# ---- updown_sweep_ctrl ----
$ cat src/rtl/updown_sweep_ctrl_pkg.sv
// Shared definitions for the up/down sweep controller.
//   DEFAULT_WIDTH : default counter width in bits
//   NSWEEP_W      : width of the round-trip count input
//   state_e       : sweep FSM state encoding (IDLE, UP, DOWN)
package updown_sweep_ctrl_pkg;

    localparam int DEFAULT_WIDTH = 5;
    localparam int NSWEEP_W      = 4;

    typedef enum logic [1:0] {
        IDLE = 2'd0,
        UP   = 2'd1,
        DOWN = 2'd2
    } state_e;

endpackage

$ cat src/rtl/updown_core.sv
// Loadable up/down counter register driven by the sweep FSM.
//   clk      : clock, rising edge
//   reset    : asynchronous active-low reset, clears count to 0
//   load     : load load_val this edge (wins over en)
//   load_val : value to load
//   en       : step the counter by one this edge
//   up       : step direction when en is set (1 = +1, 0 = -1)
//   count    : registered counter value
module updown_core #(
    parameter int WIDTH = 5
) (
    input  logic             clk,
    input  logic             reset,
    input  logic             load,
    input  logic [WIDTH-1:0] load_val,
    input  logic             en,
    input  logic             up,
    output logic [WIDTH-1:0] count
);

    logic [WIDTH-1:0] count_q, count_d;

    always_comb begin
        count_d = count_q;
        if (load) begin
            count_d = load_val;
        end else if (en) begin
            count_d = up ? count_q + WIDTH'(1) : count_q - WIDTH'(1);
        end
    end

    always_ff @(posedge clk or negedge reset) begin
        if (!reset) begin
            count_q <= '0;
        end else begin
            count_q <= count_d;
        end
    end

    assign count = count_q;

endmodule

$ cat src/rtl/updown_sweep_ctrl.sv
// Sweep controller: runs a counter lo->hi->lo for nsweep round trips.
//   clk    : clock, rising edge
//   reset  : asynchronous active-low reset
//   start  : begin a run (sampled in IDLE only; abort wins)
//   abort  : end any run immediately, no done/turn at that edge
//   lo, hi : sweep limits, latched on accepted start (requires lo < hi)
//   nsweep : round trips, latched on accepted start (requires != 0)
//   count  : registered counter value
//   dir    : 1 = counting up, 0 = counting down
//   busy   : high whenever not IDLE
//   turn   : one-cycle pulse on each direction reversal
//   done   : one-cycle pulse on normal completion
//   err    : one-cycle pulse on a rejected start
module updown_sweep_ctrl
    import updown_sweep_ctrl_pkg::*;
#(
    parameter int WIDTH = DEFAULT_WIDTH
) (
    input  logic                clk,
    input  logic                reset,
    input  logic                start,
    input  logic                abort,
    input  logic [WIDTH-1:0]    lo,
    input  logic [WIDTH-1:0]    hi,
    input  logic [NSWEEP_W-1:0] nsweep,
    output logic [WIDTH-1:0]    count,
    output logic                dir,
    output logic                busy,
    output logic                turn,
    output logic                done,
    output logic                err
);

    state_e              state_q, state_d;
    logic                dir_q, dir_d;
    logic                turn_q, turn_d;
    logic                done_q, done_d;
    logic                err_q, err_d;
    logic [WIDTH-1:0]    lo_q, lo_d;
    logic [WIDTH-1:0]    hi_q, hi_d;
    logic [NSWEEP_W-1:0] rem_q, rem_d;     // round trips still to finish

    logic                ld;
    logic [WIDTH-1:0]    ld_val;
    logic                cnt_en;
    logic                cnt_up;

    updown_core #(.WIDTH(WIDTH)) u_core (
        .clk      (clk),
        .reset    (reset),
        .load     (ld),
        .load_val (ld_val),
        .en       (cnt_en),
        .up       (cnt_up),
        .count    (count)
    );

    // Limits are reversed by loading the neighbour value directly, so the
    // counter never steps past hi or below lo and cannot wrap.
    always_comb begin
        state_d = state_q;
        dir_d   = dir_q;
        turn_d  = 1'b0;
        done_d  = 1'b0;
        err_d   = 1'b0;
        lo_d    = lo_q;
        hi_d    = hi_q;
        rem_d   = rem_q;
        ld      = 1'b0;
        ld_val  = count;
        cnt_en  = 1'b0;
        cnt_up  = 1'b0;

        unique case (state_q)
            IDLE: begin
                if (abort) begin
                    // abort masks start entirely, including the err check
                    state_d = IDLE;
                end else if (start) begin
                    if ((lo < hi) && (nsweep != '0)) begin
                        lo_d    = lo;
                        hi_d    = hi;
                        rem_d   = nsweep;
                        ld      = 1'b1;
                        ld_val  = lo;
                        dir_d   = 1'b1;
                        state_d = UP;
                    end else begin
                        err_d = 1'b1;
                    end
                end
            end

            UP: begin
                if (abort) begin
                    dir_d   = 1'b1;
                    state_d = IDLE;
                end else if (count >= hi_q) begin
                    ld      = 1'b1;
                    ld_val  = hi_q - WIDTH'(1);
                    dir_d   = 1'b0;
                    turn_d  = 1'b1;
                    state_d = DOWN;
                end else begin
                    cnt_en = 1'b1;
                    cnt_up = 1'b1;
                end
            end

            DOWN: begin
                if (abort) begin
                    dir_d   = 1'b1;
                    state_d = IDLE;
                end else if (count <= lo_q) begin
                    dir_d = 1'b1;
                    if (rem_q > NSWEEP_W'(1)) begin
                        rem_d   = rem_q - NSWEEP_W'(1);
                        ld      = 1'b1;
                        ld_val  = lo_q + WIDTH'(1);
                        turn_d  = 1'b1;
                        state_d = UP;
                    end else begin
                        // count already sits at lo; simply hold it
                        done_d  = 1'b1;
                        state_d = IDLE;
                    end
                end else begin
                    cnt_en = 1'b1;
                    cnt_up = 1'b0;
                end
            end

            default: begin
                dir_d   = 1'b1;
                state_d = IDLE;
            end
        endcase
    end

    always_ff @(posedge clk or negedge reset) begin
        if (!reset) begin
            state_q <= IDLE;
            dir_q   <= 1'b1;
            turn_q  <= 1'b0;
            done_q  <= 1'b0;
            err_q   <= 1'b0;
            lo_q    <= '0;
            hi_q    <= '0;
            rem_q   <= '0;
        end else begin
            state_q <= state_d;
            dir_q   <= dir_d;
            turn_q  <= turn_d;
            done_q  <= done_d;
            err_q   <= err_d;
            lo_q    <= lo_d;
            hi_q    <= hi_d;
            rem_q   <= rem_d;
        end
    end

    assign dir  = dir_q;
    assign busy = (state_q != IDLE);
    assign turn = turn_q;
    assign done = done_q;
    assign err  = err_q;

endmodule

$ cat config.mk
export PLATFORM = sky130hd
export DESIGN_NAME = updown_sweep_ctrl
export DESIGN_NICKNAME = d
export VERILOG_FILES = /design/src/rtl/updown_sweep_ctrl_pkg.sv /design/src/rtl/updown_core.sv /design/src/rtl/updown_sweep_ctrl.sv
export SDC_FILE = /design/constraint.sdc
export NUM_CORES = 1
export LEC_CHECK = 0
export CAP_MARGIN = 20
export CORE_ASPECT_RATIO = 0.9
export CORE_MARGIN = 3
export CORE_UTILIZATION = 50
export CTS_BUF_LIST = sky130_fd_sc_hd__clkbuf_8 sky130_fd_sc_hd__clkbuf_16
export DETAILED_ROUTE_END_ITERATION = 8
export PLACE_DENSITY_LB_ADDON = 0.08
export SYNTH_ARGS = -nofsm -noshare
export SYNTH_HDL_FRONTEND = slang
export SYNTH_SLANG_ARGS = --single-unit
$ cat constraint.sdc
create_clock -name clk -period 2.6 [get_ports clk]
set_input_delay 0.26 -clock clk [delete_from_list [all_inputs] [get_ports clk]]
set_output_delay 0.26 -clock clk [all_outputs]
set_load 0.02 [all_outputs]
# ---- spi_slave ----
===== src/rtl/spi_slave.sv =====
// spi_slave: SPI mode-0 slave. The sclk, ss and mosi pins are synchronised into
// clk. Received words are offered on a level-valid/ack port. Transmit words are
// staged in a one-entry holding register that uses a valid/ready handshake.
module spi_slave #(
  parameter int WIDTH = 8
) (
  input  logic             clk,
  input  logic             reset,
  input  logic             sclk,
  input  logic             ss,
  input  logic             mosi,
  output logic             miso,
  output logic             miso_oe,
  input  logic [WIDTH-1:0] tx_data,
  input  logic             tx_valid,
  output logic             tx_ready,
  output logic [WIDTH-1:0] rx_data,
  output logic             rx_valid,
  input  logic             rx_ack,
  output logic             overrun,
  output logic             busy
);

  localparam int CW = (WIDTH > 1) ? $clog2(WIDTH) : 1;

  typedef enum logic {IDLE, ACTIVE} state_t;

  state_t           r_state;
  state_t           w_state_nxt;

  logic             r_sclk_s1, r_sclk_s2, r_sclk_d;
  logic             r_ss_s1, r_ss_s2, r_ss_d;
  logic             r_mosi_s1, r_mosi_s2;

  logic [WIDTH-1:0] r_tx_shift;
  logic [WIDTH-1:0] r_hold;
  logic             r_hold_full;
  // Only WIDTH-1 bits are kept: the last bit of a word goes straight into rx_data.
  logic [WIDTH-2:0] r_rx_shift;
  logic [CW-1:0]    r_bit_cnt;
  logic             r_word_done;
  logic [WIDTH-1:0] r_rx_data;
  logic             r_rx_valid;
  logic             r_overrun;

  logic             w_sclk_rise, w_sclk_fall, w_ss_fall, w_ss_rise;
  logic             w_active, w_start, w_rise, w_fall, w_end, w_word;
  logic             w_consume, w_load;
  logic [WIDTH-1:0] w_rx_next;

  assign w_sclk_rise = r_sclk_s2 & ~r_sclk_d;
  assign w_sclk_fall = ~r_sclk_s2 & r_sclk_d;
  assign w_ss_fall   = ~r_ss_s2 & r_ss_d;
  assign w_ss_rise   = r_ss_s2 & ~r_ss_d;

  assign w_active  = (r_state == ACTIVE);
  assign w_start   = (r_state == IDLE) && w_ss_fall;
  assign w_rise    = w_active && w_sclk_rise;
  assign w_fall    = w_active && w_sclk_fall;
  assign w_end     = w_active && w_ss_rise;
  assign w_word    = w_rise && (r_bit_cnt == CW'(WIDTH - 1));
  assign w_consume = w_start || (w_fall && r_word_done);
  assign w_load    = tx_valid && !r_hold_full;
  assign w_rx_next = {r_rx_shift, r_mosi_s2};

  // Two-flop synchronisers, plus history flops for edge detection
  always_ff @(posedge clk) begin
    if (!reset) begin
      r_sclk_s1 <= 1'b0; r_sclk_s2 <= 1'b0; r_sclk_d <= 1'b0;
      r_ss_s1   <= 1'b1; r_ss_s2   <= 1'b1; r_ss_d   <= 1'b1;
      r_mosi_s1 <= 1'b0; r_mosi_s2 <= 1'b0;
    end else begin
      r_sclk_s1 <= sclk; r_sclk_s2 <= r_sclk_s1; r_sclk_d <= r_sclk_s2;
      r_ss_s1   <= ss;   r_ss_s2   <= r_ss_s1;   r_ss_d   <= r_ss_s2;
      r_mosi_s1 <= mosi; r_mosi_s2 <= r_mosi_s1;
    end
  end

  // FSM state register
  always_ff @(posedge clk) begin
    if (!reset) r_state <= IDLE;
    else        r_state <= w_state_nxt;
  end

  // FSM next state: frame framing is driven by synchronised ss only
  always_comb begin
    w_state_nxt = r_state;
    unique case (r_state)
      IDLE:    if (w_ss_fall) w_state_nxt = ACTIVE;
      ACTIVE:  if (w_ss_rise) w_state_nxt = IDLE;
      default: w_state_nxt = IDLE;
    endcase
  end

  // FSM outputs and register-backed status outputs
  always_comb begin
    busy     = w_active;
    miso_oe  = w_active;
    miso     = w_active ? r_tx_shift[WIDTH-1] : 1'b0;
    tx_ready = !r_hold_full;
    rx_data  = r_rx_data;
    rx_valid = r_rx_valid;
    overrun  = r_overrun;
  end

  // Transmit path: the shift register draws from the holding register. A load
  // into an empty holding register in the same cycle as a consume wins over the consume.
  always_ff @(posedge clk) begin
    if (!reset) begin
      r_tx_shift  <= '0;
      r_hold      <= '0;
      r_hold_full <= 1'b0;
    end else begin
      if (w_consume)   r_tx_shift <= r_hold_full ? r_hold : '0;
      else if (w_fall) r_tx_shift <= r_tx_shift << 1;

      if (w_load) begin
        r_hold      <= tx_data;
        r_hold_full <= 1'b1;
      end else if (w_consume) begin
        r_hold_full <= 1'b0;
      end
    end
  end

  // Receive shifting and bit counting; a frame end also discards any partial word
  always_ff @(posedge clk) begin
    if (!reset) begin
      r_rx_shift  <= '0;
      r_bit_cnt   <= '0;
      r_word_done <= 1'b0;
    end else begin
      if (w_start) begin
        r_bit_cnt   <= '0;
        r_word_done <= 1'b0;
      end
      if (w_rise) begin
        r_rx_shift <= w_rx_next[WIDTH-2:0];
        if (w_word) begin
          r_bit_cnt   <= '0;
          r_word_done <= 1'b1;
        end else begin
          r_bit_cnt <= r_bit_cnt + CW'(1);
        end
      end
      if (w_fall && r_word_done) r_word_done <= 1'b0;
      if (w_end) begin
        r_bit_cnt   <= '0;
        r_word_done <= 1'b0;
      end
    end
  end

  // Receive handshake: a completing word takes priority over an ack
  always_ff @(posedge clk) begin
    if (!reset) begin
      r_rx_data  <= '0;
      r_rx_valid <= 1'b0;
      r_overrun  <= 1'b0;
    end else if (w_word) begin
      r_rx_data  <= w_rx_next;
      r_rx_valid <= 1'b1;
      if (r_rx_valid && !rx_ack) r_overrun <= 1'b1;
    end else if (rx_ack) begin
      r_rx_valid <= 1'b0;
      r_overrun  <= 1'b0;
    end
  end

endmodule


===== config.mk =====
export PLATFORM = sky130hd
export DESIGN_NAME = spi_slave
export DESIGN_NICKNAME = d
export VERILOG_FILES = /design/src/rtl/spi_slave.sv
export SDC_FILE = /design/constraint.sdc
export NUM_CORES = 1
export LEC_CHECK = 0
export ABC_AREA = 1
export ABC_CLOCK_PERIOD_IN_PS = 4000
export CORE_MARGIN = 8
export CORE_UTILIZATION = 40
export CTS_BUF_LIST = sky130_fd_sc_hd__clkbuf_16
export DETAILED_ROUTE_END_ITERATION = 10
export DONT_BUFFER_PORTS = 1
export PLACE_DENSITY = 0.64
export SETUP_SLACK_MARGIN = 0.3
export SLEW_MARGIN = 20
export SYNTH_ARGS = -nofsm -noshare
export SYNTH_HDL_FRONTEND = slang
export SYNTH_SLANG_ARGS = --single-unit

===== constraint.sdc =====
create_clock -name clk -period 4 [get_ports clk]
set_input_delay 0.4 -clock clk [delete_from_list [all_inputs] [get_ports clk]]
set_output_delay 0.4 -clock clk [all_outputs]
set_load 0.005 [all_outputs]

# ---- wino_f23_engine ----
--- config.mk ---
export PLATFORM = sky130hd
export DESIGN_NAME = wino_f23_engine
export DESIGN_NICKNAME = d
export VERILOG_FILES = /design/src/rtl/wino_pkg.sv /design/src/rtl/wino_f23_lane.sv /design/src/rtl/wino_f23_engine.sv
export SDC_FILE = /design/constraint.sdc
export NUM_CORES = 2
export LEC_CHECK = 0
export ABC_AREA = 1
export CAP_MARGIN = 20
export CORE_ASPECT_RATIO = 2
export CORE_MARGIN = 3
export CORE_UTILIZATION = 50
export DETAILED_ROUTE_END_ITERATION = 7
export PLACE_DENSITY = 0.74
export SYNTH_ARGS = -nofsm -noshare
export SYNTH_HDL_FRONTEND = slang
export SYNTH_SLANG_ARGS = --single-unit
export TNS_END_PERCENT = 100
--- constraint.sdc ---
create_clock -name clk -period 5.15 [get_ports clk]
set_clock_uncertainty 0.1 [all_clocks]
set_input_delay 0.7725 -clock clk [delete_from_list [all_inputs] [get_ports clk]]
set_output_delay 0.7725 -clock clk [all_outputs]
set_load 0.02 [all_outputs]
--- src/rtl/wino_pkg.sv ---
// Shared widths and Winograd F(2,3) transform helpers for the engine and its lane.
// Helpers work on 64-bit signed values; callers sign-extend in and size-cast out.
package wino_pkg;

    typedef logic signed [63:0] wide_t;

    function automatic int ow_width(input int dw, input int ch);
        return 2 * dw + 4 + $clog2(ch);
    endfunction

    function automatic int idx_width(input int ch);
        return (ch > 1) ? $clog2(ch) : 1;
    endfunction

    // Filter transform, 2x-scaled so every coefficient stays an integer
    function automatic wide_t filt_xform(input int i, input wide_t g0, input wide_t g1,
                                         input wide_t g2);
        case (i)
            0:       return g0 + g0;
            1:       return g0 + g1 + g2;
            2:       return g0 - g1 + g2;
            default: return g2 + g2;
        endcase
    endfunction

    function automatic wide_t data_xform(input int i, input wide_t d0, input wide_t d1,
                                         input wide_t d2, input wide_t d3);
        case (i)
            0:       return d0 - d2;
            1:       return d1 + d2;
            2:       return d2 - d1;
            default: return d1 - d3;
        endcase
    endfunction

endpackage

--- src/rtl/wino_f23_lane.sv ---
// Combinational Winograd F(2,3) datapath: transforms for S1 and element-wise products for S2.
module wino_f23_lane
    import wino_pkg::*;
#(
    parameter int DW = 10,
    localparam int UW = DW + 2,
    localparam int VW = DW + 1,
    localparam int PW = 2 * DW + 3
) (
    input  logic [3*DW-1:0]      g_taps,
    input  logic [4*DW-1:0]      d_tile,
    output logic signed [UW-1:0] u    [4],
    output logic signed [VW-1:0] v    [4],
    input  logic signed [UW-1:0] u_in [4],
    input  logic signed [VW-1:0] v_in [4],
    output logic signed [PW-1:0] m    [4]
);

    wide_t g_w [3];
    wide_t d_w [4];

    always_comb begin
        for (int i = 0; i < 3; i++) g_w[i] = wide_t'($signed(g_taps[i*DW +: DW]));
        for (int i = 0; i < 4; i++) d_w[i] = wide_t'($signed(d_tile[i*DW +: DW]));
        for (int i = 0; i < 4; i++) begin
            u[i] = UW'(filt_xform(i, g_w[0], g_w[1], g_w[2]));
            v[i] = VW'(data_xform(i, d_w[0], d_w[1], d_w[2], d_w[3]));
        end
    end

    always_comb begin
        for (int i = 0; i < 4; i++) m[i] = PW'(u_in[i]) * PW'(v_in[i]);
    end

endmodule

--- src/rtl/wino_f23_engine.sv ---
// Multi-channel Winograd F(2,3) engine: filter banks, tile capture, 3-stage pipeline,
// channel accumulator and a stallable output register.
module wino_f23_engine
    import wino_pkg::*;
#(
    parameter int DW = 10,
    parameter int CH = 1,
    localparam int OW  = ow_width(DW, CH),
    localparam int CIW = idx_width(CH)
) (
    input  logic            clk,
    input  logic            rst,
    input  logic            g_we,
    input  logic [CIW-1:0]  g_ch,
    input  logic [3*DW-1:0] g_data,
    input  logic            d_valid,
    output logic            d_ready,
    input  logic [4*DW-1:0] d_data,
    input  logic            clr,
    output logic            y_valid,
    input  logic            y_ready,
    output logic [2*OW-1:0] y_data,
    output logic [CIW-1:0]  ch_idx
);

    localparam int UW = DW + 2;
    localparam int VW = DW + 1;
    localparam int PW = 2 * DW + 3;

    logic en, is_last;
    logic [3*DW-1:0] bank [CH];
    logic [3*DW-1:0] g_sel, g_p0;
    logic [4*DW-1:0] d_p0;
    logic vld_p0, vld_p1, vld_p2, last_p0, last_p1, last_p2;
    logic signed [UW-1:0] u_c [4], u_p1 [4];
    logic signed [VW-1:0] v_c [4], v_p1 [4];
    logic signed [PW-1:0] m_c [4], m_p2 [4];
    logic signed [OW-1:0] acc0, acc1, y0_t, y1_t, sum0, sum1;

    assign en      = !y_valid || y_ready;
    assign d_ready = en;
    assign is_last = (ch_idx == CIW'(CH - 1));

    always_comb begin
        g_sel = '0;
        for (int i = 0; i < CH; i++) if (ch_idx == CIW'(i)) g_sel = bank[i];
    end

    // A same-cycle write lands after the bank was sampled into g_p0
    always_ff @(posedge clk or negedge rst) begin
        if (!rst) begin
            for (int i = 0; i < CH; i++) bank[i] <= '0;
        end else if (g_we && !clr) begin
            for (int i = 0; i < CH; i++) if (g_ch == CIW'(i)) bank[i] <= g_data;
        end
    end

    wino_f23_lane #(.DW(DW)) u_lane (
        .g_taps (g_p0),
        .d_tile (d_p0),
        .u      (u_c),
        .v      (v_c),
        .u_in   (u_p1),
        .v_in   (v_p1),
        .m      (m_c)
    );

    // S0 capture -> S1 transforms -> S2 products
    always_ff @(posedge clk) begin
        if (en) begin
            d_p0 <= d_data;
            g_p0 <= g_sel;
            u_p1 <= u_c;
            v_p1 <= v_c;
            m_p2 <= m_c;
        end
    end

    // S3: output transform, exact halving undoes the 2x filter scaling
    always_comb begin
        y0_t = (OW'(m_p2[0]) + OW'(m_p2[1]) + OW'(m_p2[2])) >>> 1;
        y1_t = (OW'(m_p2[1]) - OW'(m_p2[2]) - OW'(m_p2[3])) >>> 1;
        sum0 = acc0 + y0_t;
        sum1 = acc1 + y1_t;
    end

    always_ff @(posedge clk or negedge rst) begin
        if (!rst) begin
            vld_p0 <= 1'b0; vld_p1 <= 1'b0; vld_p2 <= 1'b0;
            last_p0 <= 1'b0; last_p1 <= 1'b0; last_p2 <= 1'b0;
            acc0 <= '0; acc1 <= '0;
            y_data <= '0; y_valid <= 1'b0;
            ch_idx <= '0;
        end else if (clr) begin
            vld_p0 <= 1'b0; vld_p1 <= 1'b0; vld_p2 <= 1'b0;
            acc0 <= '0; acc1 <= '0;
            y_valid <= 1'b0;
            ch_idx <= '0;
        end else if (en) begin
            vld_p0 <= d_valid;  last_p0 <= is_last;
            vld_p1 <= vld_p0;   last_p1 <= last_p0;
            vld_p2 <= vld_p1;   last_p2 <= last_p1;
            if (d_valid) ch_idx <= is_last ? '0 : ch_idx + CIW'(1);
            y_valid <= vld_p2 && last_p2;
            if (vld_p2) begin
                if (last_p2) begin
                    y_data <= {sum1, sum0};
                    acc0 <= '0; acc1 <= '0;
                end else begin
                    acc0 <= sum0; acc1 <= sum1;
                end
            end
        end
    end

endmodule
# ---- snitch_round_ctrl ----
`config.mk`:
```
export PLATFORM = sky130hd
export DESIGN_NAME = snitch_round_ctrl
export DESIGN_NICKNAME = d
export VERILOG_FILES = /design/src/rtl/snitch_round_ctrl_pkg.sv /design/src/rtl/snitch_round_ctrl_tick.sv /design/src/rtl/snitch_round_ctrl.sv
export SDC_FILE = /design/constraint.sdc
export NUM_CORES = 1
export LEC_CHECK = 0
export ABC_AREA = 1
export CAP_MARGIN = 15
export CORE_MARGIN = 8
export CORE_UTILIZATION = 58
export CTS_CLUSTER_DIAMETER = 100
export CTS_CLUSTER_SIZE = 40
export DETAILED_ROUTE_END_ITERATION = 10
export GPL_TIMING_DRIVEN = 0
export PLACE_DENSITY = 0.86
export SLEW_MARGIN = 20
export SYNTH_ARGS = -nofsm -noshare
export SYNTH_HDL_FRONTEND = slang
export SYNTH_SLANG_ARGS = --single-unit
```
`constraint.sdc`:
```
create_clock -name clk -period 8 [get_ports clk]
set_clock_uncertainty 0.2 [all_clocks]
set_input_delay 1.2 -clock clk [delete_from_list [all_inputs] [get_ports clk]]
set_output_delay 1.2 -clock clk [all_outputs]
set_load 0.05 [all_outputs]
```
`src/rtl/snitch_round_ctrl_pkg.sv`:
```
// Shared definitions for the snitch round controller: state codes, grant owners,
// winner codes and the IR grid width.
package snitch_round_ctrl_pkg;

  localparam int unsigned GridW = 16;

  typedef enum logic [2:0] {
    StIdle      = 3'd0,
    StCountdown = 3'd1,
    StActive    = 3'd2,
    StCaught    = 3'd3,
    StGameover  = 3'd4
  } state_e;

  typedef enum logic [1:0] {
    OwnNone = 2'b00,
    OwnP1   = 2'b01,
    OwnP2   = 2'b10
  } owner_e;

  localparam logic [1:0] WinNone = 2'b00;
  localparam logic [1:0] WinP1   = 2'b01;
  localparam logic [1:0] WinP2   = 2'b10;
  localparam logic [1:0] WinTie  = 2'b11;

  function automatic logic [1:0] winner_of(input logic [3:0] s1, input logic [3:0] s2);
    if (s1 > s2) return WinP1;
    if (s2 > s1) return WinP2;
    return WinTie;
  endfunction

  function automatic logic [3:0] sat_inc(input logic [3:0] s);
    return (s == 4'hf) ? s : s + 4'd1;
  endfunction

endpackage

```
`src/rtl/snitch_round_ctrl_tick.sv`:
```
// One-cycle tick every TICK_DIV clocks; clear restarts the period from zero.
module snitch_round_ctrl_tick #(
  parameter int unsigned TICK_DIV = 50000000
) (
  input  logic clk,
  input  logic reset,
  input  logic clear,
  output logic tick
);

  localparam int unsigned CntW = (TICK_DIV > 1) ? $clog2(TICK_DIV) : 1;
  localparam logic [CntW-1:0] Last = CntW'(TICK_DIV - 1);

  logic [CntW-1:0] cnt_q;

  assign tick = (cnt_q == Last);

  always_ff @(posedge clk or posedge reset) begin
    if (reset) begin
      cnt_q <= '0;
    end else if (clear || tick) begin
      cnt_q <= '0;
    end else begin
      cnt_q <= cnt_q + 1'b1;
    end
  end

endmodule

```
`src/rtl/snitch_round_ctrl.sv`:
```
// Round controller for the snitch game: countdown, active play with IR arbitration,
// post-catch hold, game timer and winner decision.
module snitch_round_ctrl
  import snitch_round_ctrl_pkg::*;
#(
  parameter int unsigned TICK_DIV    = 50000000,
  parameter int unsigned COUNTDOWN_S = 3,
  parameter int unsigned GAME_S      = 60,
  parameter int unsigned HOLD_S      = 2,
  parameter int unsigned WIN_SCORE   = 3
) (
  input  logic             clk,
  input  logic             reset,
  input  logic             start,
  input  logic [GridW-1:0] ir_p1,
  input  logic [GridW-1:0] ir_p2,
  input  logic             snitch_caught,
  output logic             snitch_powerup,
  output logic [GridW-1:0] ir_to_snitch,
  output logic [2:0]       state,
  output logic [6:0]       secs_left,
  output logic [3:0]       score_p1,
  output logic [3:0]       score_p2,
  output logic [1:0]       winner
);

  localparam logic [6:0] CountdownS = 7'(COUNTDOWN_S);
  localparam logic [6:0] GameS      = 7'(GAME_S);
  localparam logic [6:0] HoldS      = 7'(HOLD_S);
  localparam logic [3:0] WinScore   = 4'(WIN_SCORE);

  state_e           state_q, state_d;
  logic [6:0]       phase_q, phase_d;
  logic [6:0]       game_q, game_d;
  logic [3:0]       score1_q, score1_d, score2_q, score2_d;
  logic [1:0]       winner_q, winner_d;
  logic             rr_q, rr_d;
  logic [GridW-1:0] ir_q, ir_d;
  owner_e           owner_q, owner_d;
  logic             tick, credit_p1, credit_p2;

  snitch_round_ctrl_tick #(
    .TICK_DIV(TICK_DIV)
  ) u_tick (
    .clk  (clk),
    .reset(reset),
    .clear(state_d != state_q),
    .tick (tick)
  );

  // Catches credit whichever player owned the grid driven last cycle.
  assign credit_p1 = snitch_caught && (state_q == StActive) && (owner_q == OwnP1);
  assign credit_p2 = snitch_caught && (state_q == StActive) && (owner_q == OwnP2);

  always_comb begin
    state_d  = state_q;
    phase_d  = phase_q;
    game_d   = game_q;
    score1_d = score1_q;
    score2_d = score2_q;
    winner_d = winner_q;
    unique case (state_q)
      StIdle, StGameover: begin
        if (start) begin
          state_d  = StCountdown;
          phase_d  = CountdownS;
          game_d   = GameS;
          score1_d = 4'd0;
          score2_d = 4'd0;
          winner_d = WinNone;
        end
      end
      StCountdown: begin
        if (tick) begin
          if (phase_q <= 7'd1) begin
            state_d = StActive;
            phase_d = 7'd0;
          end else begin
            phase_d = phase_q - 7'd1;
          end
        end
      end
      StActive: begin
        if (credit_p1) score1_d = sat_inc(score1_q);
        if (credit_p2) score2_d = sat_inc(score2_q);
        if (tick && game_q <= 7'd1) begin
          // Expiry wins over the hold, but a same-cycle catch is already counted.
          game_d   = 7'd0;
          state_d  = StGameover;
          winner_d = winner_of(score1_d, score2_d);
        end else begin
          if (tick) game_d = game_q - 7'd1;
          if (credit_p1 || credit_p2) begin
            state_d = StCaught;
            phase_d = HoldS;
          end
        end
      end
      StCaught: begin
        if (tick) begin
          if (phase_q <= 7'd1) begin
            if (score1_q >= WinScore || score2_q >= WinScore) begin
              state_d  = StGameover;
              phase_d  = 7'd0;
              winner_d = winner_of(score1_q, score2_q);
            end else begin
              state_d = StCountdown;
              phase_d = CountdownS;
            end
          end else begin
            phase_d = phase_q - 7'd1;
          end
        end
      end
      default: state_d = StIdle;
    endcase
  end

  // Grants are only registered while play continues, so the grid drops on the edge
  // that leaves ACTIVE and a stale owner never survives into a later ACTIVE period.
  always_comb begin
    ir_d    = '0;
    owner_d = OwnNone;
    rr_d    = rr_q;
    if (state_q == StActive && state_d == StActive) begin
      if ((|ir_p1) && (|ir_p2)) begin
        ir_d    = rr_q ? ir_p2 : ir_p1;
        owner_d = rr_q ? OwnP2 : OwnP1;
        rr_d    = ~rr_q;
      end else if (|ir_p1) begin
        ir_d    = ir_p1;
        owner_d = OwnP1;
      end else if (|ir_p2) begin
        ir_d    = ir_p2;
        owner_d = OwnP2;
      end
    end
  end

  always_ff @(posedge clk or posedge reset) begin
    if (reset) begin
      state_q  <= StIdle;
      phase_q  <= 7'd0;
      game_q   <= 7'd0;
      score1_q <= 4'd0;
      score2_q <= 4'd0;
      winner_q <= WinNone;
      rr_q     <= 1'b0;
      ir_q     <= '0;
      owner_q  <= OwnNone;
    end else begin
      state_q  <= state_d;
      phase_q  <= phase_d;
      game_q   <= game_d;
      score1_q <= score1_d;
      score2_q <= score2_d;
      winner_q <= winner_d;
      rr_q     <= rr_d;
      ir_q     <= ir_d;
      owner_q  <= owner_d;
    end
  end

  always_comb begin
    secs_left = 7'd0;
    unique case (state_q)
      StActive:              secs_left = game_q;
      StCountdown, StCaught: secs_left = phase_q;
      default:               secs_left = 7'd0;
    endcase
  end

  assign snitch_powerup = (state_q == StActive);
  assign ir_to_snitch   = ir_q;
  assign state          = state_q;
  assign score_p1       = score1_q;
  assign score_p2       = score2_q;
  assign winner         = winner_q;

endmodule

```
### Register map, names as in the netlist, spi_slave

(4 px per micron) Other sequential cells in the stronger grey, the rest of the logic in the fainter grey.
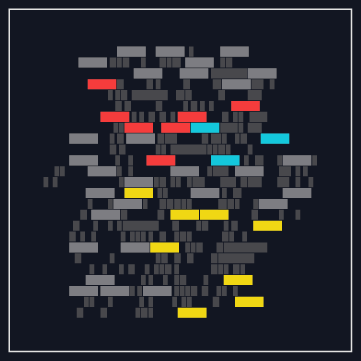
colour	name in the netlist	sequential cells
red	r_rx_shift	7
cyan	r_bit_cnt	3
yellow	r_tx_shift	8
not coloured	29
sequential cell area share: 45.6%
Flop area: 941 sq um
Finished Core Util: 44.2%

==> results_slide.txt, spi_slave <==
Synthesis and Place & Route Summary

Run status
  • Status: finished, final reports clean

Setup path
  • Slowest CP cell: dfxtp_1
  • Crit end category: register
  • Cell repeated most along the worst path: nand2_1
  • Crit path to: r_tx_shift[7]
  • Worst reg2reg startpoint: busy
  • WS Path Type: reg -> reg

Floorplan
  • # IOs: 29

GRT
  • Largest net degree at the start of global routing: 32
  • Vias in the first global route: 1,352

Timing
  • Final max-slew violation count: 0
  • Slew @ Worst Pin: 0.542 ns

Placed design
  • Final HPWL DP: roughly 2400 microns
  • Number of port buffers: 0

CTS
  • TritonCTS clock tree: yes
  • Clk slew on worst S/H paths: 0.06 ns
  • Worst-Skew Late Latency: roughly 0.28 ns

Final layout
  • Ratio of cells with drive above 1 in the final layout: 8.91%
  • Flop count: 47

Yosys
  • Yosys synthesis chip area: between 1500 and 2000 sq um
  • Syn_nets: 269
## spi_slave: registers in the layout, indices dropped and copies added, names as in the netlist, 3 cells and up
| register | count |
|---|---|
| r_hold | 8 |
| r_bit_cnt | 3 |
| rx_data | 8 |
| r_rx_shift | 7 |
| r_tx_shift | 8 |
## spi_slave: cell usage after synthesis, drive strengths merged
| cell type | number | area share, % |
|---|---|---|
| ha | 2 | 1.3 |
| nand3b | 1 | 0.39 |
| dfxtp | 47 | 49 |
| or2 | 3 | 0.98 |
| o21ai | 23 | 6.0 |
| buf | 9 | 3.6 |
| nand2 | 51 | 11 |
| inv | 33 | 6.7 |
| nand4 | 1 | 0.33 |
| clkbuf | 3 | 0.59 |
| nor2 | 35 | 7.2 |
| a21oi | 19 | 5.7 |
| nand3 | 25 | 7.3 |
## spi_slave: layer usage
metal	share of wire (%)	global-route usage [%]
met4	2.5	6.31
met3	6.0	4.15
met5	0	0
met2	40	15.6
met1	51	12.6
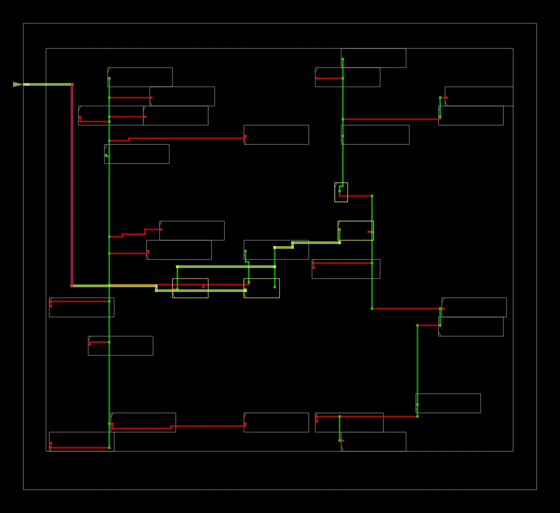
*Clock wiring as the flow saved it, updown_sweep_ctrl*
Worst-Skew Late Latency: 0.28 ns
CTS buffer count: 3
flop count: 25
Final Skew: 0.0101 ns

==> results_slide.txt, updown_sweep_ctrl <==
Synthesis and Place & Route Summary

Route
  • Met1 Wirelength: about 2500 microns
  • WL met3: around 280 microns

Yosys
  • Yosys synthesis chip area: between 2000 and 2500 sq um
  • Number of enable flip-flop cells: 0
  • Yosys Instances: approximately 230

Timing
  • Setup TNS: 0 ns
  • Post-route minimum period: about 2.5 ns
  • Final max-slew violation count: 0
  • Setup ws final: 0.131 ns

Run
  • Max-cap violation count: 0

Setup path
  • Largest fanout on the critical path: 8
  • Slowest CP cell: a221o_2
  • Crit path arrival time: ~2.6 ns

CTS
  • CTS Sinks: 25
  • Hold buffers post-CTS: 0

GRT
  • Met3 usage in global routing: 3.80%

Floorplan
  • Die area: around 4800 sq um
  • Core box area: between 3000 and 4000 sq um
  • # IOs: 28

Run status
  • Status: finished, final reports clean
-- updown_sweep_ctrl: what timing repair did --
item,in CTS,in global routing
setup endpoints to repair,0,2
resized,0,9
setup buffers,0,4
-- updown_sweep_ctrl: cells in the mapped netlist, types with 3 or more instances --
master	count	area [sq um]
inv_1	32	120
ha_1	25	313
dfrtp_1	24	601
nand2_1	22	82.6
o21ai_0	17	85.1
nor2_1	16	60.1
a21oi_1	15	75.1
o22ai_1	7	43.8
a22oi_1	6	45.0
clkbuf_1	5	18.8
nand3_1	5	25.0
xor2_1	5	43.8
a21o_1	4	30.0
xnor2_1	4	35.0
a211oi_2	3	37.5
o22a_1	3	26.3
-- updown_sweep_ctrl: final cells by class --
class / instances / area [sq um]
multi-input combinational: 167 / 1290
fill: 327 / 1210
sequential: 25 / 631
timing repair buffer: 48 / 428
inverter: 32 / 120
tap: 46 / 57.6
clock buffer: 3 / 41.3
clock inverter: 1 / 5.00
-- updown_sweep_ctrl: cells by family after synthesis --
family / count (synthesis) / share of synthesized area [%]
compound gates: 72 / 25.9
mux: 1 / 0.498
buf+inv: 38 / 7.48
simple gates: 59 / 14.4
flops: 25 / 31.2
xor+xnor: 9 / 3.92
fa+ha+maj: 26 / 16.6
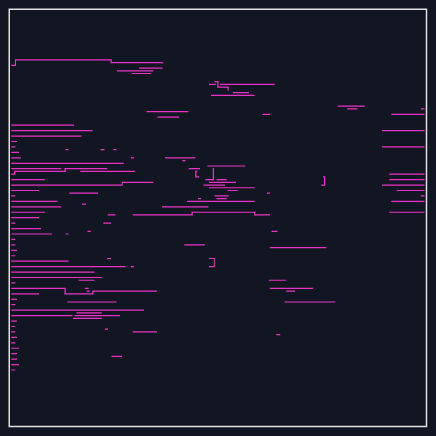
*M3 wires, snitch_round_ctrl*
(4 px per micron)
wire length on this layer	878 microns
longest straight run	32.9 microns
nets with wire on the layer	103
share of all routed wire	7.3%
main direction	horizontal
met3 usage in global routing: 6.20%
via count: 4,410
final wirelength: 12,000 microns

==> results_slide.txt, snitch_round_ctrl <==
Synthesis and Place & Route Summary

Yosys
  • Area share, top type: 40.2%
  • Synth Area in Adders: roughly 4.2%
  • Yosys Warn Count: 0
  • Number of enable flip-flop cells: 0

Setup path
  • CP startpoint: state[1]
  • Worst reg2reg startpoint: state[1]
  • WS Path Type: reg -> out

CTS
  • PostCTS Resize Cnt: 0
  • TritonCTS clock tree: yes
  • Worst-Skew Late Latency: 0.34 ns

Final layout
  • Net count, final: ~730
  • Post-route cell area: about 5600 sq um
  • Layout filler cell count: 607
  • Flop area: 1800 sq um

Placed design
  • Number of port buffers: ~72

Hold path
  • HP Class: reg -> reg
  • Hold path start: u_tick.cnt_q[0]

Run status
  • Status: finished, final reports clean
snitch_round_ctrl: through the flow:
stage | hold slack, ns | setup slack [ns] | cells
after floorplan | 0.232 | 4.24 | 594
after global placement | 0.246 | 3.63 | 768
after detailed placement | 0.260 | 4.11 | 769
after CTS | 0.270 | 3.84 | 785
after global routing | 0.286 | 3.69 | 785
final | 0.270 | 3.82 | 785
snitch_round_ctrl: final timing paths:
check | endpoint | slack, ns | cells after the start
max reg2reg | winner[0] | 4.99 | 17
min | u_tick.cnt_q[0] | 0.27 | 1
max in group asynchronous | phase_q[6] | 6.10 | 3
min reg2reg | u_tick.cnt_q[0] | 0.27 | 1
max | snitch_powerup | 3.82 | 6
min in group asynchronous | ir_to_snitch[4] | 0.95 | 2
snitch_round_ctrl: logic make-up after synthesis:
group	count (synthesis)
and+or+nand+nor	276
buffers and inverters	103
AOI/OAI and AO/OA	100
DFF	72
xor gates and xnor gates	28
adders and majority gates	15
snitch_round_ctrl: layout make-up:
type,instances,share of cell area (%)
clock inverters,5,1.41
multi-input cells,419,40.7
well taps,102,2.28
repair buffers,73,13.4
inverters,91,6.15
clock buffers,11,2.71
plain buffers,12,1.16
flip-flops and latches,72,32.2
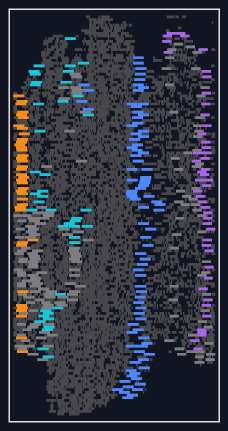
*Register map, names as in the netlist, wino_f23_engine*
(1 px per micron) Other sequential cells in the stronger grey, the rest of the logic in the fainter grey.
colour	name in the netlist	sequential cells
purple	y_data	48
orange	d_p0	40
cyan	v_p1	43
blue	m_p2	87
Flop area: 10,600 sq um
Finished Core Util: 57.5%

==> results_slide.txt, wino_f23_engine <==
Synthesis and Place & Route Summary

Setup path
  • WS Path Type: reg -> reg
  • Largest fanout on the critical path: 4
  • Worst reg2reg startpoint: v_p1[28]
  • Worst reg-to-reg setup slack: -0.005 ns

Run status
  • Violated checks: setup timing
  • Status: complete, but fails checks

Final layout
  • Layout filler cell count: about 7,000
  • Most frequent cells in the layout: inv_1, nand2_1, fa_1
  • Ratio of cells with drive above 1 in the final layout: a little under a tenth
  • Antenna Cells: 0
  • Layout Area Growth over Synthesis: 13.3%

Floorplan
  • Die X: approximately 210 microns
  • Die area: roughly 86,000 sq um
  • Core box area: just over 80,000 sq um
  • DIE HEIGHT: ~410 microns

CTS
  • Clk buf depth: 3
  • TritonCTS clock tree: yes

Yosys
  • Seq/Total Area, Yosys: between 20 and 30%
  • Syn_nets: approximately 5,500

Timing
  • Setup ws final: -0.00516 ns
  • Endpoints failing setup: 1
  • Post-route minimum period: ~5.2 ns

GRT
  • Vias in the first global route: between 30,000 and 40,000

Route
  • DRC errors left: 0
  • WL met3: ~3500 microns
  • Wire length on met2: between 50,000 and 60,000 microns

Placed design
  • Final HPWL DP: approximately 92,000 microns
  • RD Place Congestion: between 1 and 1.5
==> wino_f23_engine: worst max-delay path, stage by stage (launching register included) <==
cell	delay, ns
edfxtp_1	0.51
buf_6	0.18
nand2_4	0.05
inv_2	0.05
fa_1	0.60
inv_2	0.09
fa_1	0.53
inv_2	0.05
fa_1	0.54
inv_2	0.04
fa_1	0.55
inv_2	0.04
fa_1	0.50
ha_4	0.31
inv_4	0.04
nor3_2	0.09
inv_1	0.08
nor3_2	0.22
nand4_1	0.14
o2111ai_2	0.11
xor2_1	0.09
==> wino_f23_engine: final cells by class <==
class                           count  share of cell area (%)
Clock buffer                       49                    2.29
Clock inverter                     21                   0.560
Inverter                         1145                    9.27
Multi-Input combinational cell   2957                    56.1
Sequential cell                   376                    22.9
Tap cell                         1043                    2.81
Timing Repair Buffer              321                    6.10
==> wino_f23_engine: flip-flops by register name, indices dropped and copies added, names as in the netlist <==
name     cells
acc1        24
vld_p1       1
y_valid      1
vld_p2       1
last_p1      1
last_p0      1
y_data      48
m_p2        87
d_p0        40
bank        30
v_p1        43
g_p0        30
acc0        24
u_p1        43
last_p2      1
vld_p0       1

# ---- proc_run_ctrl_flat ----
### Clock wiring as the flow saved it, proc_run_ctrl_flat

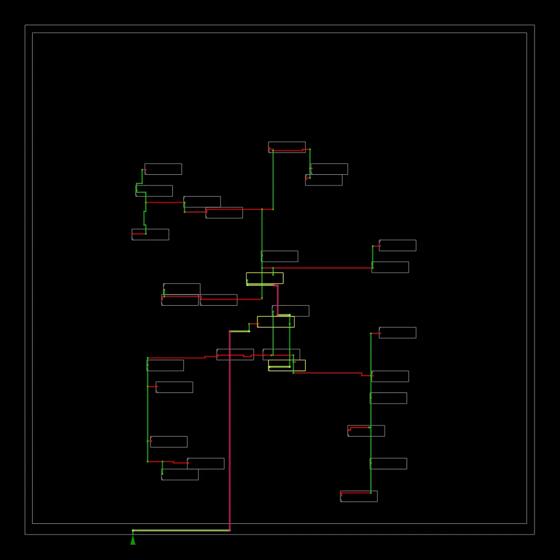

==> src/rtl/proc_run_ctrl_if.sv <==
`default_nettype none
// ============================================================================
// Module      : proc_run_ctrl_if
// Description : Valid/ready state-dump stream from the run controller to its
//               sink.
//               master : drives dump_valid, dump_data, dump_is_mem, dump_idx
//                        and dump_done; samples dump_ready
//               slave  : the mirror image
// Revision    : 1.0 - initial release
// ============================================================================
interface proc_run_ctrl_if #(
    parameter int REG_W = 32,
    parameter int IDX_W = 5
);
    logic             dump_valid;
    logic             dump_ready;
    logic [REG_W-1:0] dump_data;
    logic             dump_is_mem;
    logic [IDX_W-1:0] dump_idx;
    logic             dump_done;

    modport master (
        output dump_valid,
        output dump_data,
        output dump_is_mem,
        output dump_idx,
        output dump_done,
        input  dump_ready
    );

    modport slave (
        input  dump_valid,
        input  dump_data,
        input  dump_is_mem,
        input  dump_idx,
        input  dump_done,
        output dump_ready
    );
endinterface
`default_nettype wire

==> src/rtl/proc_run_ctrl.sv <==
`default_nettype none
// ============================================================================
// Module      : proc_run_ctrl
// Description : Run control and state dump for the pipelined processor.
//               The unit gates the core with a clock enable. It halts the
//               core on a cycle budget, a PC breakpoint or a single step.
//               After each halt it streams every register-file word and then
//               the low data-memory words out over a valid/ready interface.
// Ports       : clk            - single clock
//               rst_n          - asynchronous active-low reset
//               i_start        - pulse: clear the cycle counter, enter RUN
//               i_step         - pulse: execute exactly one core cycle
//               i_cycle_limit  - halt budget (0 = unlimited), sampled live
//               i_bp_en/i_bp_pc- PC breakpoint enable / address
//               i_pc           - current core PC
//               o_cpu_en       - core advance enable
//               o_rf_raddr / i_rf_rdata - register-file debug read port
//               o_dm_raddr / i_dm_rdata - data-memory debug read port
//               dump           - dump stream (master side)
//               o_cycle_count  - enabled cycles since the last start
//               o_halted       - high in HALT
//               o_halt_cause   - 00 none, 01 limit, 10 breakpoint, 11 step
// Revision    : 1.0 - initial release
// ============================================================================
module proc_run_ctrl #(
    parameter int ADDR_W     = 32,
    parameter int REG_W      = 32,
    parameter int NREGS      = 32,
    parameter int DMEM_WORDS = 8,
    parameter int CNT_W      = 16,
    parameter int IDX_W      = 5
) (
    input  wire logic              clk,
    input  wire logic              rst_n,
    input  wire logic              i_start,
    input  wire logic              i_step,
    input  wire logic [CNT_W-1:0]  i_cycle_limit,
    input  wire logic              i_bp_en,
    input  wire logic [ADDR_W-1:0] i_bp_pc,
    input  wire logic [ADDR_W-1:0] i_pc,
    output logic                   o_cpu_en,
    output logic [IDX_W-1:0]       o_rf_raddr,
    input  wire logic [REG_W-1:0]  i_rf_rdata,
    output logic [IDX_W-1:0]       o_dm_raddr,
    input  wire logic [REG_W-1:0]  i_dm_rdata,
    proc_run_ctrl_if.master        dump,
    output logic [CNT_W-1:0]       o_cycle_count,
    output logic                   o_halted,
    output logic [1:0]             o_halt_cause
);

    localparam logic [IDX_W-1:0] c_RF_LAST  = IDX_W'(NREGS - 1);
    localparam logic [IDX_W-1:0] c_MEM_LAST = IDX_W'(DMEM_WORDS - 1);
    localparam logic [CNT_W-1:0] c_CNT_MAX  = '1;

    localparam logic [1:0] c_CAUSE_LIMIT = 2'b01;
    localparam logic [1:0] c_CAUSE_BP    = 2'b10;
    localparam logic [1:0] c_CAUSE_STEP  = 2'b11;

    typedef enum logic [2:0] {
        S_IDLE     = 3'd0,
        S_RUN      = 3'd1,
        S_STEP     = 3'd2,
        S_DUMP_RF  = 3'd3,
        S_DUMP_MEM = 3'd4,
        S_HALT     = 3'd5
    } state_t;

    state_t           r_state;
    state_t           w_next_state;
    logic [CNT_W-1:0] r_cycle_count;
    logic [IDX_W-1:0] r_dump_idx;
    logic [1:0]       r_halt_cause;
    logic             r_dump_done;
    // Set on the first RUN cycle after entry so that resuming from the
    // breakpoint address executes that instruction instead of re-trapping.
    logic             r_first_run;

    logic             w_start_run;
    logic             w_bp_hit;
    logic             w_lim_hit;
    logic             w_cpu_en;
    logic             w_dumping;
    logic             w_beat;
    logic             w_last_beat;
    logic [CNT_W:0]   w_cnt_inc;

    assign w_start_run = ((r_state == S_IDLE) || (r_state == S_HALT)) && i_start;

    assign w_bp_hit = (r_state == S_RUN) && !r_first_run && i_bp_en && (i_pc == i_bp_pc);

    // One extra bit keeps the compare correct when the counter has saturated.
    assign w_cnt_inc = {1'b0, r_cycle_count} + {{CNT_W{1'b0}}, 1'b1};
    assign w_lim_hit = (r_state == S_RUN) && !w_bp_hit && (i_cycle_limit != '0)
                     && (w_cnt_inc >= {1'b0, i_cycle_limit});

    assign w_cpu_en = ((r_state == S_RUN) && !w_bp_hit) || (r_state == S_STEP);

    assign w_dumping   = (r_state == S_DUMP_RF) || (r_state == S_DUMP_MEM);
    assign w_beat      = w_dumping && dump.dump_ready;
    assign w_last_beat = w_beat && (((r_state == S_DUMP_RF) && (r_dump_idx == c_RF_LAST))
                                 || ((r_state == S_DUMP_MEM) && (r_dump_idx == c_MEM_LAST)));

    // ------------------------------------------------------------------
    // Next-state logic
    // ------------------------------------------------------------------
    always_comb begin
        w_next_state = r_state;
        case (r_state)
            S_IDLE, S_HALT: begin
                if (i_start) begin
                    w_next_state = S_RUN;
                end else if (i_step) begin
                    w_next_state = S_STEP;
                end
            end
            S_RUN: begin
                if (w_bp_hit || w_lim_hit) begin
                    w_next_state = S_DUMP_RF;
                end
            end
            S_STEP: begin
                w_next_state = S_DUMP_RF;
            end
            S_DUMP_RF: begin
                if (w_last_beat) begin
                    w_next_state = S_DUMP_MEM;
                end
            end
            S_DUMP_MEM: begin
                if (w_last_beat) begin
                    w_next_state = S_HALT;
                end
            end
            default: begin
                w_next_state = S_IDLE;
            end
        endcase
    end

    // ------------------------------------------------------------------
    // State and datapath registers
    // ------------------------------------------------------------------
    always_ff @(posedge clk or negedge rst_n) begin
        if (!rst_n) begin
            r_state       <= S_IDLE;
            r_cycle_count <= '0;
            r_dump_idx    <= '0;
            r_halt_cause  <= 2'b00;
            r_dump_done   <= 1'b0;
            r_first_run   <= 1'b0;
        end else begin
            r_state     <= w_next_state;
            r_first_run <= w_start_run;
            r_dump_done <= (r_state == S_DUMP_MEM) && w_last_beat;

            if (w_start_run) begin
                r_cycle_count <= '0;
            end else if (w_cpu_en && (r_cycle_count != c_CNT_MAX)) begin
                r_cycle_count <= r_cycle_count + 1'b1;
            end

            // The index restarts at 0 when a table completes, so the memory
            // walk starts at word 0 and the index rests at 0 in HALT.
            if (w_beat) begin
                if (w_last_beat) begin
                    r_dump_idx <= '0;
                end else begin
                    r_dump_idx <= r_dump_idx + 1'b1;
                end
            end

            if (w_bp_hit) begin
                r_halt_cause <= c_CAUSE_BP;
            end else if (w_lim_hit) begin
                r_halt_cause <= c_CAUSE_LIMIT;
            end else if (r_state == S_STEP) begin
                r_halt_cause <= c_CAUSE_STEP;
            end
        end
    end

    // ------------------------------------------------------------------
    // Outputs
    // ------------------------------------------------------------------
    assign o_cpu_en      = w_cpu_en;
    assign o_rf_raddr    = (r_state == S_DUMP_RF)  ? r_dump_idx : '0;
    assign o_dm_raddr    = (r_state == S_DUMP_MEM) ? r_dump_idx : '0;
    assign o_cycle_count = r_cycle_count;
    assign o_halted      = (r_state == S_HALT);
    assign o_halt_cause  = r_halt_cause;

    // The core is stalled throughout the dump, so the combinational read
    // data stays stable while a beat waits for ready.
    assign dump.dump_valid  = w_dumping;
    assign dump.dump_is_mem = (r_state == S_DUMP_MEM);
    assign dump.dump_data   = (r_state == S_DUMP_MEM) ? i_dm_rdata : i_rf_rdata;
    assign dump.dump_idx    = r_dump_idx;
    assign dump.dump_done   = r_dump_done;

endmodule
`default_nettype wire

==> src/flat_wrapper.sv <==
// flat-port wrapper written by rule: the top's interface ports become plain ports
module proc_run_ctrl_flat 
#(
    parameter int ADDR_W     = 32,
    parameter int REG_W      = 32,
    parameter int NREGS      = 32,
    parameter int DMEM_WORDS = 8,
    parameter int CNT_W      = 16,
    parameter int IDX_W      = 5
)
  (clk, rst_n, i_start, i_step, i_cycle_limit, i_bp_en, i_bp_pc, i_pc, o_cpu_en, o_rf_raddr, i_rf_rdata, o_dm_raddr, i_dm_rdata, o_cycle_count, o_halted, o_halt_cause, dump_dump_valid, dump_dump_data, dump_dump_is_mem, dump_dump_idx, dump_dump_done, dump_dump_ready);
  proc_run_ctrl_if #(.REG_W(REG_W), .IDX_W(IDX_W)) dump_i ();
  input  wire logic clk;
  input  wire logic rst_n;
  input  wire logic i_start;
  input  wire logic i_step;
  input  wire logic [CNT_W-1:0] i_cycle_limit;
  input  wire logic i_bp_en;
  input  wire logic [ADDR_W-1:0] i_bp_pc;
  input  wire logic [ADDR_W-1:0] i_pc;
  output logic o_cpu_en;
  output logic [IDX_W-1:0] o_rf_raddr;
  input  wire logic [REG_W-1:0] i_rf_rdata;
  output logic [IDX_W-1:0] o_dm_raddr;
  input  wire logic [REG_W-1:0] i_dm_rdata;
  output logic [CNT_W-1:0] o_cycle_count;
  output logic o_halted;
  output logic [1:0] o_halt_cause;
  output wire logic [$bits(dump_i.dump_valid)-1:0] dump_dump_valid;
  output wire logic [$bits(dump_i.dump_data)-1:0] dump_dump_data;
  output wire logic [$bits(dump_i.dump_is_mem)-1:0] dump_dump_is_mem;
  output wire logic [$bits(dump_i.dump_idx)-1:0] dump_dump_idx;
  output wire logic [$bits(dump_i.dump_done)-1:0] dump_dump_done;
  input wire logic [$bits(dump_i.dump_ready)-1:0] dump_dump_ready;
  assign dump_dump_valid = dump_i.dump_valid;
  assign dump_dump_data = dump_i.dump_data;
  assign dump_dump_is_mem = dump_i.dump_is_mem;
  assign dump_dump_idx = dump_i.dump_idx;
  assign dump_dump_done = dump_i.dump_done;
  assign dump_i.dump_ready = dump_dump_ready;
  proc_run_ctrl #(.ADDR_W(ADDR_W), .REG_W(REG_W), .NREGS(NREGS), .DMEM_WORDS(DMEM_WORDS), .CNT_W(CNT_W), .IDX_W(IDX_W)) u_core (.clk(clk), .rst_n(rst_n), .i_start(i_start), .i_step(i_step), .i_cycle_limit(i_cycle_limit), .i_bp_en(i_bp_en), .i_bp_pc(i_bp_pc), .i_pc(i_pc), .o_cpu_en(o_cpu_en), .o_rf_raddr(o_rf_raddr), .i_rf_rdata(i_rf_rdata), .o_dm_raddr(o_dm_raddr), .i_dm_rdata(i_dm_rdata), .dump(dump_i), .o_cycle_count(o_cycle_count), .o_halted(o_halted), .o_halt_cause(o_halt_cause));
endmodule
==> config.mk <==
export PLATFORM = sky130hd
export DESIGN_NAME = proc_run_ctrl_flat
export DESIGN_NICKNAME = d
export VERILOG_FILES = /design/src/rtl/proc_run_ctrl_if.sv /design/src/rtl/proc_run_ctrl.sv /design/src/flat_wrapper.sv
export SDC_FILE = /design/constraint.sdc
export NUM_CORES = 1
export LEC_CHECK = 0
export ABC_AREA = 0
export ABC_CLOCK_PERIOD_IN_PS = 7400
export CELL_PAD_IN_SITES_DETAIL_PLACEMENT = 0
export CELL_PAD_IN_SITES_GLOBAL_PLACEMENT = 2
export CORE_MARGIN = 1.5
export CORE_UTILIZATION = 19
export CTS_CLUSTER_DIAMETER = 80
export DETAILED_ROUTE_END_ITERATION = 10
export GPL_TIMING_DRIVEN = 0
export HOLD_SLACK_MARGIN = 0.03
export PLACE_DENSITY = 0.87
export SYNTH_ARGS = -nofsm -noshare
export SYNTH_HDL_FRONTEND = slang
export SYNTH_SLANG_ARGS = --single-unit
==> constraint.sdc <==
create_clock -name clk -period 7.4 [get_ports clk]
set_clock_uncertainty 0.1 [all_clocks]
set_input_delay 1.11 -clock clk [delete_from_list [all_inputs] [get_ports clk]]
set_output_delay 1.11 -clock clk [all_outputs]
set_load 0.005 [all_outputs]
# ---- sqrt_pipelined_stream_flat ----
File: src/rtl/sqrt_pkg.sv
// Shared width helpers for the streaming square-root pipeline.
// Build option: SQRT_ROUND_EN adds a round-to-nearest guard stage.
package sqrt_pkg;

    function automatic int int_bits(input int ib);
        return (ib + 1) / 2;
    endfunction

    function automatic int out_bits(input int ib, input int fb);
        return int_bits(ib) + fb;
    endfunction

    function automatic int work_bits(input int ib, input int fb);
        return ib + 2 * fb;
    endfunction

    // Payload = valid + rem(2*ob) + root(ob+1, LSB is guard) + tag
    function automatic int pay_bits(input int ob, input int tb);
        return 1 + 2 * ob + (ob + 1) + tb;
    endfunction

endpackage

File: src/rtl/sqrt_pipelined_stream_if.sv
// Valid/ready stream bundle for the square-root pipeline.
// Build option: SQRT_ROUND_EN (no effect on this bundle's shape).
interface sqrt_pipelined_stream_if
    import sqrt_pkg::*;
#(
    parameter int INPUT_BITS = 16,
    parameter int FRAC_BITS  = 0,
    parameter int TAG_BITS   = 4
);
    localparam int OUTPUT_BITS = out_bits(INPUT_BITS, FRAC_BITS);
    localparam int REM_BITS    = OUTPUT_BITS + 1;

    logic                   in_valid;
    logic                   in_ready;
    logic [INPUT_BITS-1:0]  radicand;
    logic [TAG_BITS-1:0]    in_tag;
    logic                   out_valid;
    logic                   out_ready;
    logic [OUTPUT_BITS-1:0] root;
    logic [REM_BITS-1:0]    remainder;
    logic [TAG_BITS-1:0]    out_tag;

    modport slave (
        input  in_valid, radicand, in_tag, out_ready,
        output in_ready, out_valid, root, remainder, out_tag
    );

    modport master (
        output in_valid, radicand, in_tag, out_ready,
        input  in_ready, out_valid, root, remainder, out_tag
    );

endinterface

File: src/rtl/sqrt_stage.sv
// One restoring-sqrt trial-subtract stage with hold enable.
// STAGE_IDX == OB is the guard stage used under SQRT_ROUND_EN.
module sqrt_stage
    import sqrt_pkg::*;
#(
    parameter int OB        = 8,
    parameter int TB        = 4,
    parameter int STAGE_IDX = 0,
    localparam int PB       = pay_bits(OB, TB)
) (
    input  logic          clk,
    input  logic          reset,
    input  logic          i_en,
    input  logic [PB-1:0] i_pl,
    output logic [PB-1:0] o_pl
);
    localparam int RW = 2 * OB;

    typedef struct packed {
        logic          valid;
        logic [RW-1:0] rem;
        logic [OB:0]   root;
        logic [TB-1:0] tag;
    } pl_t;

    pl_t w_in;
    pl_t w_nxt;
    pl_t r_pl;

    assign w_in = i_pl;

    if (STAGE_IDX < OB) begin : g_bit
        localparam int J = OB - 1 - STAGE_IDX;
        logic [RW-1:0] w_trial;

        // (4*r + 1) << 2j with r the root bits already decided
        assign w_trial = (RW'(w_in.root[OB:1]) << (J + 1))
                       | (RW'(1) << (2 * J));

        // Keep the bit if the trial square still fits
        always_comb begin
            w_nxt = w_in;
            if (w_in.rem >= w_trial) begin
                w_nxt.rem         = w_in.rem - w_trial;
                w_nxt.root[J + 1] = 1'b1;
            end
        end
    end else begin : g_guard
        // Half-LSB bit: (r+0.5)^2 <= x  <=>  rem > r
        always_comb begin
            w_nxt         = w_in;
            w_nxt.root[0] = (w_in.rem > RW'(w_in.root[OB:1]));
        end
    end

    // Stage slot register, frozen while downstream stalls
    always_ff @(posedge clk or posedge reset) begin
        if (reset) begin
            r_pl <= '0;
        end else if (i_en) begin
            r_pl <= w_nxt;
        end
    end

    assign o_pl = r_pl;

endmodule

File: src/rtl/sqrt_pipelined_stream.sv
// Streaming fixed-point square root with valid/ready backpressure.
// Build option: SQRT_ROUND_EN -> extra guard stage, round to nearest.
module sqrt_pipelined_stream
    import sqrt_pkg::*;
#(
    parameter int INPUT_BITS = 16,
    parameter int FRAC_BITS  = 0,
    parameter int TAG_BITS   = 4
) (
    input  logic                   clk,
    input  logic                   reset,
    sqrt_pipelined_stream_if.slave bus
);
    localparam int OB = out_bits(INPUT_BITS, FRAC_BITS);
    localparam int WB = work_bits(INPUT_BITS, FRAC_BITS);
    localparam int RW = 2 * OB;
    localparam int RB = OB + 1;
    localparam int PB = pay_bits(OB, TAG_BITS);
`ifdef SQRT_ROUND_EN
    localparam int NST = OB + 1;
`else
    localparam int NST = OB;
`endif

    typedef struct packed {
        logic                valid;
        logic [RW-1:0]       rem;
        logic [OB:0]         root;
        logic [TAG_BITS-1:0] tag;
    } pl_t;

    logic                w_adv;
    pl_t                 w_head;
    pl_t                 w_tail;
    logic [PB-1:0]       w_pl [0:NST];
    logic [OB-1:0]       w_trunc;
    logic [OB-1:0]       w_root;
    logic                w_unused_bits;
    logic                r_out_valid;
    logic [OB-1:0]       r_root;
    logic [RB-1:0]       r_rem;
    logic [TAG_BITS-1:0] r_tag;

    assign w_adv        = !r_out_valid || bus.out_ready;
    assign bus.in_ready = w_adv;

    // Scale radicand by 2^(2*FRAC_BITS) into the work field
    always_comb begin
        w_head       = '0;
        w_head.valid = bus.in_valid;
        w_head.rem   = RW'(bus.radicand) << (WB - INPUT_BITS);
        w_head.tag   = bus.in_tag;
    end

    assign w_pl[0] = w_head;

    for (genvar k = 0; k < NST; k++) begin : g_stage
        sqrt_stage #(
            .OB       (OB),
            .TB       (TAG_BITS),
            .STAGE_IDX(k)
        ) u_stage (
            .clk  (clk),
            .reset(reset),
            .i_en (w_adv),
            .i_pl (w_pl[k]),
            .o_pl (w_pl[k + 1])
        );
    end

    assign w_tail        = w_pl[NST];
    assign w_trunc       = w_tail.root[OB:1];
    assign w_unused_bits = ^{w_tail.rem, w_tail.root[0]};

`ifdef SQRT_ROUND_EN
    assign w_root = (&w_trunc) ? w_trunc
                  : w_trunc + OB'(w_tail.root[0]);
`else
    assign w_root = w_trunc;
`endif

    // Output register, holds while the consumer stalls
    always_ff @(posedge clk or posedge reset) begin
        if (reset) begin
            r_out_valid <= 1'b0;
            r_root      <= '0;
            r_rem       <= '0;
            r_tag       <= '0;
        end else if (w_adv) begin
            r_out_valid <= w_tail.valid;
            r_root      <= w_root;
            r_rem       <= w_tail.rem[RB-1:0];
            r_tag       <= w_tail.tag;
        end
    end

    assign bus.out_valid = r_out_valid;
    assign bus.root      = r_root;
    assign bus.remainder = r_rem;
    assign bus.out_tag   = r_tag;

endmodule

File: src/flat_wrapper.sv
// flat-port wrapper written by rule: the top's interface ports become plain ports
module sqrt_pipelined_stream_flat import sqrt_pkg::*;
#(
    parameter int INPUT_BITS = 16,
    parameter int FRAC_BITS  = 0,
    parameter int TAG_BITS   = 4
)
  (clk, reset, bus_in_valid, bus_radicand, bus_in_tag, bus_out_ready, bus_in_ready, bus_out_valid, bus_root, bus_remainder, bus_out_tag);
  sqrt_pipelined_stream_if #(.INPUT_BITS(INPUT_BITS), .FRAC_BITS(FRAC_BITS), .TAG_BITS(TAG_BITS)) bus_i ();
  input  logic clk;
  input  logic reset;
  input wire logic [$bits(bus_i.in_valid)-1:0] bus_in_valid;
  input wire logic [$bits(bus_i.radicand)-1:0] bus_radicand;
  input wire logic [$bits(bus_i.in_tag)-1:0] bus_in_tag;
  input wire logic [$bits(bus_i.out_ready)-1:0] bus_out_ready;
  output wire logic [$bits(bus_i.in_ready)-1:0] bus_in_ready;
  output wire logic [$bits(bus_i.out_valid)-1:0] bus_out_valid;
  output wire logic [$bits(bus_i.root)-1:0] bus_root;
  output wire logic [$bits(bus_i.remainder)-1:0] bus_remainder;
  output wire logic [$bits(bus_i.out_tag)-1:0] bus_out_tag;
  assign bus_i.in_valid = bus_in_valid;
  assign bus_i.radicand = bus_radicand;
  assign bus_i.in_tag = bus_in_tag;
  assign bus_i.out_ready = bus_out_ready;
  assign bus_in_ready = bus_i.in_ready;
  assign bus_out_valid = bus_i.out_valid;
  assign bus_root = bus_i.root;
  assign bus_remainder = bus_i.remainder;
  assign bus_out_tag = bus_i.out_tag;
  sqrt_pipelined_stream #(.INPUT_BITS(INPUT_BITS), .FRAC_BITS(FRAC_BITS), .TAG_BITS(TAG_BITS)) u_core (.clk(clk), .reset(reset), .bus(bus_i));
endmodule
File: config.mk
export PLATFORM = sky130hd
export DESIGN_NAME = sqrt_pipelined_stream_flat
export DESIGN_NICKNAME = d
export VERILOG_FILES = /design/src/rtl/sqrt_pkg.sv /design/src/rtl/sqrt_pipelined_stream_if.sv /design/src/rtl/sqrt_stage.sv /design/src/rtl/sqrt_pipelined_stream.sv /design/src/flat_wrapper.sv
export SDC_FILE = /design/constraint.sdc
export NUM_CORES = 1
export LEC_CHECK = 0
export CORE_MARGIN = 3
export CORE_UTILIZATION = 55
export DETAILED_ROUTE_END_ITERATION = 6
export PLACE_DENSITY = 0.71
export SYNTH_ARGS = -nofsm -noshare
export SYNTH_HDL_FRONTEND = slang
export SYNTH_SLANG_ARGS = --single-unit
File: constraint.sdc
create_clock -name clk -period 12.6 [get_ports clk]
set_clock_uncertainty 0.1 [all_clocks]
set_input_delay 1.89 -clock clk [delete_from_list [all_inputs] [get_ports clk]]
set_output_delay 1.89 -clock clk [all_outputs]
set_load 0.01 [all_outputs]
# ---- lsu ----
File: src/rtl/lsu.sv
// lsu - load/store unit for the multi-cycle RV32I core (memory stage).
//
// Takes the effective address and store data on a start pulse, runs one
// word-aligned valid/ready bus transaction and returns extended load data.
// Misaligned accesses, illegal widths and bus timeouts are reported as
// faults. Misaligned and illegal-width accesses never reach the bus.
//
// Ports
//   clk_i, rst_i            core clock, async active-high reset
//   start_i                 one-cycle pulse, samples is_load/is_store/funct3/addr/store_data
//   load_result_o           extended load data, held until the next successful load
//   done_o                  one-cycle completion pulse
//   fault_o, fault_code_o   valid with done_o (01 misaligned, 10 width, 11 timeout)
//   busy_o                  high whenever the unit is not idle
//   mem_*                   data bus: request channel (valid/ready) + read response
module lsu #(
    parameter int unsigned TIMEOUT_CYCLES = 255
) (
    input  logic        clk_i,
    input  logic        rst_i,
    input  logic        start_i,
    input  logic        is_load_i,
    input  logic        is_store_i,
    input  logic [2:0]  funct3_i,
    input  logic [31:0] addr_i,
    input  logic [31:0] store_data_i,
    output logic [31:0] load_result_o,
    output logic        done_o,
    output logic        fault_o,
    output logic [1:0]  fault_code_o,
    output logic        busy_o,
    output logic        mem_req_valid_o,
    input  logic        mem_req_ready_i,
    output logic        mem_we_o,
    output logic [31:0] mem_addr_o,
    output logic [31:0] mem_wdata_o,
    output logic [3:0]  mem_wstrb_o,
    input  logic        mem_rsp_valid_i,
    input  logic [31:0] mem_rdata_i
);

    typedef enum logic [1:0] {S_IDLE, S_REQ, S_WAIT, S_DONE} state_t;

    localparam logic [1:0] FC_MISALIGN = 2'b01;
    localparam logic [1:0] FC_WIDTH    = 2'b10;
    localparam logic [1:0] FC_TIMEOUT  = 2'b11;

    state_t      state_q;
    logic [2:0]  funct3_q;
    logic [1:0]  off_q;
    logic [31:0] tmo_cnt_q;
    logic [31:0] load_result_q;
    logic        done_q, fault_q, busy_q, valid_q, we_q;
    logic [1:0]  fault_code_q;
    logic [31:0] mem_addr_q, wdata_q;
    logic [3:0]  wstrb_q;

    // Decode of the incoming operation, consumed only in IDLE on start.
    logic        illegal_d, misalign_d;
    logic [31:0] wdata_d;
    logic [3:0]  wstrb_d;

    always_comb begin
        // Loads reject 011/11x; stores accept only 000/001/010.
        if (is_load_i)
            illegal_d = (funct3_i == 3'b011) || (funct3_i[2:1] == 2'b11);
        else
            illegal_d = funct3_i[2] || (funct3_i[1:0] == 2'b11);
        misalign_d = ((funct3_i[1:0] == 2'b01) && addr_i[0]) ||
                     ((funct3_i[1:0] == 2'b10) && (addr_i[1:0] != 2'b00));
        wdata_d = store_data_i;
        wstrb_d = 4'b1111;
        case (funct3_i[1:0])
            2'b00: begin
                wdata_d = {4{store_data_i[7:0]}};
                wstrb_d = 4'b0001 << addr_i[1:0];
            end
            2'b01: begin
                wdata_d = {2{store_data_i[15:0]}};
                wstrb_d = addr_i[1] ? 4'b1100 : 4'b0011;
            end
            default: ;
        endcase
    end

    // Load extraction from the returned word using the latched byte offset.
    logic [31:0] shifted_d, load_ext_d;

    always_comb begin
        shifted_d = mem_rdata_i >> {off_q, 3'b000};
        case (funct3_q)
            3'b000:  load_ext_d = {{24{shifted_d[7]}}, shifted_d[7:0]};
            3'b100:  load_ext_d = {24'h0, shifted_d[7:0]};
            3'b001:  load_ext_d = {{16{shifted_d[15]}}, shifted_d[15:0]};
            3'b101:  load_ext_d = {16'h0, shifted_d[15:0]};
            default: load_ext_d = mem_rdata_i;
        endcase
    end

    // Timeout fires at the end of the TIMEOUT_CYCLES-th cycle in REQ/WAIT.
    logic tmo_hit;
    assign tmo_hit = (TIMEOUT_CYCLES != 0) &&
                     ((tmo_cnt_q + 32'd1) == 32'(TIMEOUT_CYCLES));

    always_ff @(posedge clk_i or posedge rst_i) begin
        if (rst_i) begin
            state_q       <= S_IDLE;
            funct3_q      <= 3'b000;
            off_q         <= 2'b00;
            tmo_cnt_q     <= 32'h0;
            load_result_q <= 32'h0;
            done_q        <= 1'b0;
            fault_q       <= 1'b0;
            fault_code_q  <= 2'b00;
            busy_q        <= 1'b0;
            valid_q       <= 1'b0;
            we_q          <= 1'b0;
            mem_addr_q    <= 32'h0;
            wdata_q       <= 32'h0;
            wstrb_q       <= 4'b0000;
        end else begin
            case (state_q)
                S_IDLE: begin
                    if (start_i) begin
                        funct3_q   <= funct3_i;
                        off_q      <= addr_i[1:0];
                        tmo_cnt_q  <= 32'h0;
                        busy_q     <= 1'b1;
                        mem_addr_q <= {addr_i[31:2], 2'b00};
                        we_q       <= !is_load_i;
                        wdata_q    <= is_load_i ? 32'h0 : wdata_d;
                        wstrb_q    <= is_load_i ? 4'b0000 : wstrb_d;
                        if (!is_load_i && !is_store_i) begin
                            state_q <= S_DONE;
                            done_q  <= 1'b1;
                        end else if (illegal_d) begin
                            state_q      <= S_DONE;
                            done_q       <= 1'b1;
                            fault_q      <= 1'b1;
                            fault_code_q <= FC_WIDTH;
                        end else if (misalign_d) begin
                            state_q      <= S_DONE;
                            done_q       <= 1'b1;
                            fault_q      <= 1'b1;
                            fault_code_q <= FC_MISALIGN;
                        end else begin
                            state_q <= S_REQ;
                            valid_q <= 1'b1;
                        end
                    end
                end
                S_REQ: begin
                    tmo_cnt_q <= tmo_cnt_q + 32'd1;
                    // Acceptance wins over a timeout landing in the same cycle.
                    if (mem_req_ready_i) begin
                        valid_q <= 1'b0;
                        if (we_q) begin
                            state_q <= S_DONE;
                            done_q  <= 1'b1;
                        end else begin
                            state_q <= S_WAIT;
                        end
                    end else if (tmo_hit) begin
                        valid_q      <= 1'b0;
                        state_q      <= S_DONE;
                        done_q       <= 1'b1;
                        fault_q      <= 1'b1;
                        fault_code_q <= FC_TIMEOUT;
                    end
                end
                S_WAIT: begin
                    tmo_cnt_q <= tmo_cnt_q + 32'd1;
                    if (mem_rsp_valid_i) begin
                        load_result_q <= load_ext_d;
                        state_q       <= S_DONE;
                        done_q        <= 1'b1;
                    end else if (tmo_hit) begin
                        state_q      <= S_DONE;
                        done_q       <= 1'b1;
                        fault_q      <= 1'b1;
                        fault_code_q <= FC_TIMEOUT;
                    end
                end
                S_DONE: begin
                    state_q      <= S_IDLE;
                    done_q       <= 1'b0;
                    fault_q      <= 1'b0;
                    fault_code_q <= 2'b00;
                    busy_q       <= 1'b0;
                end
                default: state_q <= S_IDLE;
            endcase
        end
    end

    assign load_result_o   = load_result_q;
    assign done_o          = done_q;
    assign fault_o         = fault_q;
    assign fault_code_o    = fault_code_q;
    assign busy_o          = busy_q;
    assign mem_req_valid_o = valid_q;
    assign mem_we_o        = we_q;
    assign mem_addr_o      = mem_addr_q;
    assign mem_wdata_o     = wdata_q;
    assign mem_wstrb_o     = wstrb_q;

endmodule

File: config.mk
export PLATFORM = sky130hd
export DESIGN_NAME = lsu
export DESIGN_NICKNAME = d
export VERILOG_FILES = /design/src/rtl/lsu.sv
export SDC_FILE = /design/constraint.sdc
export NUM_CORES = 1
export LEC_CHECK = 0
export ABC_AREA = 1
export CAP_MARGIN = 10
export CORE_ASPECT_RATIO = 1.25
export CORE_MARGIN = 2
export CORE_UTILIZATION = 44
export DETAILED_ROUTE_END_ITERATION = 10
export PLACE_DENSITY = 0.87
export SKIP_LAST_GASP = 1
export SYNTH_ARGS = -nofsm -noshare
export SYNTH_HDL_FRONTEND = slang
export SYNTH_SLANG_ARGS = --single-unit
File: constraint.sdc
create_clock -name clk_i -period 4.8 [get_ports clk_i]
set_input_delay 0.96 -clock clk_i [delete_from_list [all_inputs] [get_ports clk_i]]
set_output_delay 0.96 -clock clk_i [all_outputs]
set_load 0.005 [all_outputs]
# ---- multi_delay_timer ----
[config.mk]
export PLATFORM = sky130hd
export DESIGN_NAME = multi_delay_timer
export DESIGN_NICKNAME = d
export VERILOG_FILES = /design/src/rtl/multi_delay_timer.sv
export SDC_FILE = /design/constraint.sdc
export NUM_CORES = 1
export LEC_CHECK = 0
export CORE_AREA = 8 8 199 201
export DETAILED_ROUTE_END_ITERATION = 8
export DIE_AREA = 0 0 207 209
export SLEW_MARGIN = 20
export SYNTH_ARGS = -nofsm -noshare
export SYNTH_HDL_FRONTEND = slang
export SYNTH_SLANG_ARGS = --single-unit
[constraint.sdc]
create_clock -name clk -period 3.7 [get_ports clk]
set_clock_uncertainty 0.1 [all_clocks]
set_input_delay 0.37 -clock clk [delete_from_list [all_inputs] [get_ports clk]]
set_output_delay 0.37 -clock clk [all_outputs]
set_load 0.01 [all_outputs]
[src/rtl/multi_delay_timer.sv]
// Multi-channel EN/FIN millisecond delay timer, one-shot or periodic per channel.
// Optional pause input enabled by defining MULTI_DELAY_TIMER_PAUSE_EN.
module multi_delay_timer #(
    parameter int NUM_CH      = 4,
    parameter int CNT_W       = 12,
    parameter int TICK_CYCLES = 100000
) (
    input  logic                    clk,
    input  logic                    rst_n,
    input  logic [NUM_CH-1:0]       delay_en,
    input  logic [NUM_CH-1:0]       delay_mode,
    input  logic [NUM_CH*CNT_W-1:0] delay_val,
`ifdef MULTI_DELAY_TIMER_PAUSE_EN
    input  logic [NUM_CH-1:0]       delay_pause,
`endif
    output logic [NUM_CH-1:0]       delay_fin,
    output logic [NUM_CH-1:0]       delay_busy
);

    localparam int SUB_W = (TICK_CYCLES > 2) ? $clog2(TICK_CYCLES) : 1;
    localparam logic [SUB_W-1:0] SUB_LAST = SUB_W'(TICK_CYCLES - 1);
    localparam logic [SUB_W-1:0] SUB_ONE  = SUB_W'(1);
    localparam logic [CNT_W-1:0] CNT_ONE  = CNT_W'(1);

    typedef enum logic [1:0] {
        ST_IDLE = 2'd0,
        ST_HOLD = 2'd1,
        ST_DONE = 2'd2
    } state_t;

    for (genvar c = 0; c < NUM_CH; c++) begin : g_ch
        state_t             state, state_n;
        logic [SUB_W-1:0]   sub, sub_n;
        logic [CNT_W-1:0]   ms, ms_n;
        logic [CNT_W-1:0]   val, val_n;
        logic [CNT_W-1:0]   ms_inc;
        logic               mode, mode_n;
        logic               strobe, strobe_n;
        logic               paused;

`ifdef MULTI_DELAY_TIMER_PAUSE_EN
        assign paused = delay_pause[c];
`else
        assign paused = 1'b0;
`endif
        // ms only advances while ms+1 < val, so this increment cannot wrap.
        assign ms_inc = ms + CNT_ONE;

        always_comb begin
            // NOTE: every next-state value gets a default first so no path infers a latch.
            state_n  = state;
            sub_n    = sub;
            ms_n     = ms;
            val_n    = val;
            mode_n   = mode;
            strobe_n = 1'b0;
            case (state)
                ST_IDLE: begin
                    sub_n = '0;
                    ms_n  = '0;
                    if (delay_en[c]) begin
                        val_n   = delay_val[c*CNT_W +: CNT_W];
                        mode_n  = delay_mode[c];
                        state_n = (delay_val[c*CNT_W +: CNT_W] == '0) ? ST_DONE : ST_HOLD;
                    end
                end
                ST_HOLD: begin
                    if (!delay_en[c]) begin
                        state_n = ST_IDLE;
                        sub_n   = '0;
                        ms_n    = '0;
                    end else if (!paused) begin
                        if (sub == SUB_LAST) begin
                            sub_n = '0;
                            if (ms_inc == val) begin
                                ms_n = '0;
                                if (mode) strobe_n = 1'b1;
                                else      state_n  = ST_DONE;
                            end else begin
                                ms_n = ms_inc;
                            end
                        end else begin
                            sub_n = sub + SUB_ONE;
                        end
                    end
                end
                ST_DONE: begin
                    if (!delay_en[c]) state_n = ST_IDLE;
                end
                default: begin
                    state_n = ST_IDLE;
                    sub_n   = '0;
                    ms_n    = '0;
                end
            endcase
        end

        always_ff @(posedge clk or negedge rst_n) begin
            if (!rst_n) begin
                state  <= ST_IDLE;
                sub    <= '0;
                ms     <= '0;
                val    <= '0;
                mode   <= 1'b0;
                strobe <= 1'b0;
            end else begin
                // NOTE: non-blocking updates so all registers advance together on the edge.
                state  <= state_n;
                sub    <= sub_n;
                ms     <= ms_n;
                val    <= val_n;
                mode   <= mode_n;
                strobe <= strobe_n;
            end
        end

        assign delay_fin[c]  = delay_en[c] & ((state == ST_DONE) | strobe);
        assign delay_busy[c] = (state == ST_HOLD);
    end

endmodule

### Sizing map, proc_run_ctrl_flat

(4 px per micron)
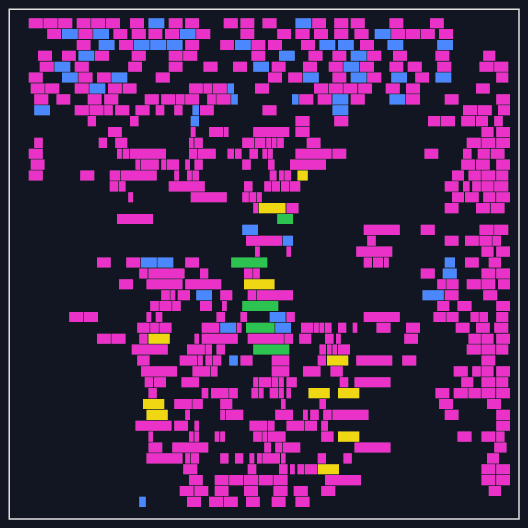
colour	size	cells
yellow	_3 and _4 cells	11
blue	_2 cells	50
magenta	_0 and _1 cells	472
green	_6 and larger	5
Non-clock buffers: 228
post-route cell area: 5420 sq um
Layout Area Growth over Synthesis: 85.4%

About 'Clock wiring as the flow saved it' of proc_run_ctrl_flat:
CTS buffer count: 3
CLK BUF: 3

==> results_slide.txt, proc_run_ctrl_flat <==
Synthesis and Place & Route Summary

Run status
  • Status: finished, final reports clean

Placed design
  • Dpl ws: around 2.8 ns

Floorplan
  • Fp util: 19.4%

Route
  • DRC errors left: 0
  • Via count: 3,101

Yosys
  • And+or+nand+nor area frac: 21.7%
  • Cell taking the most area after synthesis: dfrtp_1
  • Top cells by area: dfrtp_1, mux2_2, xnor2_1, ha_1, and2_1
  • Largest family of logic cells by area: simple AND/OR/NAND/NOR gates
  • Synth unique cells: around 46

GRT
  • Vias in the first global route: approximately 3,300
  • Total track usage: between 10% and 20%
  • Met1 global-route usage: between 15 and 20%

Timing
  • Final Hold Fails: 0

CTS
  • Postcts setup bufs: 0

Setup path
  • Reg-to-reg endpoint: u_core.r_state[1]
  • Largest fanout on the critical path: 2
  • Reg2Reg Depth: 12

Power
  • Comb pwr share: a little over half
  • Cell Pwr Density: ~150 nW/um^2
  • Int Power: ~530 uW

Run
  • Max-cap violation count: 0
## proc_run_ctrl_flat: critical path, stage by stage
cell and delay, ns:
clkdlybuf4s50_1 0.42, xnor2_1 0.24, nand4_1 0.14, nor4_1 0.46
nand3_2 0.21, nand2_1 0.14, nand2_1 0.08, clkdlybuf4s50_1 0.47
## proc_run_ctrl_flat: layout make-up
class	instances	area share [%]
multi-input combinational	255	38.1
sequential	28	12.9
timing repair buffer	219	40.3
buffer	9	1.22
tap	188	4.34
inverter	24	1.66
clock buffer	3	1.38
## proc_run_ctrl_flat: placed cells by master, fill, tap and decap left out, drive strengths merged, types with 6 or more instances in the layout
cell,count
a21oi,6
and2,26
buf,9
clkdlybuf4s50,218
dfrtp,28
ha,19
inv,24
mux2,46
nand2,16
nand3,11
nand4,17
nor2,11
nor3,6
nor4,6
o21ai,8
xnor2,39
xor2,10
## proc_run_ctrl_flat: state kept, by name (all words and copies together), names as in the netlist
register               count
u_core.dump.dump_idx       5
u_core.o_cycle_count      16
u_core.o_halt_cause        2
u_core.dump.dump_done      1
u_core.r_state             3
u_core.r_first_run         1
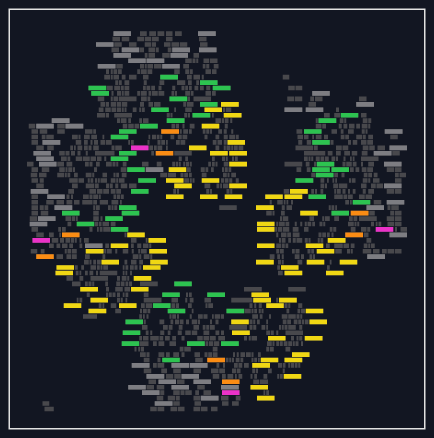
*Register map, names as in the netlist, multi_delay_timer*
(2 px per micron) Other sequential cells in the stronger grey, the rest of the logic in the fainter grey.
colour	name in the netlist	sequential cells
orange	g_ch.state	8
magenta	g_ch.mode	4
yellow	g_ch.sub	68
green	g_ch.ms	48
Seq. pwr: 2610 uW
Finished Core Util: 33.8%
sequential cell area share: 36.8%

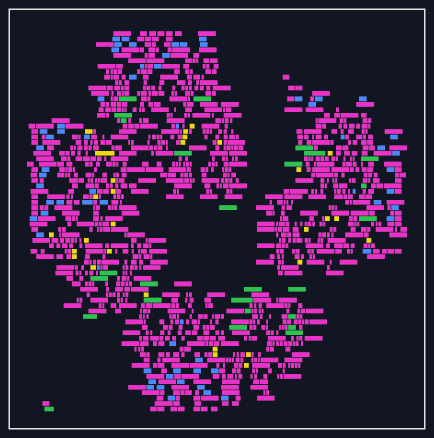
*Sizing map, multi_delay_timer*
(2 px per micron)
colour	size	cells
green	_6 and larger	26
magenta	_0 and _1 cells	1,076
blue	_2 cells	64
yellow	_3 and _4 cells	29
Layout Area Growth over Synthesis: 17.3%
Non-clock buffers: 91
setup ws final: 0.417 ns

==> results_slide.txt, multi_delay_timer <==
Synthesis and Place & Route Summary

Run status
  • Status: finished, final reports clean

Final layout
  • Post-route cell area: approximately 12,000 sq um
  • Net count, final: roughly 1,300
  • Finished Layout Cells: 1,663
  • Most frequent logic cell in the layout: dfrtp_1

Yosys
  • Mapped Area: ~10,000 sq um
  • Mux share: roughly 6.0%
  • Synth Area in Adders: roughly 1.5%
  • Number of enable flip-flop cells: 0
  • Top cells by area: dfrtp_1, mux2_2, nand2_1, o21ai_0, xor2_1

CTS
  • TritonCTS clock tree: yes

Setup path
  • CP startpoint: g_ch[0].ms[0]
  • Worst reg2reg startpoint: g_ch[0].ms[0]
  • Worst reg-to-reg setup slack: ~0.42 ns
  • Slowest cell delay on critical path: between 0.5 and 0.6 ns

Floorplan
  • DIE HEIGHT: about 210 microns

Run
  • Max-cap violation count: 0

Placed design
  • Inst Count DP: between 1,500 and 2,000
==> multi_delay_timer: state kept, by name (all words and copies together), names as in the netlist <==
name	count
g_ch.ms	48
g_ch.strobe	4
g_ch.mode	4
g_ch.sub	68
g_ch.val	48
g_ch.state	8
==> multi_delay_timer: area by class of cell <==
cell class	count	area (sq um)
Tap cell	468	586
Multi-Input combinational cell	872	5630
Timing Repair Buffer	91	865
Clock buffer	18	429
Sequential cell	180	4500
Fill cell	3702	24000
Inverter	21	78.8
Clock inverter	13	148
==> multi_delay_timer: report_power, final <==
group          switching, uW  internal, uW  total [uW]  leakage [uW]
logic                    858           830        1690       0.00212
clock network            826          1000        1830      0.000281
registers                334          2280        2610       0.00238
total                   2020          4110        6130       0.00478
==> multi_delay_timer: layer usage <==
layer	up-vias	part of all wire [%]
li1	4277	-
met1	4210	48
met2	143	47
met3	30	3.4
met4	2	1.6
met5	-	0.053
==> multi_delay_timer: logic make-up (layout without fill, tap and decap cells) <==
logic type / after synthesis / in the layout
AOI/OAI and AO/OA: 258 / 258
and+or+nand+nor: 465 / 465
adders and majority gates: 13 / 13
DFF: 180 / 180
buffers and inverters: 75 / 143
xor gates and xnor gates: 80 / 80
muxes: 56 / 56
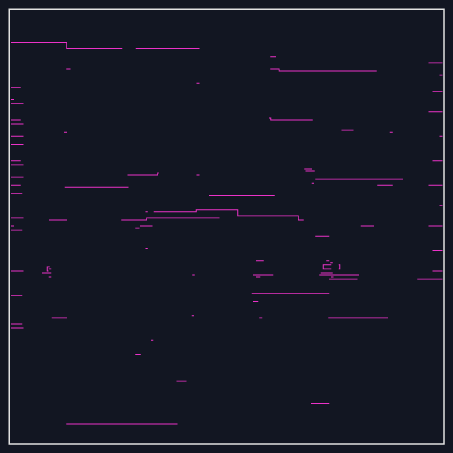
*M3 wires, sqrt_pipelined_stream_flat*
(3 px per micron)
wire length on this layer	571 microns
longest straight run	36.8 microns
met3 usage in global routing: 2.84%
via count: 7,806

==> results_slide.txt, sqrt_pipelined_stream_flat <==
Synthesis and Place & Route Summary

Run status
  • Status: finished, final reports clean

Timing
  • Post-route minimum period: a little over 6 ns

Setup path
  • Crit path to: bus_in_ready

Route
  • 1st-pass router iterations: 4

Yosys
  • Cell taking the most area after synthesis: dfrtp_1
  • Syn avg cell area: 8.84 sq um
  • Number of enable flip-flop cells: 0
  • Seq/Total Area, Yosys: 52.0%
  • Area share, top type: about half
  • Yosys Warn Count: 0

CTS
  • Clk slew on worst S/H paths: ~0.06 ns
  • PostCTS Resize Cnt: 0

Floorplan
  • Die area: between 20,000 and 25,000 sq um
  • Std-Cell Rows: 49

Final layout
  • Most frequent logic cell in the layout: nand2_1
[sqrt_pipelined_stream_flat: routing by layer]
layer / share of wire [%] / wire length (microns) / up-vias / global-route usage [%]
li1: - / - / 3997 / -
met1: 44 / 8680 / 3662 / 25.3
met2: 51 / 10000 / 108 / 34.9
met3: 2.9 / 570 / 39 / 2.84
met4: 2.4 / 473 / 0 / 5.50
met5: 0 / 0 / - / 0
[sqrt_pipelined_stream_flat: final cells by class]
class,instances,area (sq um)
flip-flops and latches,219,5480
repair buffers,51,510
fillers,1579,6460
inverters,53,211
clock buffers,31,637
multi-input cells,866,4660
well taps,229,287
clock inverters,12,155
[sqrt_pipelined_stream_flat: power breakdown]
| group | total [uW] | switching, uW | internal (uW) |
|---|---|---|---|
| registers | 1250 | 220 | 1030 |
| clock network | 692 | 272 | 420 |
| logic | 1490 | 823 | 671 |
[sqrt_pipelined_stream_flat: critical path, stage by stage]
cell	delay, ns
clkdlybuf4s50_1	0.45
nor2b_4	0.15
buf_12	0.60
inv_6	0.28
clkdlybuf4s50_1	0.57
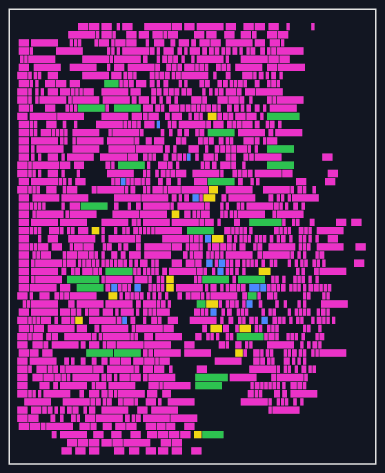
*Sizing map, lsu*
(3 px per micron)
colour	size	cells
magenta	_0 and _1 cells	1,173
blue	_2 cells	16
yellow	_3 and _4 cells	16
green	_6 and larger	25
Layout Area Growth over Synthesis: 37.9%
setup ws final: 1.66 ns
Non-clock buffers: 216
post-route cell area: 10,500 sq um

==> results_slide.txt, lsu <==
Synthesis and Place & Route Summary

Run status
  • Status: finished, final reports clean

Yosys
  • Number of enable flip-flop cells: 0
  • Mux share: 1.05%
  • Seq/Total Area, Yosys: 47.3%
  • Yosys synthesis chip area: around 7600 sq um
  • Largest family of logic cells by area: simple AND/OR/NAND/NOR gates
  • Yosys Warn Count: 0

Power
  • Leak pwr: between 0.004 and 0.005 uW
  • Final total power: about 6200 uW

Final layout
  • Multi-input gate area: between 3000 and 4000 sq um
  • Net count, final: approximately 1,300
  • Flop area: approximately 3600 sq um

Floorplan
  • # IOs: between 200 and 250

CTS
  • Postcts setup bufs: 0
  • Worst-Skew Late Latency: ~0.43 ns

Placed design
  • Number of port buffers: 210
  • Final HPWL DP: about 17,000 microns

GRT
  • Antenna violations before repair: 0

Timing
  • Slew @ Worst Pin: 1.10 ns
  • Final Cycle Share: around two thirds

Setup path
  • Worst reg2reg startpoint: state_q[0]
  • Reg2Reg Depth: 7
  • Cell repeated most along the worst path: nand2_1

Route
  • Top Metal Used: met4
lsu: worst max-delay path, delay by kind of cell:
family / cells / cell delay, ns
buffers and inverters: 3 / 1.52
AND-OR/OR-AND: 2 / 0.36
AND/OR/NAND/NOR: 6 / 0.60
lsu: cells by family after synthesis:
family                     after synthesis
adders and majority gates                6
muxes                                    8
AOI/OAI and AO/OA                      216
DFF                                    144
buffers and inverters                  150
and+or+nand+nor                        496
other                                    1
xor gates and xnor gates                 6
lsu: cell type report:
type	instances	area share [%]
inverter	105	3.79
tap	220	2.62
antenna	1	0.0238
clock inverter	12	1.73
sequential	144	34.3
multi-input combinational	734	32.7
clock buffer	19	4.22
timing repair buffer	216	20.6
lsu: power groups by stage:
stage	logic [uW]	clock network [uW]	registers (uW)
global placement	2610	0	2120
finish	2690	1420	2130
floorplan	1410	0	2020
CTS	2700	1430	2120
global route	3000	1480	2190
detailed placement	2690	0	2130
lsu: through the flow:
stage	hold WS, ns	worst slack [ns]	cell area, sq um
after detailed placement	0.466	1.31	9870
after global routing	0.500	1.42	10500
final	0.481	1.66	10500
after floorplan	0.465	2.03	7620
after CTS	0.488	1.75	10500
after global placement	0.461	1.37	9870

==> screenshots <==
Routed metal per tile.
image #1
(2 px per micron) 21 x 21 tiles, from black (low) to pale yellow (high), scaled to the fullest tile. Values are wire area over tile area, all layers added.
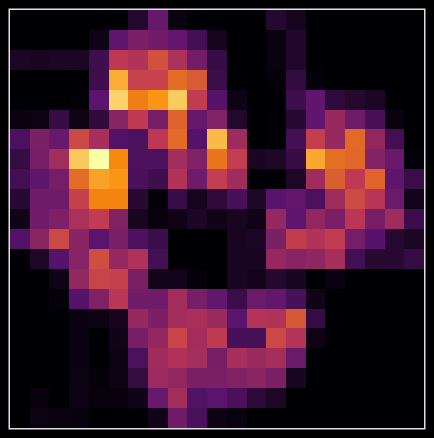
image #2
(2 px per micron) 24 x 30 tiles, from black (low) to pale yellow (high), scaled to the fullest tile. Values are wire area over tile area, all layers added.
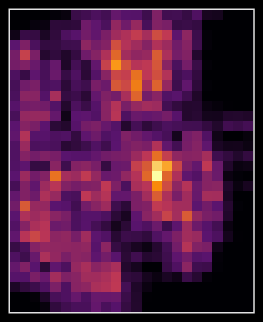
image #3
(3 px per micron) 25 x 25 tiles, from black (low) to pale yellow (high), scaled to the fullest tile. Values are wire area over tile area, all layers added.
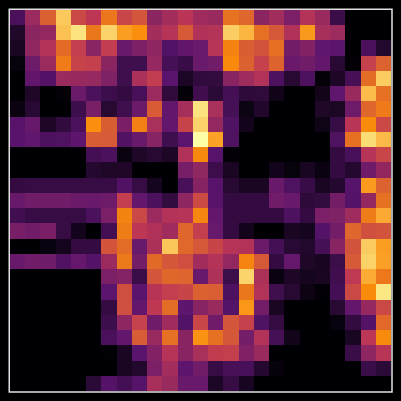
image #4
(2 px per micron) 29 x 29 tiles, from black (low) to pale yellow (high), scaled to the fullest tile. Values are wire area over tile area, all layers added.
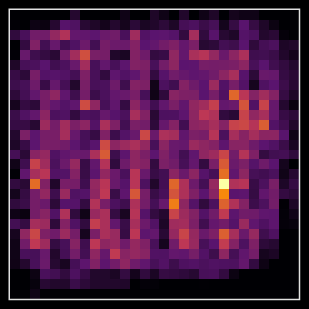
Image #2 is lsu.
Image #3 is proc_run_ctrl_flat.
Image #1 is multi_delay_timer.
Image #4 is sqrt_pipelined_stream_flat.



==> gallery <==
Clock wiring as the flow saved it.
Plate I
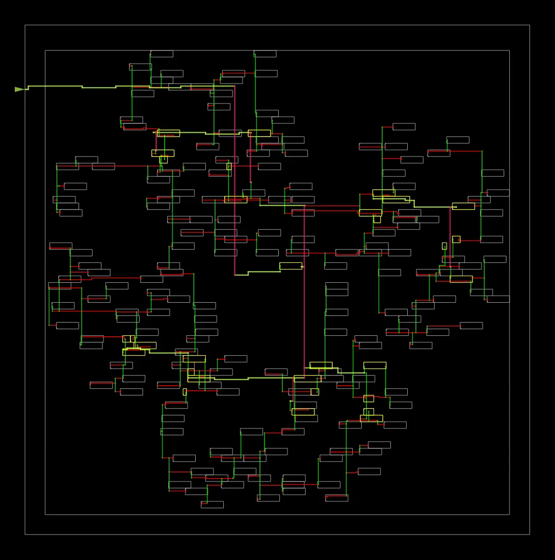
Plate II
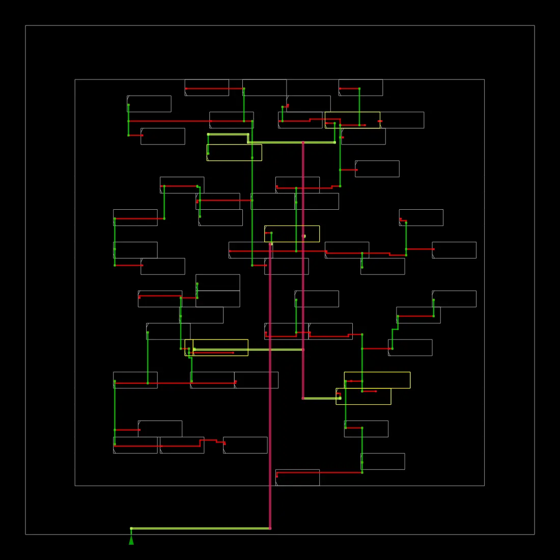
Plate III
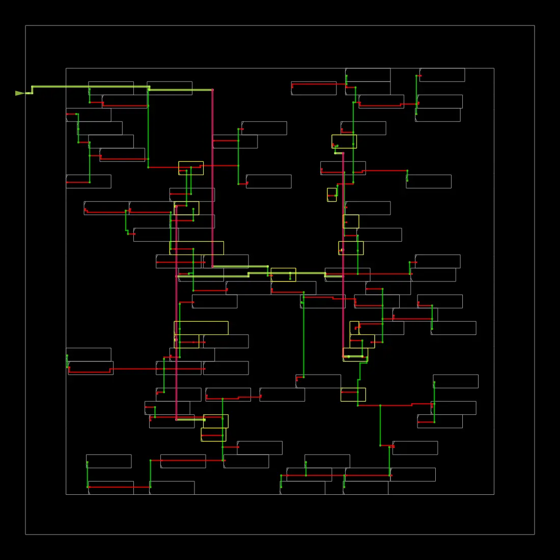
Plate IV
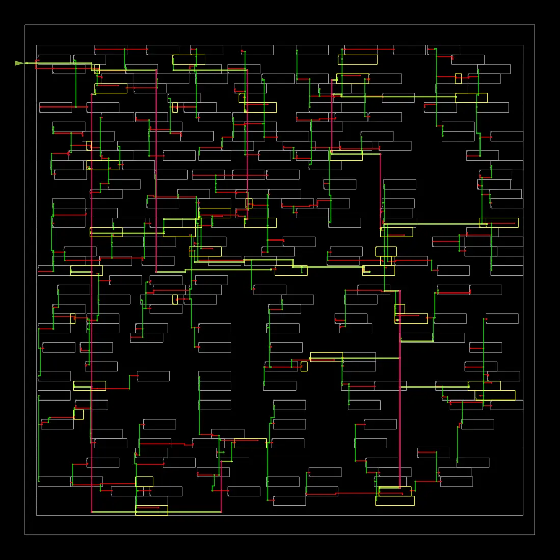
Plate V
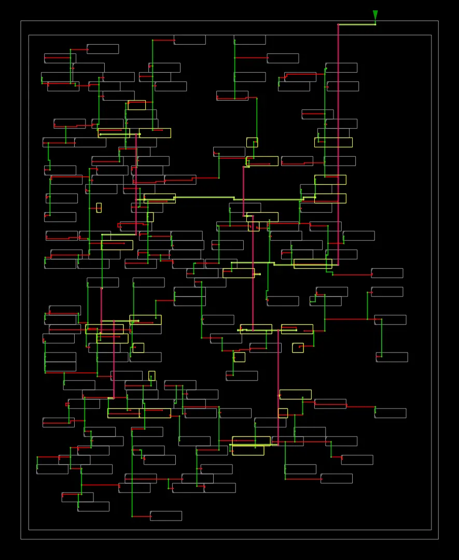
| from | picture |
|---|---|
| snitch_round_ctrl | Plate III |
| sqrt_pipelined_stream_flat | Plate IV |
| lsu | Plate V |
| multi_delay_timer | Plate I |
| spi_slave | Plate II |
The one with the fewest sequential cells is Plate II.


==> layout pictures side by side <==
Routed metal per tile.
(a)
(4 px per micron) 21 x 21 tiles, from black (low) to pale yellow (high), scaled to the fullest tile. Values are wire area over tile area, all layers added.
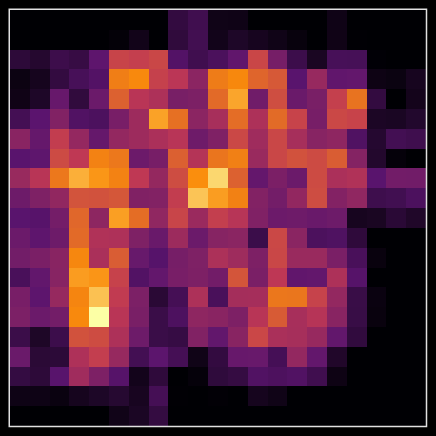
(b)
(4 px per micron) 17 x 17 tiles, from black (low) to pale yellow (high), scaled to the fullest tile. Values are wire area over tile area, all layers added.
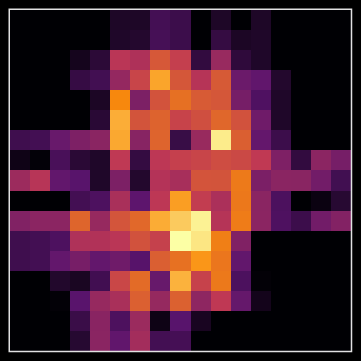
(c)
(1 px per micron) 10 x 21 tiles, from black (low) to pale yellow (high), scaled to the fullest tile. Values are wire area over tile area, all layers added.
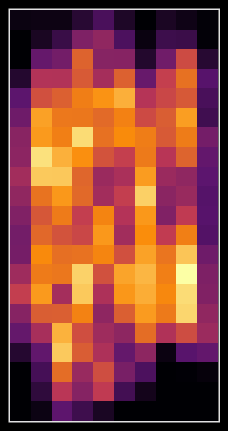
(d)
(4 px per micron) 15 x 13 tiles, from black (low) to pale yellow (high), scaled to the fullest tile. Values are wire area over tile area, all layers added.
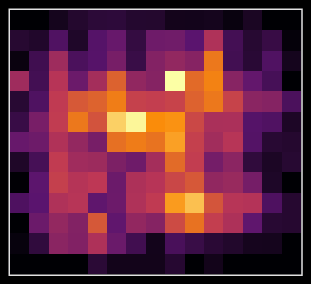
(b) comes from spi_slave.
(a) comes from snitch_round_ctrl.
(d) comes from updown_sweep_ctrl.
(c) comes from wino_f23_engine.
The one with the largest die is (c).
The one with the smallest die is (d).

Key to (c):
mean over tiles	0.21
tiles over half the peak	46%
fullest tile	0.48

Power and IR drop assume default switching activity.
